==================== design 1
Fig. 1: design 1, routing congestion map
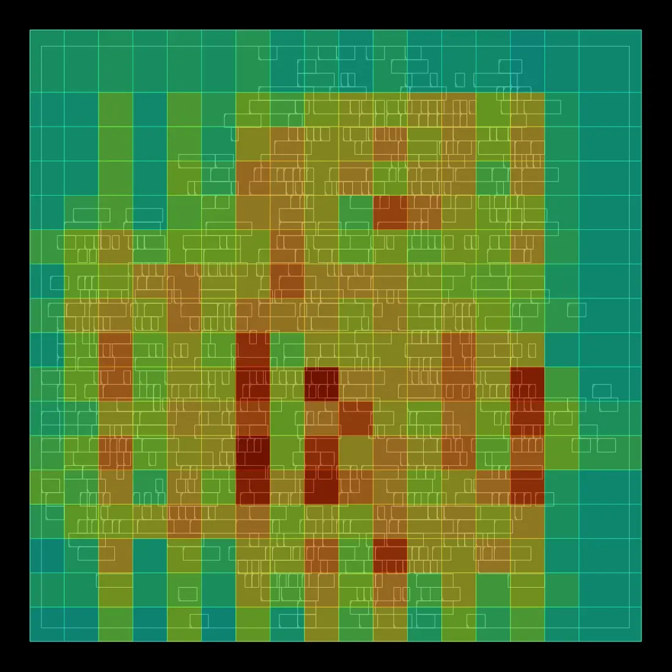

**src/rtl/uart_frame_packer_pkg.sv**
```systemverilog
// rtl/uart_frame_packer_pkg.sv - shared constants, state encoding and frame helpers
//
// Purpose: frame layout constants, FSM state type, snapshot record and the
//          byte-select / checksum helpers used by uart_frame_packer.
// Ports:   none (package).
package uart_frame_packer_pkg;

    localparam int FRAME_LEN = 8;
    localparam logic [2:0] IDX_SYNC = 3'd0;
    localparam logic [2:0] IDX_CSUM = 3'd7;
    localparam logic [7:0] SYNC_DEFAULT = 8'hA5;
    localparam int GAP_W = 17;

    typedef enum logic [1:0] {
        ST_IDLE,
        ST_EMIT,
        ST_WAIT
    } state_t;

    typedef struct packed {
        logic [15:0] r1;
        logic [15:0] r2;
        logic [15:0] r3;
    } snap_t;

    // 8-bit sum of the six result bytes; carries fall off the top.
    function automatic logic [7:0] frame_checksum(input snap_t s);
        return s.r1[15:8] + s.r1[7:0] + s.r2[15:8] + s.r2[7:0]
             + s.r3[15:8] + s.r3[7:0];
    endfunction

    function automatic logic [7:0] frame_byte(input logic [2:0] idx,
                                              input snap_t s,
                                              input logic [7:0] sync,
                                              input logic [7:0] csum);
        logic [7:0] b;
        case (idx)
            3'd0:    b = sync;
            3'd1:    b = s.r1[15:8];
            3'd2:    b = s.r1[7:0];
            3'd3:    b = s.r2[15:8];
            3'd4:    b = s.r2[7:0];
            3'd5:    b = s.r3[15:8];
            3'd6:    b = s.r3[7:0];
            default: b = csum;
        endcase
        return b;
    endfunction

endpackage

```
**src/rtl/uart_frame_packer_byte_gap_timer.sv**
```systemverilog
// rtl/uart_frame_packer_byte_gap_timer.sv - reloadable down-counter pacing UART bytes
//
// Purpose: load/decrement counter used to space START pulses.
// Ports:   clk, rst (sync, active-high), load, value[W-1:0] -> zero.
module byte_gap_timer
    import uart_frame_packer_pkg::*;
#(
    parameter int W = GAP_W
) (
    input  logic         clk,
    input  logic         rst,
    input  logic         load,
    input  logic [W-1:0] value,
    output logic         zero
);

    logic [W-1:0] count;

    always_ff @(posedge clk) begin
        if (rst) begin
            count <= '0;
        end else if (load) begin
            count <= value;
        end else if (count != '0) begin
            count <= count - W'(1);
        end
    end

    // Flags the cycle whose clock edge brings the count to zero, so the
    // consumer can act on that same edge instead of one cycle later.
    assign zero = (count == W'(1));

endmodule

```
**src/rtl/uart_frame_packer.sv**
```systemverilog
// rtl/uart_frame_packer.sv - snapshot three sensor results and pace them out as an 8-byte UART frame
//
// Purpose: on capture, snapshot result1..3 and emit SYNC, three big-endian
//          results and an 8-bit checksum, one byte per BYTE_GAP cycles.
// Ports:   CLK, RST (sync, active-high), capture, result1..3[15:0]
//          -> UARTDATA[7:0], START, busy, overrun (all registered).
module uart_frame_packer
    import uart_frame_packer_pkg::*;
#(
    parameter int unsigned BYTE_GAP = 12000,
    parameter logic [7:0]  SYNC     = SYNC_DEFAULT
) (
    input  logic        CLK,
    input  logic        RST,
    input  logic        capture,
    input  logic [15:0] result1,
    input  logic [15:0] result2,
    input  logic [15:0] result3,
    output logic [7:0]  UARTDATA,
    output logic        START,
    output logic        busy,
    output logic        overrun
);

    localparam logic [GAP_W-1:0] GAP_RELOAD = GAP_W'(BYTE_GAP - 1);

    state_t     state;
    logic [2:0] idx;
    logic [2:0] next_idx;
    snap_t      snap;
    snap_t      live;
    logic [7:0] csum;
    logic       gap_load;
    logic       gap_zero;

    assign live     = {result1, result2, result3};
    assign next_idx = idx + 3'd1;
    assign gap_load = (state == ST_EMIT);

    byte_gap_timer #(
        .W(GAP_W)
    ) u_gap (
        .clk  (CLK),
        .rst  (RST),
        .load (gap_load),
        .value(GAP_RELOAD),
        .zero (gap_zero)
    );

    // Outputs are registered on entry to EMIT, so START is high during the
    // EMIT cycle itself and UARTDATA holds until the next byte is chosen.
    always_ff @(posedge CLK) begin
        if (RST) begin
            state    <= ST_IDLE;
            idx      <= IDX_SYNC;
            snap     <= '0;
            csum     <= 8'd0;
            UARTDATA <= 8'd0;
            START    <= 1'b0;
            busy     <= 1'b0;
            overrun  <= 1'b0;
        end else begin
            START   <= 1'b0;
            overrun <= capture && (state != ST_IDLE);
            case (state)
                ST_IDLE: begin
                    if (capture) begin
                        snap     <= live;
                        csum     <= frame_checksum(live);
                        idx      <= IDX_SYNC;
                        UARTDATA <= frame_byte(IDX_SYNC, live, SYNC, 8'd0);
                        START    <= 1'b1;
                        busy     <= 1'b1;
                        state    <= ST_EMIT;
                    end
                end
                ST_EMIT: begin
                    state <= ST_WAIT;
                end
                ST_WAIT: begin
                    if (gap_zero) begin
                        if (idx == IDX_CSUM) begin
                            busy  <= 1'b0;
                            state <= ST_IDLE;
                        end else begin
                            idx      <= next_idx;
                            UARTDATA <= frame_byte(next_idx, snap, SYNC, csum);
                            START    <= 1'b1;
                            state    <= ST_EMIT;
                        end
                    end
                end
                default: begin
                    state <= ST_IDLE;
                end
            endcase
        end
    end

endmodule

```
**config.mk**
```make
export PLATFORM = sky130hd
export DESIGN_NAME = uart_frame_packer
export DESIGN_NICKNAME = d
export VERILOG_FILES = /design/src/rtl/uart_frame_packer_pkg.sv /design/src/rtl/uart_frame_packer_byte_gap_timer.sv /design/src/rtl/uart_frame_packer.sv
export SDC_FILE = /design/constraint.sdc
export NUM_CORES = 1
export LEC_CHECK = 0
export CORE_MARGIN = 2
export CORE_UTILIZATION = 35
export CTS_CLUSTER_DIAMETER = 80
export DETAILED_ROUTE_END_ITERATION = 8
export SLEW_MARGIN = 15
export SYNTH_ARGS = -nofsm -noshare
export SYNTH_HDL_FRONTEND = slang
export SYNTH_HIERARCHICAL = 1
export SYNTH_SLANG_ARGS = --single-unit
```
**constraint.sdc**
```tcl
create_clock -name CLK -period 5.28 [get_ports CLK]
set_clock_uncertainty 0.05 [all_clocks]
set_input_delay 1.056 -clock CLK [delete_from_list [all_inputs] [get_ports CLK]]
set_output_delay 1.056 -clock CLK [all_outputs]
set_load 0.005 [all_outputs]
```
==================== design 2
## config.mk

```make
export PLATFORM = sky130hd
export DESIGN_NAME = down_counter_reload
export DESIGN_NICKNAME = d
export VERILOG_FILES = /design/src/rtl/down_counter_reload.sv
export SDC_FILE = /design/constraint.sdc
export NUM_CORES = 1
export LEC_CHECK = 0
export ABC_AREA = 1
export ABC_CLOCK_PERIOD_IN_PS = 3000
export CAP_MARGIN = 30
export CORE_MARGIN = 4
export CORE_UTILIZATION = 35
export CTS_CLUSTER_SIZE = 10
export DETAILED_ROUTE_END_ITERATION = 16
export PLACE_DENSITY_LB_ADDON = 0.2
export SLEW_MARGIN = 20
export SYNTH_ARGS = -nofsm -noshare
export SYNTH_HDL_FRONTEND = slang
export SYNTH_SLANG_ARGS = --single-unit
```

## constraint.sdc

```tcl
create_clock -name clk -period 3 [get_ports clk]
set_input_delay 0.75 -clock clk [delete_from_list [all_inputs] [get_ports clk]]
set_output_delay 0.75 -clock clk [all_outputs]
set_load 0.02 [all_outputs]
```

## src/rtl/down_counter_reload.sv

```systemverilog
// down_counter_reload
//   Loadable down counter / programmable period timer. A load captures
//   load_val into both the count and a reload register. In RUN the count
//   decrements on enabled cycles. When the count steps off 1 it either
//   stops at 0 (one-shot, state DONE) or re-arms from the reload register
//   (auto-reload). In both cases tc pulses in the cycle the new value
//   appears.
//
// Ports
//   clk      : clock, rising edge
//   res      : asynchronous active-low reset
//   en       : count enable (meaningful only in RUN)
//   load     : load strobe, highest priority
//   load_val : value captured on load
//   mode     : 0 = one-shot, 1 = auto-reload
//   count    : registered counter value
//   tc       : registered terminal-count pulse
//   busy     : state == RUN
//   done     : state == DONE
module down_counter_reload #(
  parameter int WIDTH = 3
) (
  input  logic             clk,
  input  logic             res,
  input  logic             en,
  input  logic             load,
  input  logic [WIDTH-1:0] load_val,
  input  logic             mode,
  output logic [WIDTH-1:0] count,
  output logic             tc,
  output logic             busy,
  output logic             done
);

  typedef enum logic [1:0] {
    IDLE = 2'd0,
    RUN  = 2'd1,
    DONE = 2'd2
  } state_t;

  localparam logic [WIDTH-1:0] ONE = {{(WIDTH-1){1'b0}}, 1'b1};

  state_t           state, state_nxt;
  logic [WIDTH-1:0] reload, reload_nxt;
  logic [WIDTH-1:0] count_nxt;
  logic             tc_nxt;

  // State register, together with the datapath registers that share its timing.
  always_ff @(posedge clk or negedge res) begin
    if (!res) begin
      state  <= IDLE;
      count  <= '0;
      reload <= '0;
      tc     <= 1'b0;
    end else begin
      state  <= state_nxt;
      count  <= count_nxt;
      reload <= reload_nxt;
      tc     <= tc_nxt;
    end
  end

  // Next-state and datapath logic
  always_comb begin
    state_nxt  = state;
    count_nxt  = count;
    reload_nxt = reload;
    tc_nxt     = 1'b0;

    if (load) begin
      count_nxt  = load_val;
      reload_nxt = load_val;
      state_nxt  = (load_val != '0) ? RUN : IDLE;
    end else if (state == RUN && en) begin
      if (count == ONE) begin
        tc_nxt = 1'b1;
        if (mode) begin
          count_nxt = reload;
        end else begin
          count_nxt = '0;
          state_nxt = DONE;
        end
      end else if (count != '0) begin
        // The zero guard keeps the counter from wrapping, even if RUN were
        // somehow entered with a zero count.
        count_nxt = count - ONE;
      end
    end
  end

  // Output decode from the registered state only
  always_comb begin
    busy = 1'b0;
    done = 1'b0;
    unique case (state)
      RUN:     busy = 1'b1;
      DONE:    done = 1'b1;
      default: ;
    endcase
  end

endmodule

```

==================== design 3
$ cat src/rtl/enc8to3_pend_pkg.sv
// enc8to3_pend_pkg
//   Shared constants, handshake state type and popcount helper for the
//   pending-request 8-to-3 encoder.
package enc8to3_pend_pkg;

    localparam int N_REQ = 8;
    localparam int IDX_W = 3;
    localparam int CNT_W = 4;

    typedef enum logic {
        IDLE    = 1'b0,
        PRESENT = 1'b1
    } state_t;

    // Population count of a request vector (0..N_REQ).
    function automatic logic [CNT_W-1:0] popcnt(input logic [N_REQ-1:0] v);
        logic [CNT_W-1:0] c;
        c = '0;
        for (int i = 0; i < N_REQ; i++) begin
            c = c + CNT_W'(v[i]);
        end
        return c;
    endfunction

endpackage

$ cat src/rtl/enc8to3_pend_prio_enc8.sv
// prio_enc8
//   Combinational 8-input priority encoder.
//   Ports:
//     vec  in  8  request vector
//     idx  out 3  index of the winning set bit (0 when vec is empty)
//     any  out 1  at least one bit of vec is set
//   HI_PRIO=1 picks the highest set bit, HI_PRIO=0 the lowest.
module prio_enc8
    import enc8to3_pend_pkg::*;
#(
    parameter bit HI_PRIO = 1'b1
) (
    input  logic [N_REQ-1:0] vec,
    output logic [IDX_W-1:0] idx,
    output logic             any
);

    assign any = |vec;

    // Scan order is chosen so the last hit is the winner.
    generate
        if (HI_PRIO) begin : g_hi
            always_comb begin
                idx = '0;
                for (int i = 0; i < N_REQ; i++) begin
                    if (vec[i]) idx = IDX_W'(i);
                end
            end
        end else begin : g_lo
            always_comb begin
                idx = '0;
                for (int i = N_REQ - 1; i >= 0; i--) begin
                    if (vec[i]) idx = IDX_W'(i);
                end
            end
        end
    endgenerate

endmodule

$ cat src/rtl/enc8to3_pend.sv
// enc8to3_pend
//   Sequential 8-to-3 priority encoder with request capture. Request pulses
//   accumulate in a pending register; one index at a time is presented on a
//   valid/ready handshake.
//   Ports:
//     clk       in  1  rising-edge clock
//     rst       in  1  synchronous active-high reset
//     req       in  8  request pulses, req[i] marks index i pending
//     en        in  1  launch enable (capture continues when 0)
//     ready     in  1  consumer accepts code when valid && ready
//     code      out 3  index being presented
//     valid     out 1  code is valid
//     pend      out 8  pending vector, excluding the index held in code
//     pend_cnt  out 4  popcount of pend
module enc8to3_pend
    import enc8to3_pend_pkg::*;
#(
    parameter bit HI_PRIO = 1'b1
) (
    input  logic             clk,
    input  logic             rst,
    input  logic [N_REQ-1:0] req,
    input  logic             en,
    input  logic             ready,
    output logic [IDX_W-1:0] code,
    output logic             valid,
    output logic [N_REQ-1:0] pend,
    output logic [CNT_W-1:0] pend_cnt
);

    state_t           state, state_nxt;
    logic [IDX_W-1:0] sel;
    logic             pend_any;
    logic             free;
    logic             load;
    logic [N_REQ-1:0] clr_mask;
    logic [N_REQ-1:0] pend_nxt;

    prio_enc8 #(
        .HI_PRIO (HI_PRIO)
    ) u_prio (
        .vec (pend),
        .idx (sel),
        .any (pend_any)
    );

    // Slot is free when nothing is held or the held code leaves this edge.
    assign free = !valid || ready;
    assign load = en && free && pend_any;

    // Clearing the picked bit and OR-ing req afterwards lets a same-cycle
    // request on that bit keep it pending for a later re-presentation.
    assign clr_mask = load ? (N_REQ'(1) << sel) : '0;
    assign pend_nxt = (pend & ~clr_mask) | req;

    // State register
    always_ff @(posedge clk) begin
        if (rst) state <= IDLE;
        else     state <= state_nxt;
    end

    // Next-state logic
    always_comb begin
        state_nxt = state;
        case (state)
            IDLE:    if (load) state_nxt = PRESENT;
            PRESENT: if (ready) state_nxt = load ? PRESENT : IDLE;
            default: state_nxt = IDLE;
        endcase
    end

    // Output logic
    always_comb begin
        valid = (state == PRESENT);
    end

    // Code, pending vector and its count
    always_ff @(posedge clk) begin
        if (rst) begin
            code     <= '0;
            pend     <= '0;
            pend_cnt <= '0;
        end else begin
            if (load) code <= sel;
            pend     <= pend_nxt;
            pend_cnt <= popcnt(pend_nxt);
        end
    end

endmodule

$ cat config.mk
export PLATFORM = sky130hd
export DESIGN_NAME = enc8to3_pend
export DESIGN_NICKNAME = d
export VERILOG_FILES = /design/src/rtl/enc8to3_pend_pkg.sv /design/src/rtl/enc8to3_pend_prio_enc8.sv /design/src/rtl/enc8to3_pend.sv
export SDC_FILE = /design/constraint.sdc
export NUM_CORES = 1
export LEC_CHECK = 0
export CAP_MARGIN = 20
export CORE_ASPECT_RATIO = 0.75
export CORE_MARGIN = 2
export CORE_UTILIZATION = 30
export DETAILED_ROUTE_END_ITERATION = 10
export PLACE_DENSITY = 0.59
export SYNTH_ARGS = -nofsm -noshare
export SYNTH_HDL_FRONTEND = slang
export SYNTH_SLANG_ARGS = --single-unit
$ cat constraint.sdc
create_clock -name clk -period 10.3 [get_ports clk]
set_input_delay 3.09 -clock clk [delete_from_list [all_inputs] [get_ports clk]]
set_output_delay 3.09 -clock clk [all_outputs]
set_load 0.01 [all_outputs]
Fig. 2: design 2, cell classes on the final placement
Bar = 10 um.
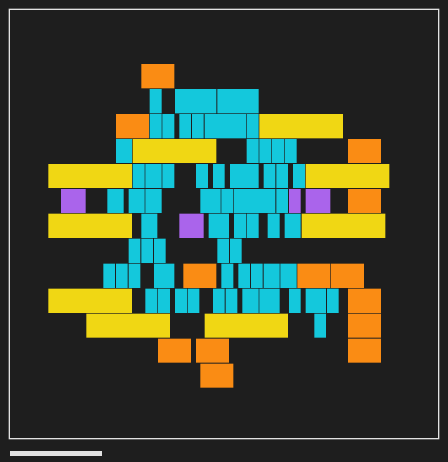
Purple is clock drivers and dummy loads, cells 4, share of their area 3.9%. Orange is other buffers and delay cells, cells 13, share of their area 19%. Cyan is combinational and other logic, cells 62, share of their area 44%. Yellow is flops, cells 9, share of their area 33%.
core region area: 1350 um^2
post-layout util: 0.517
Finished Cell Area: 698 um^2
row count: 13

==> flow_summary.yaml, design 2 <==
# physical design summary
sta:
  setup_viol: 0
final_layout:
  inv_count: 11
  seq_area_um2: 225
  final_cells: 103
  clkCellAreaFrac: 0.0376
  layout.nets: 100
  buffer_area_frac: 0.186
  logic_area_um2: 256
synthesis:
  ys_warn_count: 0
  aoi_share: 0.0455
  simple_gate_share: 0.373
  edf_count: 0
  synth.logic.top_family: "simple AND/OR/NAND/NOR gates"
  ys_seq_elements: 9
  post_synth.cell_area_avg_um2: 7.37
  syn_area_um2: 523
  seq_area_frac_synth: 0.431
  ys_sh_mux: 0
global_routing:
  overflow: 0
  grt_pass1_vias: 455
  antenna_found_initial: 0
detailed_routing:
  totalWireLength_um: 1140
  vias: 500
  first_iter_violations: 22
setup_path:
  crit_start: "state[0]"
  crit_path_max_fanout: 4
  critPathCapture: "busy"
clocking:
  cts_hold_buf: 0
  clk_pin_slew_worst_paths_ps: 60
  cts.sinks: 9
  cts_buffers: 3
  clock_latency_ps: 260
power_and_ir_drop:
  p_total_uw: 380
  p_leak_nw: 0.367
place:
  place_ws_ps: 1050
  place.gp.congestion: 0.793
  place_inst: 99
hold_path:
  hold_path_depth: 2
outcome:
  status: "finished clean"
floorplanning:
  die-area_um2: 2180
  fp.dieH_um: 46.7
## design 2: worst register-to-register path, cell delays in order, from the launching register on
cell,delay [ps]
dfrtp_1,400
inv_1,100
ha_1,200
nand2_1,140
nand2_1,90
o21ai_0,100
nand3_1,100
nand3_1,70
## design 2: per-layer routing
metal | track usage | vias to the layer above | part of all wire
met4 | 0.0166 | 0 | 0.0052
met5 | 0 | - | 0
li1 | - | 256 | -
met1 | 0.151 | 222 | 0.44
met2 | 0.192 | 20 | 0.43
met3 | 0.0820 | 2 | 0.12
## design 2: cell families (layout without fill, tap and decap cells)
| family | Yosys count | count (layout) |
|---|---|---|
| AOI/OAI and AO/OA | 4 | 4 |
| adders and majority gates | 3 | 3 |
| buffers and inverters | 11 | 28 |
| DFF | 9 | 9 |
| and+or+nand+nor | 44 | 44 |
## design 2: Yosys cell counts, types with 2 or more instances
library cell	number	area [um^2]
nand2_1	27	101
dfrtp_1	9	225
inv_1	7	26.3
nand3_1	6	30.0
nor2_1	4	15.0
ha_1	3	37.5
inv_2	3	11.3
nand2_2	2	12.5
o21ai_0	2	10.0
## design 2: power breakdown
group	internal (mW)	switching, mW
logic	0.0576	0.0798
registers	0.136	0.0127
clock network	0.0512	0.0422
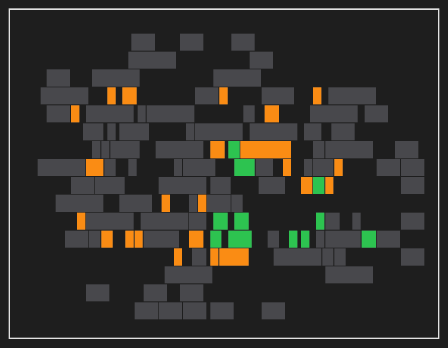
Fig. 3. Gate families picked out (design 3).
Green is NAND gates, cells 11. Orange is NOR gates, cells 23.
multi-input combinational area share: 0.387
Layout Cells excl Fill: 153
most used logic cell in the final layout: clkdlybuf4s50_1

Fig. 4: design 3, routing congestion map
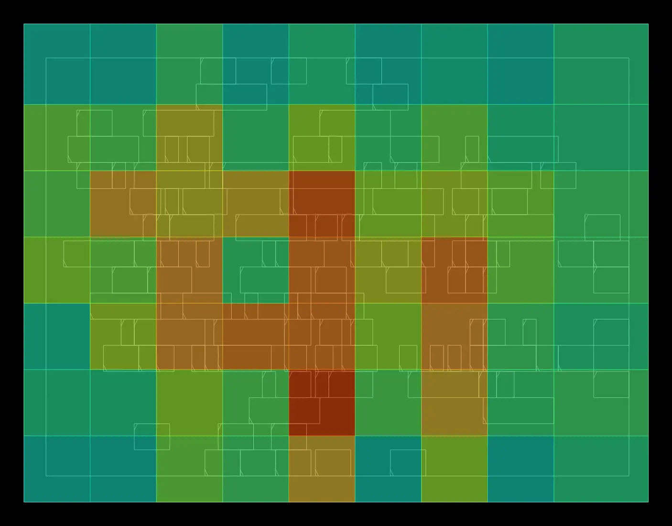
met2 usage: 0.172
post-layout util: 0.443
M1 GR Usage: 0.176
Top Usage Layer GRT: met1
M3 GR Usage: 0.0457

==> flow_summary.yaml, design 3 <==
# physical design summary
outcome:
  status: "finished clean"
clocking:
  cts_root_buf: "clkbuf_8"
  cts_hold_buf: 0
power_and_ir_drop:
  cellPowerDensity_nw_per_um2: 162
setup_path:
  critical-path-top-delay-family: "adder cells"
  end_kind: "register"
  crit_buf_inv: 5
synthesis:
  ys_types: 31
  top_cells_by_count: "dfxtp_1, nor2_1, inv_1"
global_routing:
  grt_pass1_wl_um: 3050
  grt_pass1_vias: 682
sta:
  holdWs_ps: 474
  setup_viol: 0
  slew_headroom: 0.604
  fin_crit_sh: 0.626
hold_path:
  worstHoldStart: "code[2]"
  hp-class: "register to register"
floorplanning:
  die_w_um: 65.0
  fp-row-count: 16
detailed_routing:
  remaining_drc_errors: 0
  wl_met1_um: 833
final_layout:
  layout-drive-gt1-share: 0.0940
  syn_to_final_growth_pct: 39.7
  n_fill_cell: 270
-- design 3: per-stage QoR --
step | instance area, um^2 | setup WS (ps)
after global routing | 1170 | 3540
final | 1170 | 3850
after global placement | 1130 | 3610
after detailed placement | 1130 | 3590
after floorplan | 838 | 4310
after CTS | 1170 | 3810
-- design 3: sequential cells by signal (all words and copies together), names as in the netlist --
register  cells
code          3
valid         1
pend_cnt      4
pend          8
-- design 3: cell families after synthesis --
family | share of synthesized area
AND/OR/NAND/NOR | 0.237
AND-OR/OR-AND | 0.152
flip-flops | 0.382
buffers and inverters | 0.0776
adder cells (fa/ha/maj) | 0.140
XOR/XNOR | 0.0104
-- design 3: final timing paths --
path	endpoint	slack [ps]	cells past startpoint
hold reg to reg	code[2]	470	2
hold / removal	code[2]	470	2
setup / recovery	pend_cnt[2]	3850	15
setup reg to reg	pend_cnt[2]	6600	14
-- design 3: final cells by class --
cell class | instances | area, um^2 | area share
timing repair buffer | 27 | 270 | 0.231
tap | 36 | 45.0 | 0.0385
sequential | 16 | 320 | 0.274
clock buffer | 3 | 41.3 | 0.0353
inverter | 11 | 41.3 | 0.0353
multi-input combinational | 60 | 453 | 0.387
Fig. 5: design 1, cell classes on the final placement
Bar = 20 um.
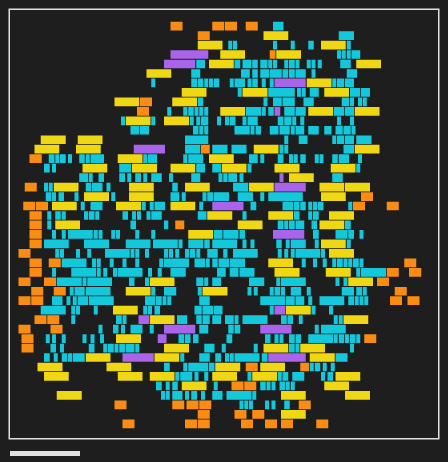
Orange is other buffers and delay cells, cells 64, share of their area 11%. Purple is clock drivers and dummy loads, cells 16, share of their area 5.5%. Yellow is flops, cells 89, share of their area 31%. Cyan is combinational and other logic, cells 496, share of their area 53%.

Fig. 6: design 1, signal wires by layer
Bar = 20 um. Two of the layers only.
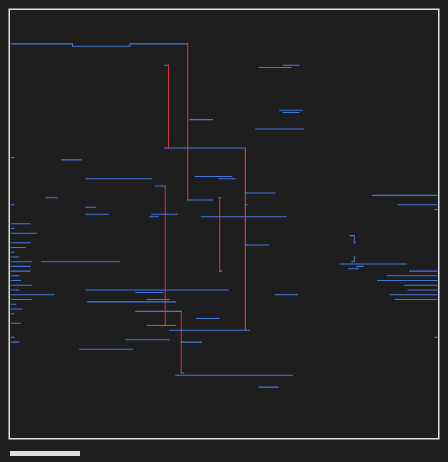
Blue is metal 3, wire length 691 um. Red is metal 4, wire length 200 um.

## Picture notes: Fig. 1
Top Usage Layer GRT: met2
M3 GR Usage: 0.0374
M1 GR Usage: 0.229

==> flow_summary.yaml, design 1 <==
# physical design summary
place:
  postPlaceCellArea_um2: 5720
outcome:
  status: "finished clean"
final_layout:
  final_util: 0.437
  largestRegisters: "snap: 48 flops, u_gap/count: 17 flops"
synthesis:
  yosysMostFrequentCell: "nand2_1"
  ys_seq_elements: 89
setup_path:
  worstRegToRegCells: 6
  critical-path-top-delay-family: "adder cells"
  critPathCapture: "csum[7]"
  slowest_delay_ps: 570
sta:
  final_max_slew_viol_count: 0
  fin_crit_sh: 0.866
floorplanning:
  coreArea_um2: 13800
  io_pins: 62
  fp-row-count: 43
detailed_routing:
  first_iter_violations: 309
power_and_ir_drop:
  p_total_mw: 2.43
clocking:
  clock_path_buffers: 2
==> design 1: final cells by class <==
cell class	instances	area, um^2
Timing Repair Buffer	64	628
Tap cell	180	225
Sequential cell	89	1780
Inverter	64	245
Clock inverter	6	90.1
Fill cell	1322	7790
Clock buffer	10	229
Multi-Input combinational cell	432	2840
==> design 1: worst reg2reg max path: stages (launching register included) <==
cell       delay [ps]
dfxtp_1           370
ha_1              230
ha_1              790
inv_6             120
a2111oi_4         720
a211oi_1          240
nor3_1            210
==> design 1: where the power goes <==
group          leakage [nW]  internal [mW]  switching (mW)
logic                  1.57          0.388           0.473
clock network         0.153          0.418           0.276
registers             0.731          0.777          0.0942
total                  2.45           1.58           0.844
==> design 1: per-layer routing <==
layer	routed length [um]	GRT usage	share of wire	up-vias
met5	0	0	0	-
met4	199	0.0596	0.016	0
met3	691	0.0374	0.054	16
met2	6170	0.307	0.48	121
met1	5760	0.229	0.45	2036
li1	-	-	-	2105
==> design 1: logic make-up after synthesis <==
group | Yosys count
DFF | 89
adders and majority gates | 41
AOI/OAI and AO/OA | 134
other | 2
buffers and inverters | 96
muxes | 2
and+or+nand+nor | 217
xor gates and xnor gates | 21

==================== design 4
==> src/rtl/c_arbiter.sv <==
// Round-robin steering of one broadcast clause to one of OUTPUT_CNT clause queues.
// Define C_ARB_FIXED_PRIO_EN to replace round-robin with fixed lowest-index priority.
module c_arbiter #(
   parameter int OUTPUT_CNT      = 4,
   parameter int CLAUSE_WIDTH    = 4,
   parameter int ELEMENT_CNT     = 1024,
   parameter int ELEMENT_BIT_CNT = $clog2(ELEMENT_CNT) + 1,
   localparam int CLAUSE_BITS    = CLAUSE_WIDTH * ELEMENT_BIT_CNT
) (
   input  logic                   clock,
   input  logic                   reset,
   input  logic [CLAUSE_BITS-1:0] clause_in,
   input  logic [OUTPUT_CNT-1:0]  full_in,
   output logic [OUTPUT_CNT-1:0]  grant_out,
   output logic [CLAUSE_BITS-1:0] clause_out
);

   localparam int          PTR_W = (OUTPUT_CNT > 1) ? $clog2(OUTPUT_CNT) : 1;
   localparam int unsigned N     = OUTPUT_CNT;

   logic [OUTPUT_CNT-1:0] req;
   logic [PTR_W-1:0]      ptr;
   logic [PTR_W-1:0]      win;
   logic [PTR_W-1:0]      idx;
   logic                  found;

   // Rotating search: first requester at or after ptr, wrapping to 0.
   always_comb begin
      req   = ~full_in;
      found = 1'b0;
      win   = '0;
      idx   = '0;
      for (int unsigned i = 0; i < N; i++) begin
         idx = PTR_W'((32'(ptr) + i) % N);
         if (!found && req[idx]) begin
            found = 1'b1;
            win   = idx;
         end
      end
   end

`ifdef C_ARB_FIXED_PRIO_EN
   assign ptr = '0;
`else
   always_ff @(posedge clock or negedge reset) begin
      if (!reset) begin
         ptr <= '0;
      end else if (found) begin
         ptr <= (win == PTR_W'(N - 1)) ? '0 : win + 1'b1;
      end
   end
`endif

   always_ff @(posedge clock or negedge reset) begin
      if (!reset) begin
         grant_out  <= '0;
         clause_out <= '0;
      end else if (found) begin
         grant_out  <= OUTPUT_CNT'(1) << win;
         clause_out <= clause_in;
      end else begin
         grant_out  <= '0;
         clause_out <= '0;
      end
   end

endmodule

==> config.mk <==
export PLATFORM = sky130hd
export DESIGN_NAME = c_arbiter
export DESIGN_NICKNAME = d
export VERILOG_FILES = /design/src/rtl/c_arbiter.sv
export SDC_FILE = /design/constraint.sdc
export NUM_CORES = 1
export LEC_CHECK = 0
export CELL_PAD_IN_SITES_DETAIL_PLACEMENT = 0
export CELL_PAD_IN_SITES_GLOBAL_PLACEMENT = 1
export CORE_MARGIN = 2
export CORE_UTILIZATION = 29
export DETAILED_ROUTE_END_ITERATION = 12
export MAX_ROUTING_LAYER = met4
export PLACE_DENSITY_LB_ADDON = 0.12
export SYNTH_ARGS = -nofsm -noshare
export SYNTH_HDL_FRONTEND = slang
export SYNTH_SLANG_ARGS = --single-unit
==> constraint.sdc <==
create_clock -name clock -period 2 [get_ports clock]
set_input_delay 0.3 -clock clock [delete_from_list [all_inputs] [get_ports clock]]
set_output_delay 0.3 -clock clock [all_outputs]
set_load 0.05 [all_outputs]
==================== design 5
--- config.mk ---
export PLATFORM = sky130hd
export DESIGN_NAME = fetch_redirect_unit_flat
export DESIGN_NICKNAME = d
export VERILOG_FILES = /design/src/rtl/fetch_redirect_unit_pkg.sv /design/src/rtl/fetch_redirect_unit_if.sv /design/src/rtl/fetch_redirect_unit_ifq_fifo.sv /design/src/rtl/fetch_redirect_unit.sv /design/src/flat_wrapper.sv
export SDC_FILE = /design/constraint.sdc
export NUM_CORES = 1
export LEC_CHECK = 0
export ABC_AREA = 1
export CAP_MARGIN = 10
export CORE_MARGIN = 2
export CORE_UTILIZATION = 35
export DETAILED_ROUTE_END_ITERATION = 8
export PLACE_DENSITY = 0.63
export SYNTH_ARGS = -nofsm -noshare
export SYNTH_HDL_FRONTEND = slang
export SYNTH_SLANG_ARGS = --single-unit
export TNS_END_PERCENT = 50
--- constraint.sdc ---
create_clock -name clk -period 8.2 [get_ports clk]
set_input_delay 0.82 -clock clk [delete_from_list [all_inputs] [get_ports clk]]
set_output_delay 0.82 -clock clk [all_outputs]
set_load 0.05 [all_outputs]
--- src/rtl/fetch_redirect_unit_pkg.sv ---
// Shared definitions for the fetch/redirect slice: machine word width,
// default reset PC and queue depth, the queue entry layout, and a word
// alignment helper used on redirect targets.
package fetch_redirect_unit_pkg;

  localparam int XLEN = 32;
  localparam logic [XLEN-1:0] DEFAULT_RESET_PC = 32'h0000_0000;
  localparam int DEFAULT_IFQ_DEPTH = 4;

  typedef struct packed {
    logic [XLEN-1:0] pc;
    logic [XLEN-1:0] instr;
  } ifq_entry_t;

  function automatic logic [XLEN-1:0] word_align(input logic [XLEN-1:0] addr);
    return {addr[XLEN-1:2], 2'b00};
  endfunction

endpackage

--- src/rtl/fetch_redirect_unit_if.sv ---
// Bus bundle between the fetch unit and its environment.
//   imem_*  : 1-cycle-latency instruction memory read port
//   dec_*   : decode-stage jump/branch redirect
//   ex_*    : execute-stage mispredict flush and correct PC
//   dq_*    : instruction queue head handshake toward decode
// master = fetch unit side, slave = memory/decode/execute side.
interface fetch_redirect_unit_if;
  import fetch_redirect_unit_pkg::*;

  logic            imem_rd_en;
  logic [XLEN-1:0] imem_addr;
  logic [XLEN-1:0] imem_rdata;
  logic            dec_jump;
  logic [XLEN-1:0] dec_target;
  logic            ex_flush;
  logic [XLEN-1:0] ex_target;
  logic            dq_valid;
  logic            dq_ready;
  logic [XLEN-1:0] dq_instr;
  logic [XLEN-1:0] dq_pc;

  modport master (
    output imem_rd_en, imem_addr, dq_valid, dq_instr, dq_pc,
    input  imem_rdata, dec_jump, dec_target, ex_flush, ex_target, dq_ready
  );

  modport slave (
    input  imem_rd_en, imem_addr, dq_valid, dq_instr, dq_pc,
    output imem_rdata, dec_jump, dec_target, ex_flush, ex_target, dq_ready
  );

endinterface

--- src/rtl/fetch_redirect_unit_ifq_fifo.sv ---
// Instruction queue: synchronous FIFO of ifq_entry_t.
//   flush     : drops all entries; same-cycle push/pop are ignored
//   push/pop  : enqueue push_data / retire the head
//   count     : current occupancy (0..DEPTH)
//   head      : entry at the read pointer (meaningful when count > 0)
// Pointers are log2(DEPTH) bits and wrap naturally; DEPTH is a power of two.
module ifq_fifo
  import fetch_redirect_unit_pkg::*;
#(
  parameter int DEPTH = DEFAULT_IFQ_DEPTH
) (
  input  logic                     clk,
  input  logic                     rst_n,
  input  logic                     flush,
  input  logic                     push,
  input  ifq_entry_t               push_data,
  input  logic                     pop,
  output logic [$clog2(DEPTH):0]   count,
  output ifq_entry_t               head
);

  localparam int PTR_W = $clog2(DEPTH);

  ifq_entry_t       mem [DEPTH];
  logic [PTR_W-1:0] wr_ptr;
  logic [PTR_W-1:0] rd_ptr;

  always_ff @(posedge clk or negedge rst_n) begin
    if (!rst_n) begin
      wr_ptr <= '0;
      rd_ptr <= '0;
      count  <= '0;
    end else if (flush) begin
      wr_ptr <= '0;
      rd_ptr <= '0;
      count  <= '0;
    end else begin
      if (push) wr_ptr <= wr_ptr + 1'b1;
      if (pop)  rd_ptr <= rd_ptr + 1'b1;
      if (push && !pop)      count <= count + 1'b1;
      else if (pop && !push) count <= count - 1'b1;
    end
  end

  // Storage carries no reset; occupancy alone decides what is valid.
  always_ff @(posedge clk) begin
    if (push && !flush) mem[wr_ptr] <= push_data;
  end

  assign head = mem[rd_ptr];

endmodule

--- src/rtl/fetch_redirect_unit.sv ---
// Instruction fetch stage. Owns the fetch PC, issues sequential reads to a
// 1-cycle-latency instruction memory under a credit check so the queue can
// never overflow, and redirects on decode jumps or execute flushes
// (execute has priority). Static not-taken prediction.
//   clk, rst_n : clock, asynchronous active-low reset
//   bus        : fetch_redirect_unit_if.master (imem, redirect, decode queue)
module fetch_redirect_unit
  import fetch_redirect_unit_pkg::*;
#(
  parameter logic [XLEN-1:0] RESET_PC  = DEFAULT_RESET_PC,
  parameter int              IFQ_DEPTH = DEFAULT_IFQ_DEPTH
) (
  input  logic                  clk,
  input  logic                  rst_n,
  fetch_redirect_unit_if.master bus
);

  localparam int CNT_W = $clog2(IFQ_DEPTH) + 1;
  localparam logic [CNT_W:0] DEPTH_L = (CNT_W+1)'(IFQ_DEPTH);

  logic [XLEN-1:0]  fetch_pc;
  logic [XLEN-1:0]  addr_p1;
  logic             inflight;
  logic             kill;
  logic [CNT_W-1:0] count;
  logic             redirect;
  logic [XLEN-1:0]  redirect_target;
  logic             enq;
  logic             deq;
  logic             issue;
  logic [CNT_W:0]   credit_use;
  ifq_entry_t       head;
  ifq_entry_t       enq_entry;

  // Stage p0: redirect priority, credit check and fetch issue.
  always_comb begin
    redirect        = bus.ex_flush | bus.dec_jump;
    redirect_target = bus.ex_flush ? bus.ex_target : bus.dec_target;
    enq             = inflight & ~kill & ~redirect;
    deq             = (count != '0) & bus.dq_ready & ~redirect;
    // Dequeues are deliberately not credited: the check stays conservative
    // and still sustains one instruction per cycle.
    credit_use      = {1'b0, count}
                    + {{CNT_W{1'b0}}, inflight}
                    + {{CNT_W{1'b0}}, enq};
    // rst_n gates issue so nothing is requested while reset is held.
    issue           = rst_n & ~redirect & (credit_use < DEPTH_L);
  end

  always_ff @(posedge clk or negedge rst_n) begin
    if (!rst_n) begin
      fetch_pc <= RESET_PC;
      inflight <= 1'b0;
      kill     <= 1'b0;
    end else begin
      inflight <= issue;
      kill     <= redirect & inflight;
      if (redirect)   fetch_pc <= word_align(redirect_target);
      else if (issue) fetch_pc <= fetch_pc + 32'd4;
    end
  end

  // Stage p1: the issued address travels with the returning word.
  always_ff @(posedge clk) begin
    if (issue) addr_p1 <= fetch_pc;
  end

  assign enq_entry = '{pc: addr_p1, instr: bus.imem_rdata};

  ifq_fifo #(.DEPTH(IFQ_DEPTH)) u_ifq (
    .clk       (clk),
    .rst_n     (rst_n),
    .flush     (redirect),
    .push      (enq),
    .push_data (enq_entry),
    .pop       (deq),
    .count     (count),
    .head      (head)
  );

  // Stage p2: queue head toward decode, zeroed when empty.
  always_comb begin
    bus.imem_rd_en = issue;
    bus.imem_addr  = rst_n ? fetch_pc : '0;
    bus.dq_valid   = (count != '0);
    bus.dq_instr   = bus.dq_valid ? head.instr : '0;
    bus.dq_pc      = bus.dq_valid ? head.pc    : '0;
  end

endmodule

--- src/flat_wrapper.sv ---
// flat-port wrapper written by rule: the top's interface ports become plain ports
module fetch_redirect_unit_flat import fetch_redirect_unit_pkg::*;
#(
  parameter logic [XLEN-1:0] RESET_PC  = DEFAULT_RESET_PC,
  parameter int              IFQ_DEPTH = DEFAULT_IFQ_DEPTH
)
  (clk, rst_n, bus_imem_rd_en, bus_imem_addr, bus_dq_valid, bus_dq_instr, bus_dq_pc, bus_imem_rdata, bus_dec_jump, bus_dec_target, bus_ex_flush, bus_ex_target, bus_dq_ready);
  fetch_redirect_unit_if bus_i ();
  input  logic clk;
  input  logic rst_n;
  output wire logic [$bits(bus_i.imem_rd_en)-1:0] bus_imem_rd_en;
  output wire logic [$bits(bus_i.imem_addr)-1:0] bus_imem_addr;
  output wire logic [$bits(bus_i.dq_valid)-1:0] bus_dq_valid;
  output wire logic [$bits(bus_i.dq_instr)-1:0] bus_dq_instr;
  output wire logic [$bits(bus_i.dq_pc)-1:0] bus_dq_pc;
  input wire logic [$bits(bus_i.imem_rdata)-1:0] bus_imem_rdata;
  input wire logic [$bits(bus_i.dec_jump)-1:0] bus_dec_jump;
  input wire logic [$bits(bus_i.dec_target)-1:0] bus_dec_target;
  input wire logic [$bits(bus_i.ex_flush)-1:0] bus_ex_flush;
  input wire logic [$bits(bus_i.ex_target)-1:0] bus_ex_target;
  input wire logic [$bits(bus_i.dq_ready)-1:0] bus_dq_ready;
  assign bus_imem_rd_en = bus_i.imem_rd_en;
  assign bus_imem_addr = bus_i.imem_addr;
  assign bus_dq_valid = bus_i.dq_valid;
  assign bus_dq_instr = bus_i.dq_instr;
  assign bus_dq_pc = bus_i.dq_pc;
  assign bus_i.imem_rdata = bus_imem_rdata;
  assign bus_i.dec_jump = bus_dec_jump;
  assign bus_i.dec_target = bus_dec_target;
  assign bus_i.ex_flush = bus_ex_flush;
  assign bus_i.ex_target = bus_ex_target;
  assign bus_i.dq_ready = bus_dq_ready;
  fetch_redirect_unit #(.RESET_PC(RESET_PC), .IFQ_DEPTH(IFQ_DEPTH)) u_core (.clk(clk), .rst_n(rst_n), .bus(bus_i));
endmodule
==================== design 6
### config.mk
export PLATFORM = sky130hd
export DESIGN_NAME = bus_rr_scheduler_flat
export DESIGN_NICKNAME = d
export VERILOG_FILES = /design/src/rtl/bus_rr_scheduler_pkg.sv /design/src/rtl/bus_rr_scheduler_if.sv /design/src/rtl/bus_rr_scheduler_rr_arbiter.sv /design/src/rtl/bus_rr_scheduler.sv /design/src/flat_wrapper.sv
export SDC_FILE = /design/constraint.sdc
export NUM_CORES = 1
export LEC_CHECK = 0
export ABC_CLOCK_PERIOD_IN_PS = 2600
export CAP_MARGIN = 20
export CORE_ASPECT_RATIO = 1.75
export CORE_UTILIZATION = 43
export CTS_CLUSTER_DIAMETER = 50
export CTS_CLUSTER_SIZE = 40
export DETAILED_ROUTE_END_ITERATION = 16
export HOLD_SLACK_MARGIN = 0.06
export PLACE_DENSITY_LB_ADDON = 0.1
export REMOVE_ABC_BUFFERS = 1
export SYNTH_ARGS = -nofsm -noshare
export SYNTH_HDL_FRONTEND = slang
export SYNTH_HIERARCHICAL = 1
export SYNTH_SLANG_ARGS = --single-unit
### constraint.sdc
create_clock -name clk -period 2.6 [get_ports clk]
set_clock_uncertainty 0.2 [all_clocks]
set_input_delay 0.39 -clock clk [delete_from_list [all_inputs] [get_ports clk]]
set_output_delay 0.39 -clock clk [all_outputs]
set_load 0.005 [all_outputs]
### src/rtl/bus_rr_scheduler_pkg.sv
// Shared types and helpers for the round-robin bus scheduler.
package bus_sched_pkg;

  // Header destination ID width, taken from the top bits of each packet.
  localparam int unsigned ID_W = 8;

  // Upper bound on the number of drivers; masks are built at this width and sliced.
  localparam int unsigned MaxDrvrs = 16;

  typedef enum logic [1:0] {
    StIdle,
    StGrant,
    StPush,
    StGap
  } state_t;

  // Destination push mask for a packet from driver src. An all-zero result marks
  // an invalid destination (broadcast can never produce zero because drvrs >= 2).
  function automatic logic [MaxDrvrs-1:0] dst_mask(input logic [ID_W-1:0] dst,
                                                   input logic [3:0]      src,
                                                   input int unsigned     drvrs,
                                                   input logic [ID_W-1:0] bcast);
    logic [MaxDrvrs-1:0] m;
    m = '0;
    if (dst == bcast) begin
      for (int unsigned i = 0; i < MaxDrvrs; i++) begin
        m[i] = (i < drvrs) && (i != 32'(src));
      end
    end else if (32'(dst) < drvrs) begin
      m[dst[3:0]] = 1'b1;
    end
    return m;
  endfunction

endpackage

### src/rtl/bus_rr_scheduler_if.sv
// Bus between the per-driver FIFOs and the scheduler.
interface bus_rr_scheduler_if #(
  parameter int unsigned drvrs   = 4,
  parameter int unsigned pckg_sz = 16
);

  logic [drvrs-1:0]         pndng;
  logic [drvrs*pckg_sz-1:0] D_pop;
  logic [drvrs-1:0]         pop;
  logic [drvrs-1:0]         push;
  logic [pckg_sz-1:0]       D_push;
  logic [3:0]               grant_id;
  logic                     busy;
  logic                     err;
  logic [15:0]              pkt_cnt;

  // Scheduler side.
  modport master (
    input  pndng, D_pop,
    output pop, push, D_push, grant_id, busy, err, pkt_cnt
  );

  // FIFO side.
  modport slave (
    output pndng, D_pop,
    input  pop, push, D_push, grant_id, busy, err, pkt_cnt
  );

endinterface

### src/rtl/bus_rr_scheduler_rr_arbiter.sv
// Combinational rotate-priority pick: first request strictly after ptr, wrapping.
module rr_arbiter #(
  parameter int unsigned drvrs = 4
) (
  input  logic [drvrs-1:0] req_i,
  input  logic [3:0]       ptr_i,
  output logic [3:0]       gnt_idx_o,
  output logic             gnt_valid_o
);

  // Two passes: indices above ptr first, then the wrapped range 0..ptr.
  always_comb begin
    gnt_idx_o   = '0;
    gnt_valid_o = 1'b0;
    for (int unsigned i = 0; i < drvrs; i++) begin
      if (!gnt_valid_o && req_i[i] && (i > 32'(ptr_i))) begin
        gnt_valid_o = 1'b1;
        gnt_idx_o   = 4'(i);
      end
    end
    for (int unsigned i = 0; i < drvrs; i++) begin
      if (!gnt_valid_o && req_i[i] && (i <= 32'(ptr_i))) begin
        gnt_valid_o = 1'b1;
        gnt_idx_o   = 4'(i);
      end
    end
  end

endmodule

### src/rtl/bus_rr_scheduler.sv
// Round-robin scheduler/router: pops one source FIFO, routes its packet to the
// destination FIFO (or all others on broadcast).
module bus_rr_scheduler
  import bus_sched_pkg::*;
#(
  parameter int unsigned     drvrs     = 4,
  parameter int unsigned     pckg_sz   = 16,
  parameter logic [ID_W-1:0] broadcast = 8'hFF,
  parameter int unsigned     GAP       = 0
) (
  input logic                clk,
  input logic                reset,
  bus_rr_scheduler_if.master bus_io
);

  state_t               state_q, state_d;
  logic [3:0]           rr_ptr_q, rr_ptr_d;
  logic [3:0]           grant_q, grant_d;
  logic [3:0]           gap_q, gap_d;
  logic [pckg_sz-1:0]   pkt_q, pkt_d;
  logic [drvrs-1:0]     pop_q, pop_d;
  logic [drvrs-1:0]     push_q, push_d;
  logic                 err_q, err_d;
  logic                 busy_q, busy_d;
  logic [15:0]          pkt_cnt_q, pkt_cnt_d;

  logic [3:0]           arb_idx;
  logic                 arb_valid;
  logic [pckg_sz-1:0]   head;
  logic [MaxDrvrs-1:0]  dst_full;
  logic [drvrs-1:0]     dst_sel;

  rr_arbiter #(
    .drvrs(drvrs)
  ) u_rr_arbiter (
    .req_i      (bus_io.pndng),
    .ptr_i      (rr_ptr_q),
    .gnt_idx_o  (arb_idx),
    .gnt_valid_o(arb_valid)
  );

  // Head packet of the granted FIFO and its decoded destination mask.
  assign head     = bus_io.D_pop[32'(grant_q) * pckg_sz +: pckg_sz];
  assign dst_full = dst_mask(head[pckg_sz-1 -: ID_W], grant_q, drvrs, broadcast);
  assign dst_sel  = dst_full[drvrs-1:0];

  // State and registered outputs; reset abandons any in-flight packet.
  always_ff @(posedge clk or negedge reset) begin
    if (!reset) begin
      state_q   <= StIdle;
      rr_ptr_q  <= 4'(drvrs - 1);
      grant_q   <= '0;
      gap_q     <= '0;
      pkt_q     <= '0;
      pop_q     <= '0;
      push_q    <= '0;
      err_q     <= 1'b0;
      busy_q    <= 1'b0;
      pkt_cnt_q <= '0;
    end else begin
      state_q   <= state_d;
      rr_ptr_q  <= rr_ptr_d;
      grant_q   <= grant_d;
      gap_q     <= gap_d;
      pkt_q     <= pkt_d;
      pop_q     <= pop_d;
      push_q    <= push_d;
      err_q     <= err_d;
      busy_q    <= busy_d;
      pkt_cnt_q <= pkt_cnt_d;
    end
  end

  // Next state; strobes are computed one state early so they appear registered.
  always_comb begin
    state_d   = state_q;
    rr_ptr_d  = rr_ptr_q;
    grant_d   = grant_q;
    gap_d     = gap_q;
    pkt_d     = pkt_q;
    pop_d     = '0;
    push_d    = '0;
    err_d     = 1'b0;
    pkt_cnt_d = pkt_cnt_q;
    unique case (state_q)
      StIdle: begin
        if (arb_valid) begin
          grant_d = arb_idx;
          pop_d   = {{(drvrs-1){1'b0}}, 1'b1} << arb_idx;
          state_d = StGrant;
        end
      end
      StGrant: begin
        pkt_d    = head;
        rr_ptr_d = grant_q;
        push_d   = dst_sel;
        err_d    = ~|dst_sel;
        state_d  = StPush;
      end
      StPush: begin
        if (|push_q) begin
          pkt_cnt_d = pkt_cnt_q + 16'd1;
        end
        if (GAP != 0) begin
          gap_d   = '0;
          state_d = StGap;
        end else begin
          state_d = StIdle;
        end
      end
      StGap: begin
        if (32'(gap_q) >= GAP - 1) begin
          state_d = StIdle;
        end else begin
          gap_d = gap_q + 4'd1;
        end
      end
      default: state_d = StIdle;
    endcase
    busy_d = (state_d != StIdle);
  end

  assign bus_io.pop      = pop_q;
  assign bus_io.push     = push_q;
  assign bus_io.D_push   = pkt_q;
  assign bus_io.grant_id = grant_q;
  assign bus_io.busy     = busy_q;
  assign bus_io.err      = err_q;
  assign bus_io.pkt_cnt  = pkt_cnt_q;

endmodule

### src/flat_wrapper.sv
// flat-port wrapper written by rule: the top's interface ports become plain ports
module bus_rr_scheduler_flat import bus_sched_pkg::*;
#(
  parameter int unsigned     drvrs     = 4,
  parameter int unsigned     pckg_sz   = 16,
  parameter logic [ID_W-1:0] broadcast = 8'hFF,
  parameter int unsigned     GAP       = 0
)
  (clk, reset, bus_io_pndng, bus_io_D_pop, bus_io_pop, bus_io_push, bus_io_D_push, bus_io_grant_id, bus_io_busy, bus_io_err, bus_io_pkt_cnt);
  bus_rr_scheduler_if #(.drvrs(drvrs), .pckg_sz(pckg_sz)) bus_io_i ();
  input logic clk;
  input logic reset;
  input wire logic [$bits(bus_io_i.pndng)-1:0] bus_io_pndng;
  input wire logic [$bits(bus_io_i.D_pop)-1:0] bus_io_D_pop;
  output wire logic [$bits(bus_io_i.pop)-1:0] bus_io_pop;
  output wire logic [$bits(bus_io_i.push)-1:0] bus_io_push;
  output wire logic [$bits(bus_io_i.D_push)-1:0] bus_io_D_push;
  output wire logic [$bits(bus_io_i.grant_id)-1:0] bus_io_grant_id;
  output wire logic [$bits(bus_io_i.busy)-1:0] bus_io_busy;
  output wire logic [$bits(bus_io_i.err)-1:0] bus_io_err;
  output wire logic [$bits(bus_io_i.pkt_cnt)-1:0] bus_io_pkt_cnt;
  assign bus_io_i.pndng = bus_io_pndng;
  assign bus_io_i.D_pop = bus_io_D_pop;
  assign bus_io_pop = bus_io_i.pop;
  assign bus_io_push = bus_io_i.push;
  assign bus_io_D_push = bus_io_i.D_push;
  assign bus_io_grant_id = bus_io_i.grant_id;
  assign bus_io_busy = bus_io_i.busy;
  assign bus_io_err = bus_io_i.err;
  assign bus_io_pkt_cnt = bus_io_i.pkt_cnt;
  bus_rr_scheduler #(.drvrs(drvrs), .pckg_sz(pckg_sz), .broadcast(broadcast), .GAP(GAP)) u_core (.clk(clk), .reset(reset), .bus_io(bus_io_i));
endmodule
==================== design 7
`src/rtl/dot_stream_pkg.sv`:
```
// dot_stream_pkg
//   Types and constants shared by the streaming dot-product engine. Later
//   matrix-vector blocks will reuse them.
//   dot_state_t : FSM encoding (ACC = accepting pairs, DONE = holding result)
//   acc_width() : width of the full-precision accumulator
package dot_stream_pkg;

   typedef enum logic {
      ACC  = 1'b0,
      DONE = 1'b1
   } dot_state_t;

   // Each product needs 2*entry_size bits. Summing vec_len of them adds
   // clog2(vec_len) carry bits. One extra bit in signed mode covers the
   // (-2^(n-1))^2 corner, so the accumulator never wraps.
   function automatic int acc_width(input int entry_size, input int vec_len,
                                    input int is_signed);
      return 2 * entry_size + $clog2(vec_len) + ((is_signed != 0) ? 1 : 0);
   endfunction

endpackage

```
`src/rtl/dot_stream_multiplication.sv`:
```
// scalar_multiplication
//   Full-precision combinational multiplier, 2*WIDTH result bits.
//   Ports:
//     a, b : WIDTH-bit operands (two's complement when SIGNED != 0)
//     p    : 2*WIDTH-bit exact product (two's complement when SIGNED != 0)
module scalar_multiplication
   import dot_stream_pkg::*;
#(
   parameter int WIDTH  = 5,
   parameter int SIGNED = 0
) (
   input  logic [WIDTH-1:0]   a,
   input  logic [WIDTH-1:0]   b,
   output logic [2*WIDTH-1:0] p
);

   localparam bit SGN = (SIGNED != 0);

   logic [2*WIDTH-1:0] ax;
   logic [2*WIDTH-1:0] bx;

   // Extend both operands to the result width before multiplying. The low
   // 2*WIDTH bits of the product of the extended values are the exact
   // product in either signedness.
   assign ax = {{WIDTH{a[WIDTH-1] & SGN}}, a};
   assign bx = {{WIDTH{b[WIDTH-1] & SGN}}, b};
   assign p  = ax * bx;

endmodule

```
`src/rtl/dot_stream.sv`:
```
// dot_stream
//   Sequential dot-product engine. Element pairs arrive one per cycle. A
//   single multiplier feeds a full-precision accumulator. After VEC_LEN
//   pairs, the wrapped result and an overflow flag are held on the output
//   until the consumer takes them.
//   Handshake: a transfer happens on a rising edge where valid && ready.
//   The producer holds its data stable while valid is high and ready is low.
//   in_ready and out_valid are registered and depend on state only.
//   Ports:
//     clk, reset          : clock, synchronous active-high reset
//     in_valid, in_ready  : input pair handshake
//     a, b                : ENTRY_SIZE-bit elements of vectors a and b
//     out_valid, out_ready: result handshake
//     product             : low RESENTRY_SIZE bits of the exact dot product
//     overflow            : exact dot product does not fit RESENTRY_SIZE bits
module dot_stream
   import dot_stream_pkg::*;
#(
   parameter int ENTRY_SIZE    = 5,
   parameter int RESENTRY_SIZE = 9,
   parameter int VEC_LEN       = 3,
   parameter int SIGNED        = 0
) (
   input  logic                     clk,
   input  logic                     reset,
   input  logic                     in_valid,
   output logic                     in_ready,
   input  logic [ENTRY_SIZE-1:0]    a,
   input  logic [ENTRY_SIZE-1:0]    b,
   output logic                     out_valid,
   input  logic                     out_ready,
   output logic [RESENTRY_SIZE-1:0] product,
   output logic                     overflow
);

   localparam int ACC_W = acc_width(ENTRY_SIZE, VEC_LEN, SIGNED);
   // The result is compared in a width wider than both the accumulator and
   // the output, so the bits above the output window always exist.
   localparam int EXT_W = ((ACC_W > RESENTRY_SIZE) ? ACC_W : RESENTRY_SIZE) + 1;
   localparam int IDX_W = (VEC_LEN > 1) ? $clog2(VEC_LEN) : 1;
   localparam logic [IDX_W-1:0] LAST = IDX_W'(VEC_LEN - 1);

   dot_state_t             state;
   logic [IDX_W-1:0]       idx;
   logic [ACC_W-1:0]       acc;
   logic [ACC_W-1:0]       acc_next;
   logic [ACC_W-1:0]       mul_ext;
   logic [2*ENTRY_SIZE-1:0] mul_p;
   logic [EXT_W-1:0]       sum_ext;
   logic                   ovf_next;

   scalar_multiplication #(
      .WIDTH  (ENTRY_SIZE),
      .SIGNED (SIGNED)
   ) u_mul (
      .a (a),
      .b (b),
      .p (mul_p)
   );

   generate
      if (SIGNED != 0) begin : g_signed
         assign mul_ext = ACC_W'($signed(mul_p));
         assign sum_ext = EXT_W'($signed(acc_next));
      end else begin : g_unsigned
         assign mul_ext = ACC_W'(mul_p);
         assign sum_ext = EXT_W'(acc_next);
      end
   endgenerate

   assign acc_next = acc + mul_ext;

   // Unsigned: any set bit above the output window means overflow.
   // Signed: the bits from the output sign bit upward must all be equal.
   always_comb begin
      ovf_next = 1'b0;
      if (SIGNED != 0) begin
         ovf_next = !((&sum_ext[EXT_W-1:RESENTRY_SIZE-1]) ||
                      !(|sum_ext[EXT_W-1:RESENTRY_SIZE-1]));
      end else begin
         ovf_next = |sum_ext[EXT_W-1:RESENTRY_SIZE];
      end
   end

   always_ff @(posedge clk) begin
      if (reset) begin
         state     <= ACC;
         idx       <= '0;
         acc       <= '0;
         product   <= '0;
         overflow  <= 1'b0;
         out_valid <= 1'b0;
         in_ready  <= 1'b1;
      end else begin
         case (state)
            ACC: begin
               if (in_valid && in_ready) begin
                  acc <= acc_next;
                  if (idx == LAST) begin
                     idx       <= '0;
                     product   <= sum_ext[RESENTRY_SIZE-1:0];
                     overflow  <= ovf_next;
                     state     <= DONE;
                     in_ready  <= 1'b0;
                     out_valid <= 1'b1;
                  end else begin
                     idx <= idx + IDX_W'(1);
                  end
               end
            end
            DONE: begin
               if (out_valid && out_ready) begin
                  acc       <= '0;
                  state     <= ACC;
                  out_valid <= 1'b0;
                  in_ready  <= 1'b1;
               end
            end
            default: state <= ACC;
         endcase
      end
   end

endmodule

```
`config.mk`:
```
export PLATFORM = sky130hd
export DESIGN_NAME = dot_stream
export DESIGN_NICKNAME = d
export VERILOG_FILES = /design/src/rtl/dot_stream_pkg.sv /design/src/rtl/dot_stream_multiplication.sv /design/src/rtl/dot_stream.sv
export SDC_FILE = /design/constraint.sdc
export NUM_CORES = 1
export LEC_CHECK = 0
export CAP_MARGIN = 20
export CORE_ASPECT_RATIO = 0.6
export CORE_MARGIN = 1
export CORE_UTILIZATION = 57
export CTS_CLUSTER_SIZE = 16
export DETAILED_ROUTE_END_ITERATION = 8
export GPL_TIMING_DRIVEN = 0
export MAX_ROUTING_LAYER = met4
export PLACE_DENSITY = 0.81
export SYNTH_ARGS = -nofsm -noshare
export SYNTH_HDL_FRONTEND = slang
export SYNTH_HIERARCHICAL = 1
export SYNTH_SLANG_ARGS = --single-unit
```
`constraint.sdc`:
```
create_clock -name clk -period 7.49 [get_ports clk]
set_input_delay 1.498 -clock clk [delete_from_list [all_inputs] [get_ports clk]]
set_output_delay 1.498 -clock clk [all_outputs]
set_load 0.005 [all_outputs]
```
Fig. 7: design 4, signal wires by layer
Bar = 20 um. Two of the layers only.
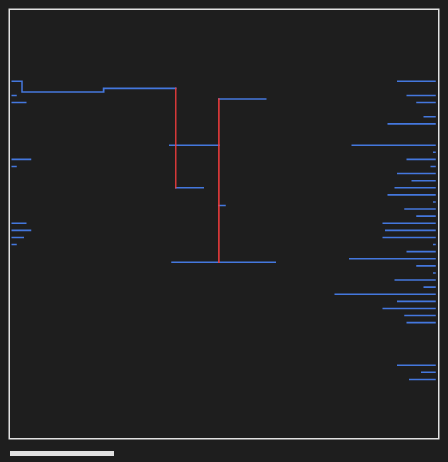
Blue is metal 3, wire length 307 um. Red is metal 4, wire length 50.3 um.
routed wire length: 3960 um
wire length per cell: 13.1 um
Via Count: 1240
GRT Total Usage: 0.120

==> flow_summary.yaml, design 4 <==
# physical design summary
sta:
  slew_headroom: 0.652
  rsz0062_at_grt: "false"
  finalClockSkew_ps: 2.02
  tightest_slew_ps: 520
final_layout:
  final_util: 0.498
  design_area_um2: 2930
  logic_area_um2: 479
  n_fill_cell: 530
setup_path:
  reg2reg_from: "ptr[1]"
  end_kind: "register"
  worstPathArrival_ps: 1950
  rrSetupSlack_ps: 260
outcome:
  status: "finished clean"
synthesis:
  aoi_share: 0.0383
  ys_sh_adder: 0.0284
  ys_seq_elements: 50
  ys_types: 17
clocking:
  htree_levels: 2
  clock_path_buffers: 2
  cts_tree: "built"
  clk_pin_slew_worst_paths_ps: 90
power_and_ir_drop:
  powerComb_uw: 840
==> design 4: routing by layer <==
metal	wire (um)	vias up	global-route usage
li1	-	590	-
met1	1410	596	0.109
met2	2190	48	0.230
met3	307	6	0.0396
met4	50	0	0.0400
met5	0	-	-
==> design 4: final cells by class <==
cell class                      instances  area share
Clock buffer                            6      0.0282
Sequential cell                        50       0.427
Multi-Input combinational cell         69       0.164
Timing Repair Buffer                  101       0.345
Tap cell                               75      0.0320
Clock inverter                          2     0.00427
==> design 4: sequential cells by signal (all words and copies together), names as in the netlist <==
signal      cells
clause_out     44
ptr             2
grant_out       4
==> design 4: cell families (layout without fill, tap and decap cells) <==
logic type / Yosys count / after routing
AOI/OAI and AO/OA: 8 / 8
adders and majority gates: 4 / 4
buffers and inverters: 5 / 109
and+or+nand+nor: 56 / 56
muxes: 1 / 1
DFF: 50 / 50
==> design 4: critical path: stages <==
cell and delay (ps):
clkdlybuf4s50_1 590, nor2b_1 90, o32ai_2 300, a21oi_1 110, ha_1 310, mux2_4 250
==> design 4: what timing repair did <==
item / CTS / global route
setup buffers: 0 / 0
hold buffers: 1 / 0
hold endpoints to repair: 20 / 0
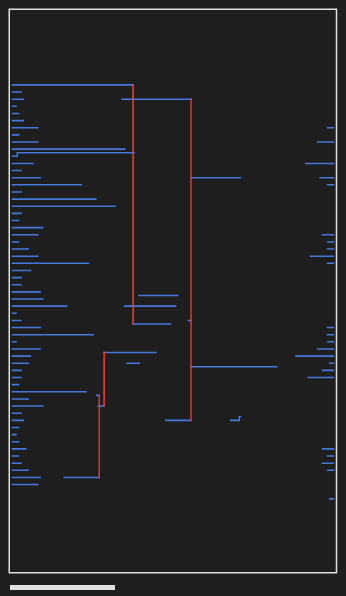
Fig. 8. Signal wires by layer (design 6).
Bar = 20 um. Two of the layers only.
Red is metal 4, wire length 133 um. Blue is metal 3, wire length 443 um.

Fig. 9: design 6, gate families picked out
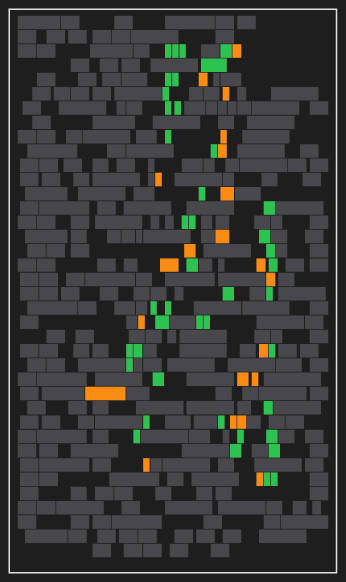
Green is NAND gates, cells 42. Orange is NOR gates, cells 21.

==> flow_summary.yaml, design 6 <==
# physical design summary
final_layout:
  clockBufferCount: 5
  n_fill_cell: 481
  ff_count: 52
  clkCellAreaFrac: 0.0273
  mostFrequentLayoutCells: "clkdlybuf4s50_1, dfrtp_1, nand2_1"
  final_cells: 422
  seq_area_um2: 1300
  sh_seq_area: 0.320
  buffer_area_frac: 0.296
  inv_count: 4
detailed_routing:
  via_per_inst: 5.47
synthesis:
  edf_count: 0
  synthCells: 222
  yosysCellCount: 222
  post_synth.cell_area_avg_um2: 12.2
  ys_warn_count: 6
  ys_sh_xor: 0.0484
setup_path:
  worstPathArrival_ps: 1820
  cpMaxStageDelayCell: "dfrtp_1"
  crit_start: "u_core/bus_io.grant_id[0]"
sta:
  fin_ws_ps: 188
  rsz0062_at_grt: "false"
  setup_viol: 0
  holdWs_ps: 286
  tightest_slew_ps: 713
  finalHoldViolCount: 0
floorplanning:
  die-area_um2: 6650
  taps: 80
  fp_util: 0.442
power_and_ir_drop:
  p_total_mw: 3.33
  top_power_group: "combinational cells"
  swShare: 0.340
  intPower_mw: 2.20
  power.net_switching_mw: 1.13
  p_leak_nw: 1.70
global_routing:
  busiest_layer: "met2"
  met2_usage: 0.375
place:
  port_buffers: 115
outcome:
  status: "finished clean"
hold_path:
  hold_path_depth: 0
clocking:
  cts_hold_buf: 1
design 6: cell usage after synthesis, drive strengths merged, types with 2 or more instances:
cell,count,area (um^2)
mux2i,2,20.0
nor2,8,30.0
a211oi,2,20.0
clkbuf,6,22.5
a21oi,3,15.0
nand3,4,20.0
xor2,7,61.3
a22o,14,123
nand2b,4,32.5
dfrtp,50,1250
buf,6,41.3
nand2,28,108
a21o,2,15.0
o21ai,5,25.0
nand4,5,31.3
mux4,16,394
dfstp,2,52.6
nor3,8,40.0
inv,4,15.0
and4,3,26.3
xnor2,8,70.1
mux2,5,56.3
nor4,2,27.5
nor3b,2,15.0
o2111ai,2,17.5
and2,4,25.0
o22ai,2,12.5
and3,3,18.8
or3,2,17.5
design 6: sequential cells by signal (all words and copies together) (netlist names):
register	count
u_core/bus_io.D_push	16
u_core/bus_io.pkt_cnt	16
u_core/bus_io.grant_id	4
u_core/bus_io.pop	4
u_core/bus_io.push	4
u_core/rr_ptr_q	4
u_core/state_q	2
u_core/bus_io.busy	1
u_core/bus_io.err	1
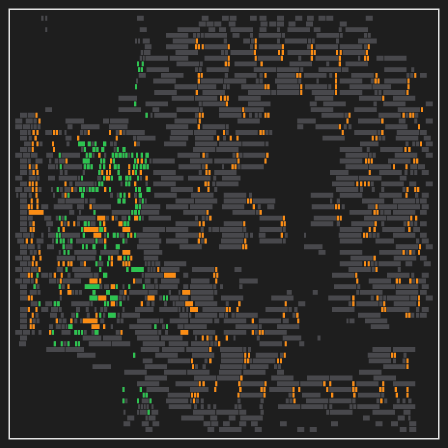
Fig. 10. Gate families picked out (design 5).
Green is NAND gates, cells 175, where left middle. Orange is NOR gates, cells 385, where all over the die.

Fig. 11: design 5, register map, names as in the netlist
Bar = 50 um. Other sequential cells in the stronger grey, the rest of the logic in the fainter grey.
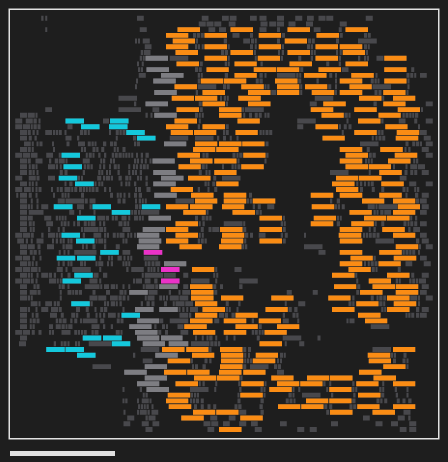
Magenta is u_core.u_ifq.count, flops 3. Orange is u_core.u_ifq.mem, flops 248. Cyan is u_core.fetch_pc, flops 30.
flop share of the area: 0.537
post-layout util: 0.440
Seq. pwr: 1.84 mW

==> flow_summary.yaml, design 5 <==
# physical design summary
final_layout:
  dominant_cells: "registers"
  layout-drive-gt1-share: 0.0703
  largestRegisters: "u_core.u_ifq.mem: 248 flops, u_core.addr_p1: 30 flops, u_core.fetch_pc: 30 flops"
detailed_routing:
  wl_per_cell_um: 16.3
  wl_met2_um: 15600
  remaining_drc_errors: 0
clocking:
  clk_pin_slew_worst_paths_ps: 60
  htree_levels: 2
  cts_root_buf: "clkbuf_16"
synthesis:
  synth_top_cell_by_area: "edfxtp_1"
  syn_area_um2: 14000
  seq_area_frac_synth: 0.667
  post_synth.cell_area_avg_um2: 10.5
  synthCells: 1333
power_and_ir_drop:
  intPower_mw: 2.79
  powerComb_uw: 316
  ir_drop_uv: 125
  clockPowerShare: 0.408
outcome:
  status: "finished clean"
global_routing:
  busiest_layer: "met2"
sta:
  holdWs_ps: 497
  tns_ps: 0
setup_path:
  end_kind: "primary output"
## design 5: cell usage in the layout, fill, tap and decap left out, drive strengths merged, types with 10 or more instances in the layout
master,netlist,final
edfxtp,278,278
nor2,383,383
o21ai,151,151
nand3,34,34
a21oi,123,123
buf,44,13
clkdlybuf4s50,0,189
inv,82,84
nand2,139,139
dfrtp,39,39
clkinv,0,10
clkbuf,29,40
## design 5: worst max-delay path, delay by kind of cell
family                     cells  cell delay (ps)
buffers and inverters          5             2180
and+or+nand+nor                4             1450
adders and majority gates      1              290
AOI/OAI and AO/OA              1              230
## design 5: worst min-delay path by stage
stage	startpoint	to	slack (ps)	depth (start not counted)
floorplan	u_core.addr_p1[2]	u_core.u_ifq.mem[0][34]	460	0
global placement	u_core.addr_p1[18]	u_core.u_ifq.mem[2][50]	470	0
detailed placement	u_core.addr_p1[15]	u_core.u_ifq.mem[2][47]	490	0
CTS	u_core.addr_p1[16]	u_core.u_ifq.mem[1][48]	480	0
global route	u_core.addr_p1[16]	u_core.u_ifq.mem[2][48]	500	0
finish	u_core.addr_p1[16]	u_core.u_ifq.mem[1][48]	500	0
Fig. 12: design 7, register map, names as in the netlist
Bar = 20 um. Other sequential cells in the stronger grey, the rest of the logic in the fainter grey.
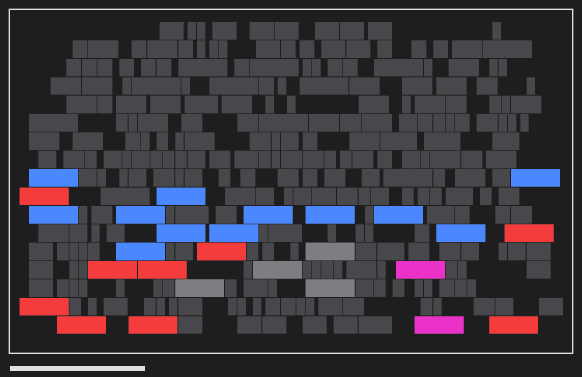
Magenta is idx, flops 2. Blue is acc, flops 12. Red is product, flops 9.
Another 4 sequential cells are not coloured.
Seq. pwr: 178 uW
area occupied by registers: 541 um^2
post-layout util: 0.702
flop share of the area: 0.207

==> flow_summary.yaml, design 7 <==
# physical design summary
outcome:
  status: "finished clean"
sta:
  holdWs_ps: 456
  finalCriticalPeriod_ps: 6340
synthesis:
  aoi_share: 0.200
  syn_area_um2: 2250
  seq_area_frac_synth: 0.240
  simple_gate_share: 0.233
  ys_sh_mux: 0
setup_path:
  crit_start: "b[4]"
  cpMaxStageDelayCell: "clkdlybuf4s50_1"
  end_kind: "register"
clocking:
  cts_root_buf: "clkbuf_8"
  cts.sinks: 27
  ctsResizeCount: 0
  cts_hold_buf: 0
detailed_routing:
  first_pass_iters: 4
  remaining_drc_errors: 0
  wl_met2_um: 1830
power_and_ir_drop:
  powerComb_uw: 349
  intPower_uw: 354
floorplanning:
  die_w_um: 83.2
  io_pins: 26
flow_run:
  maxCapViolCount: 0
global_routing:
  grt_max_degree: 18
  overflow: 0
[design 7: synth_stat cells, types with 2 or more instances]
cell      number
a2111o_1       2
a21o_1         3
a21oi_1       20
a22oi_1        9
a31oi_1        4
and2_1        19
clkbuf_1       6
dfxtp_1       27
fa_1          10
ha_1          28
inv_1         14
nand2_1       32
nand2b_1       3
nand3_1        3
nand3b_1       6
nand4_1        3
nor2_1        19
nor3_1         5
o21ai_0        5
o21bai_1       2
o221ai_1       2
o311ai_0       5
xnor2_1        8
xor2_1         3
[design 7: final cells by class]
cell class              instances  area share
repair buffers                 25      0.0958
clock inverters                 1     0.00335
flip-flops and latches         27       0.207
clock buffers                   3      0.0158
plain buffers                   7      0.0129
well taps                      47      0.0225
multi-input cells             211       0.621
inverters                      15      0.0216
[design 7: registers in the layout, indices dropped and copies added (netlist names)]
register and cells:
in_ready 1, acc 12, out_valid 1, product 9, idx 2, state 1, overflow 1
[design 7: tightest hold or removal path, cell delays in order (launching register included)]
cell and delay (ps):
dfxtp_1 320, nand2_1 50, a21oi_1 50
[design 7: final timing paths]
check             cells after the start         end  slack, ps
setup / recovery                     18    overflow       1150
hold / removal                        2  product[2]        460
setup reg to reg                      8    overflow       5110
hold reg to reg                       2  product[2]        460

## Gallery

Cell classes on the final placement.
(a)
Bar = 50 um.
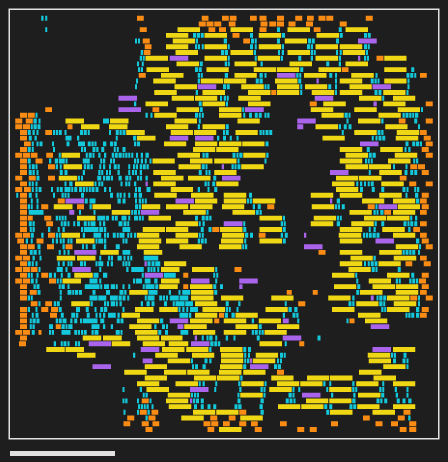
(b)
Bar = 20 um.
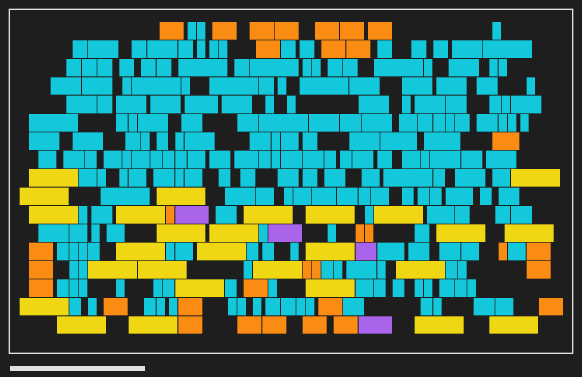
(c)
Bar = 20 um.
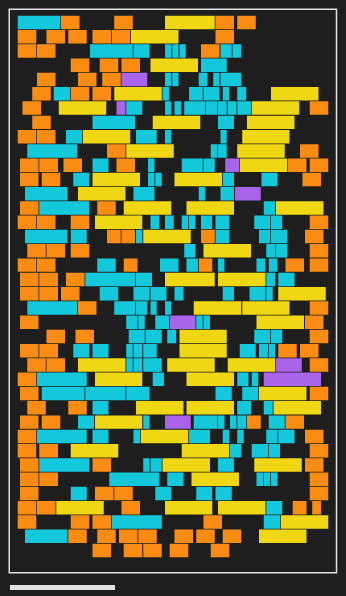
(d)
Bar = 20 um.
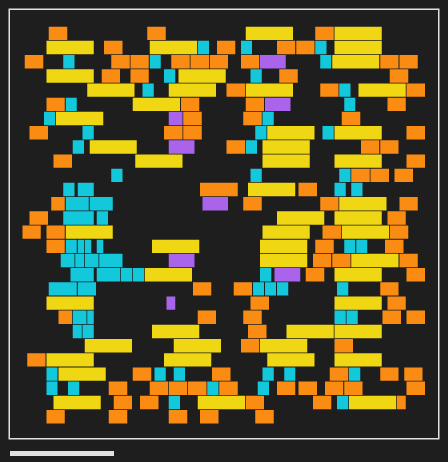
(a) is design 5.
(b) is design 7.
(d) is design 4.
(c) is design 6.
The one with the most sequential cells is (a).
The one with the smallest die is (b).

Key to (c):
Purple is clock drivers and dummy loads, cells 8, share of their area 2.8%. Orange is other buffers and delay cells, cells 123, share of their area 30%. Cyan is combinational and other logic, cells 159, share of their area 34%. Yellow is flops, cells 52, share of their area 33%.



==> notes/layouts.md <==
Pictures saved along the way, in no particular order.

Register map, names as in the netlist.
image #1
Bar = 20 um. Other sequential cells in the stronger grey, the rest of the logic in the fainter grey.
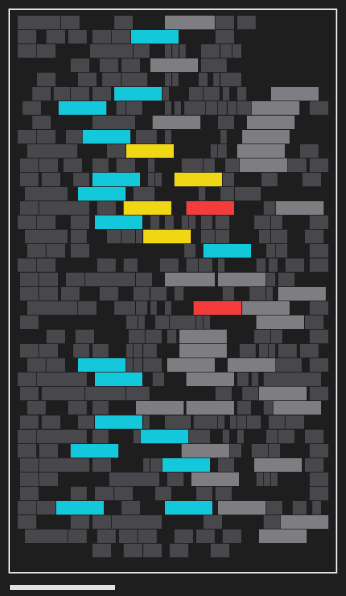
image #2
Bar = 20 um. Other sequential cells in the stronger grey, the rest of the logic in the fainter grey.
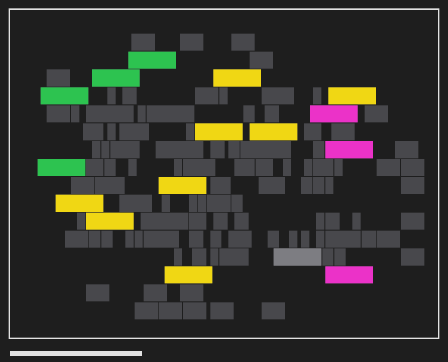
image #3
Bar = 10 um. Other sequential cells in the stronger grey, the rest of the logic in the fainter grey.
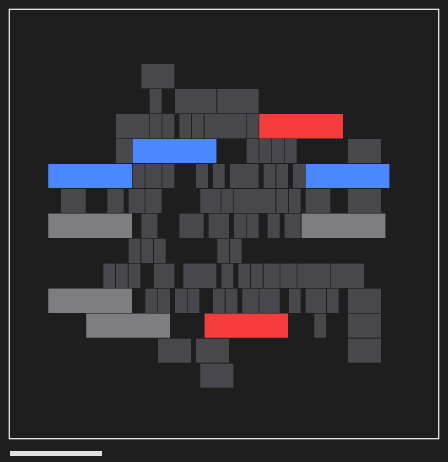
image #4
Bar = 20 um. Other cells in grey.
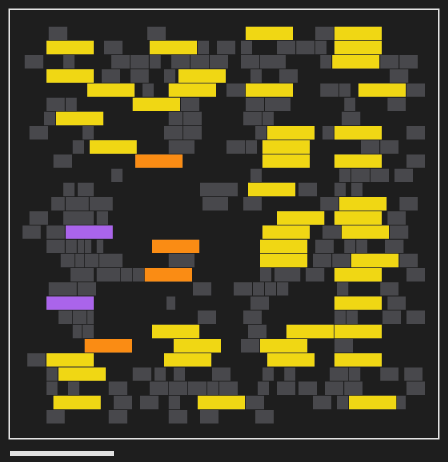
image #5
Bar = 20 um. Other sequential cells in the stronger grey, the rest of the logic in the fainter grey.
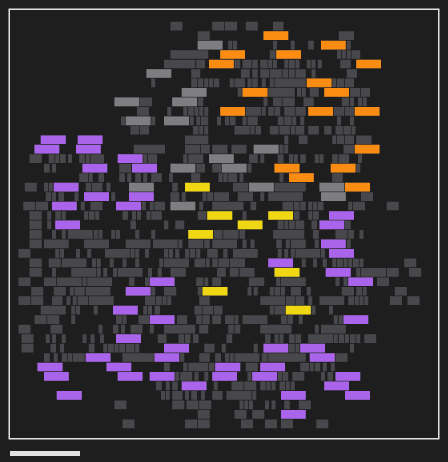
- fewest cells: image #3
| from | picture |
|---|---|
| design 1 | image #5 |
| design 2 | image #3 |
| design 4 | image #4 |
| design 3 | image #2 |
| design 6 | image #1 |


## Gallery

Routing congestion map.
picture 1
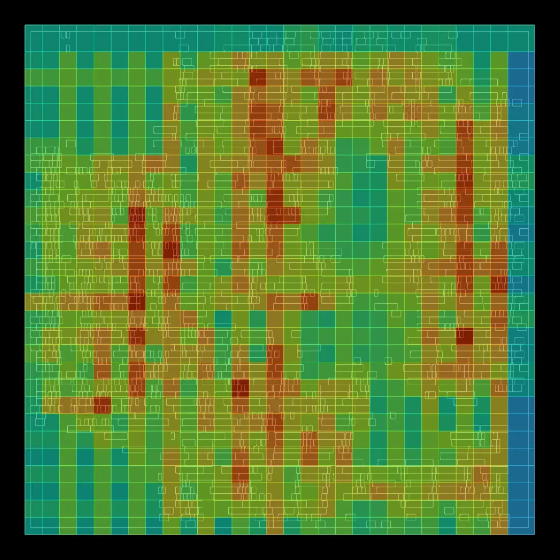
picture 2
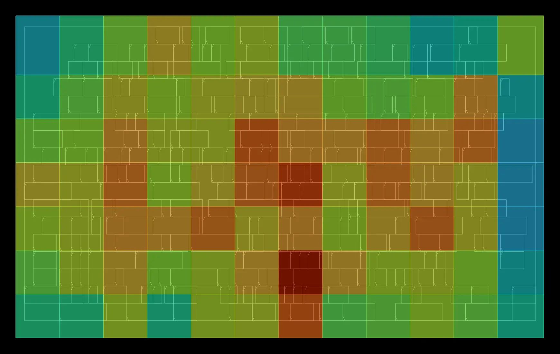
picture 3
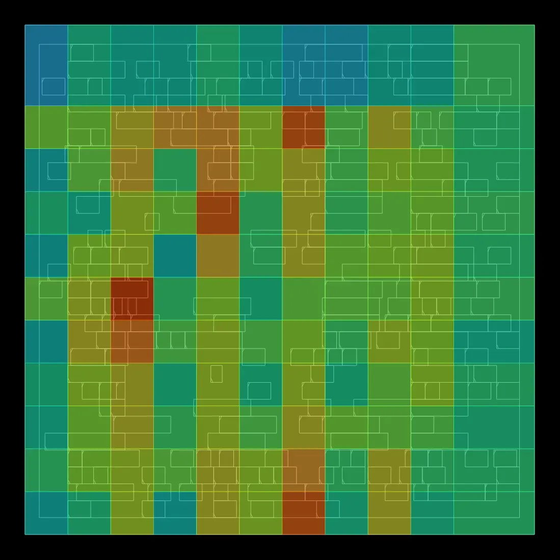
picture 4
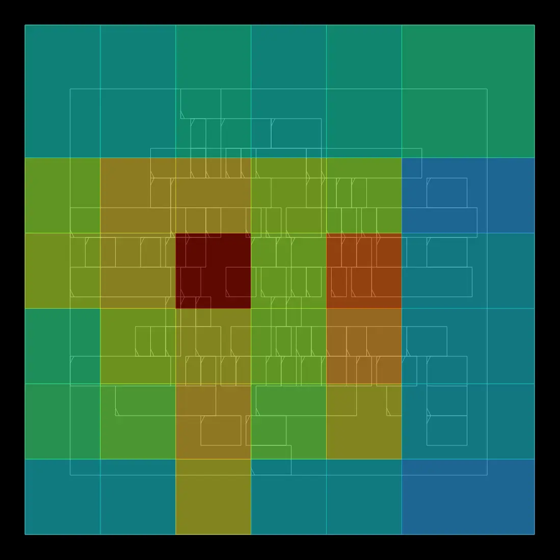
picture 5
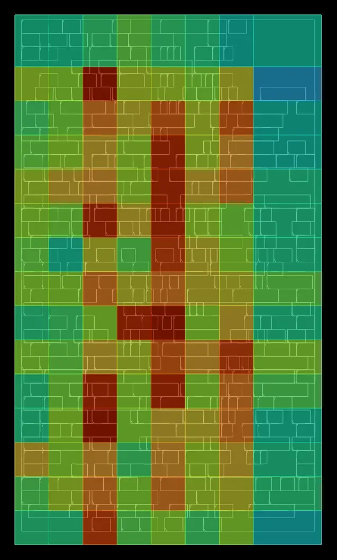
design 4: picture 3
design 7: picture 2
design 2: picture 4
design 6: picture 5
design 5: picture 1
The one with the least wire per cell is picture 4.

Power is estimated from default activity; no workload was simulated.
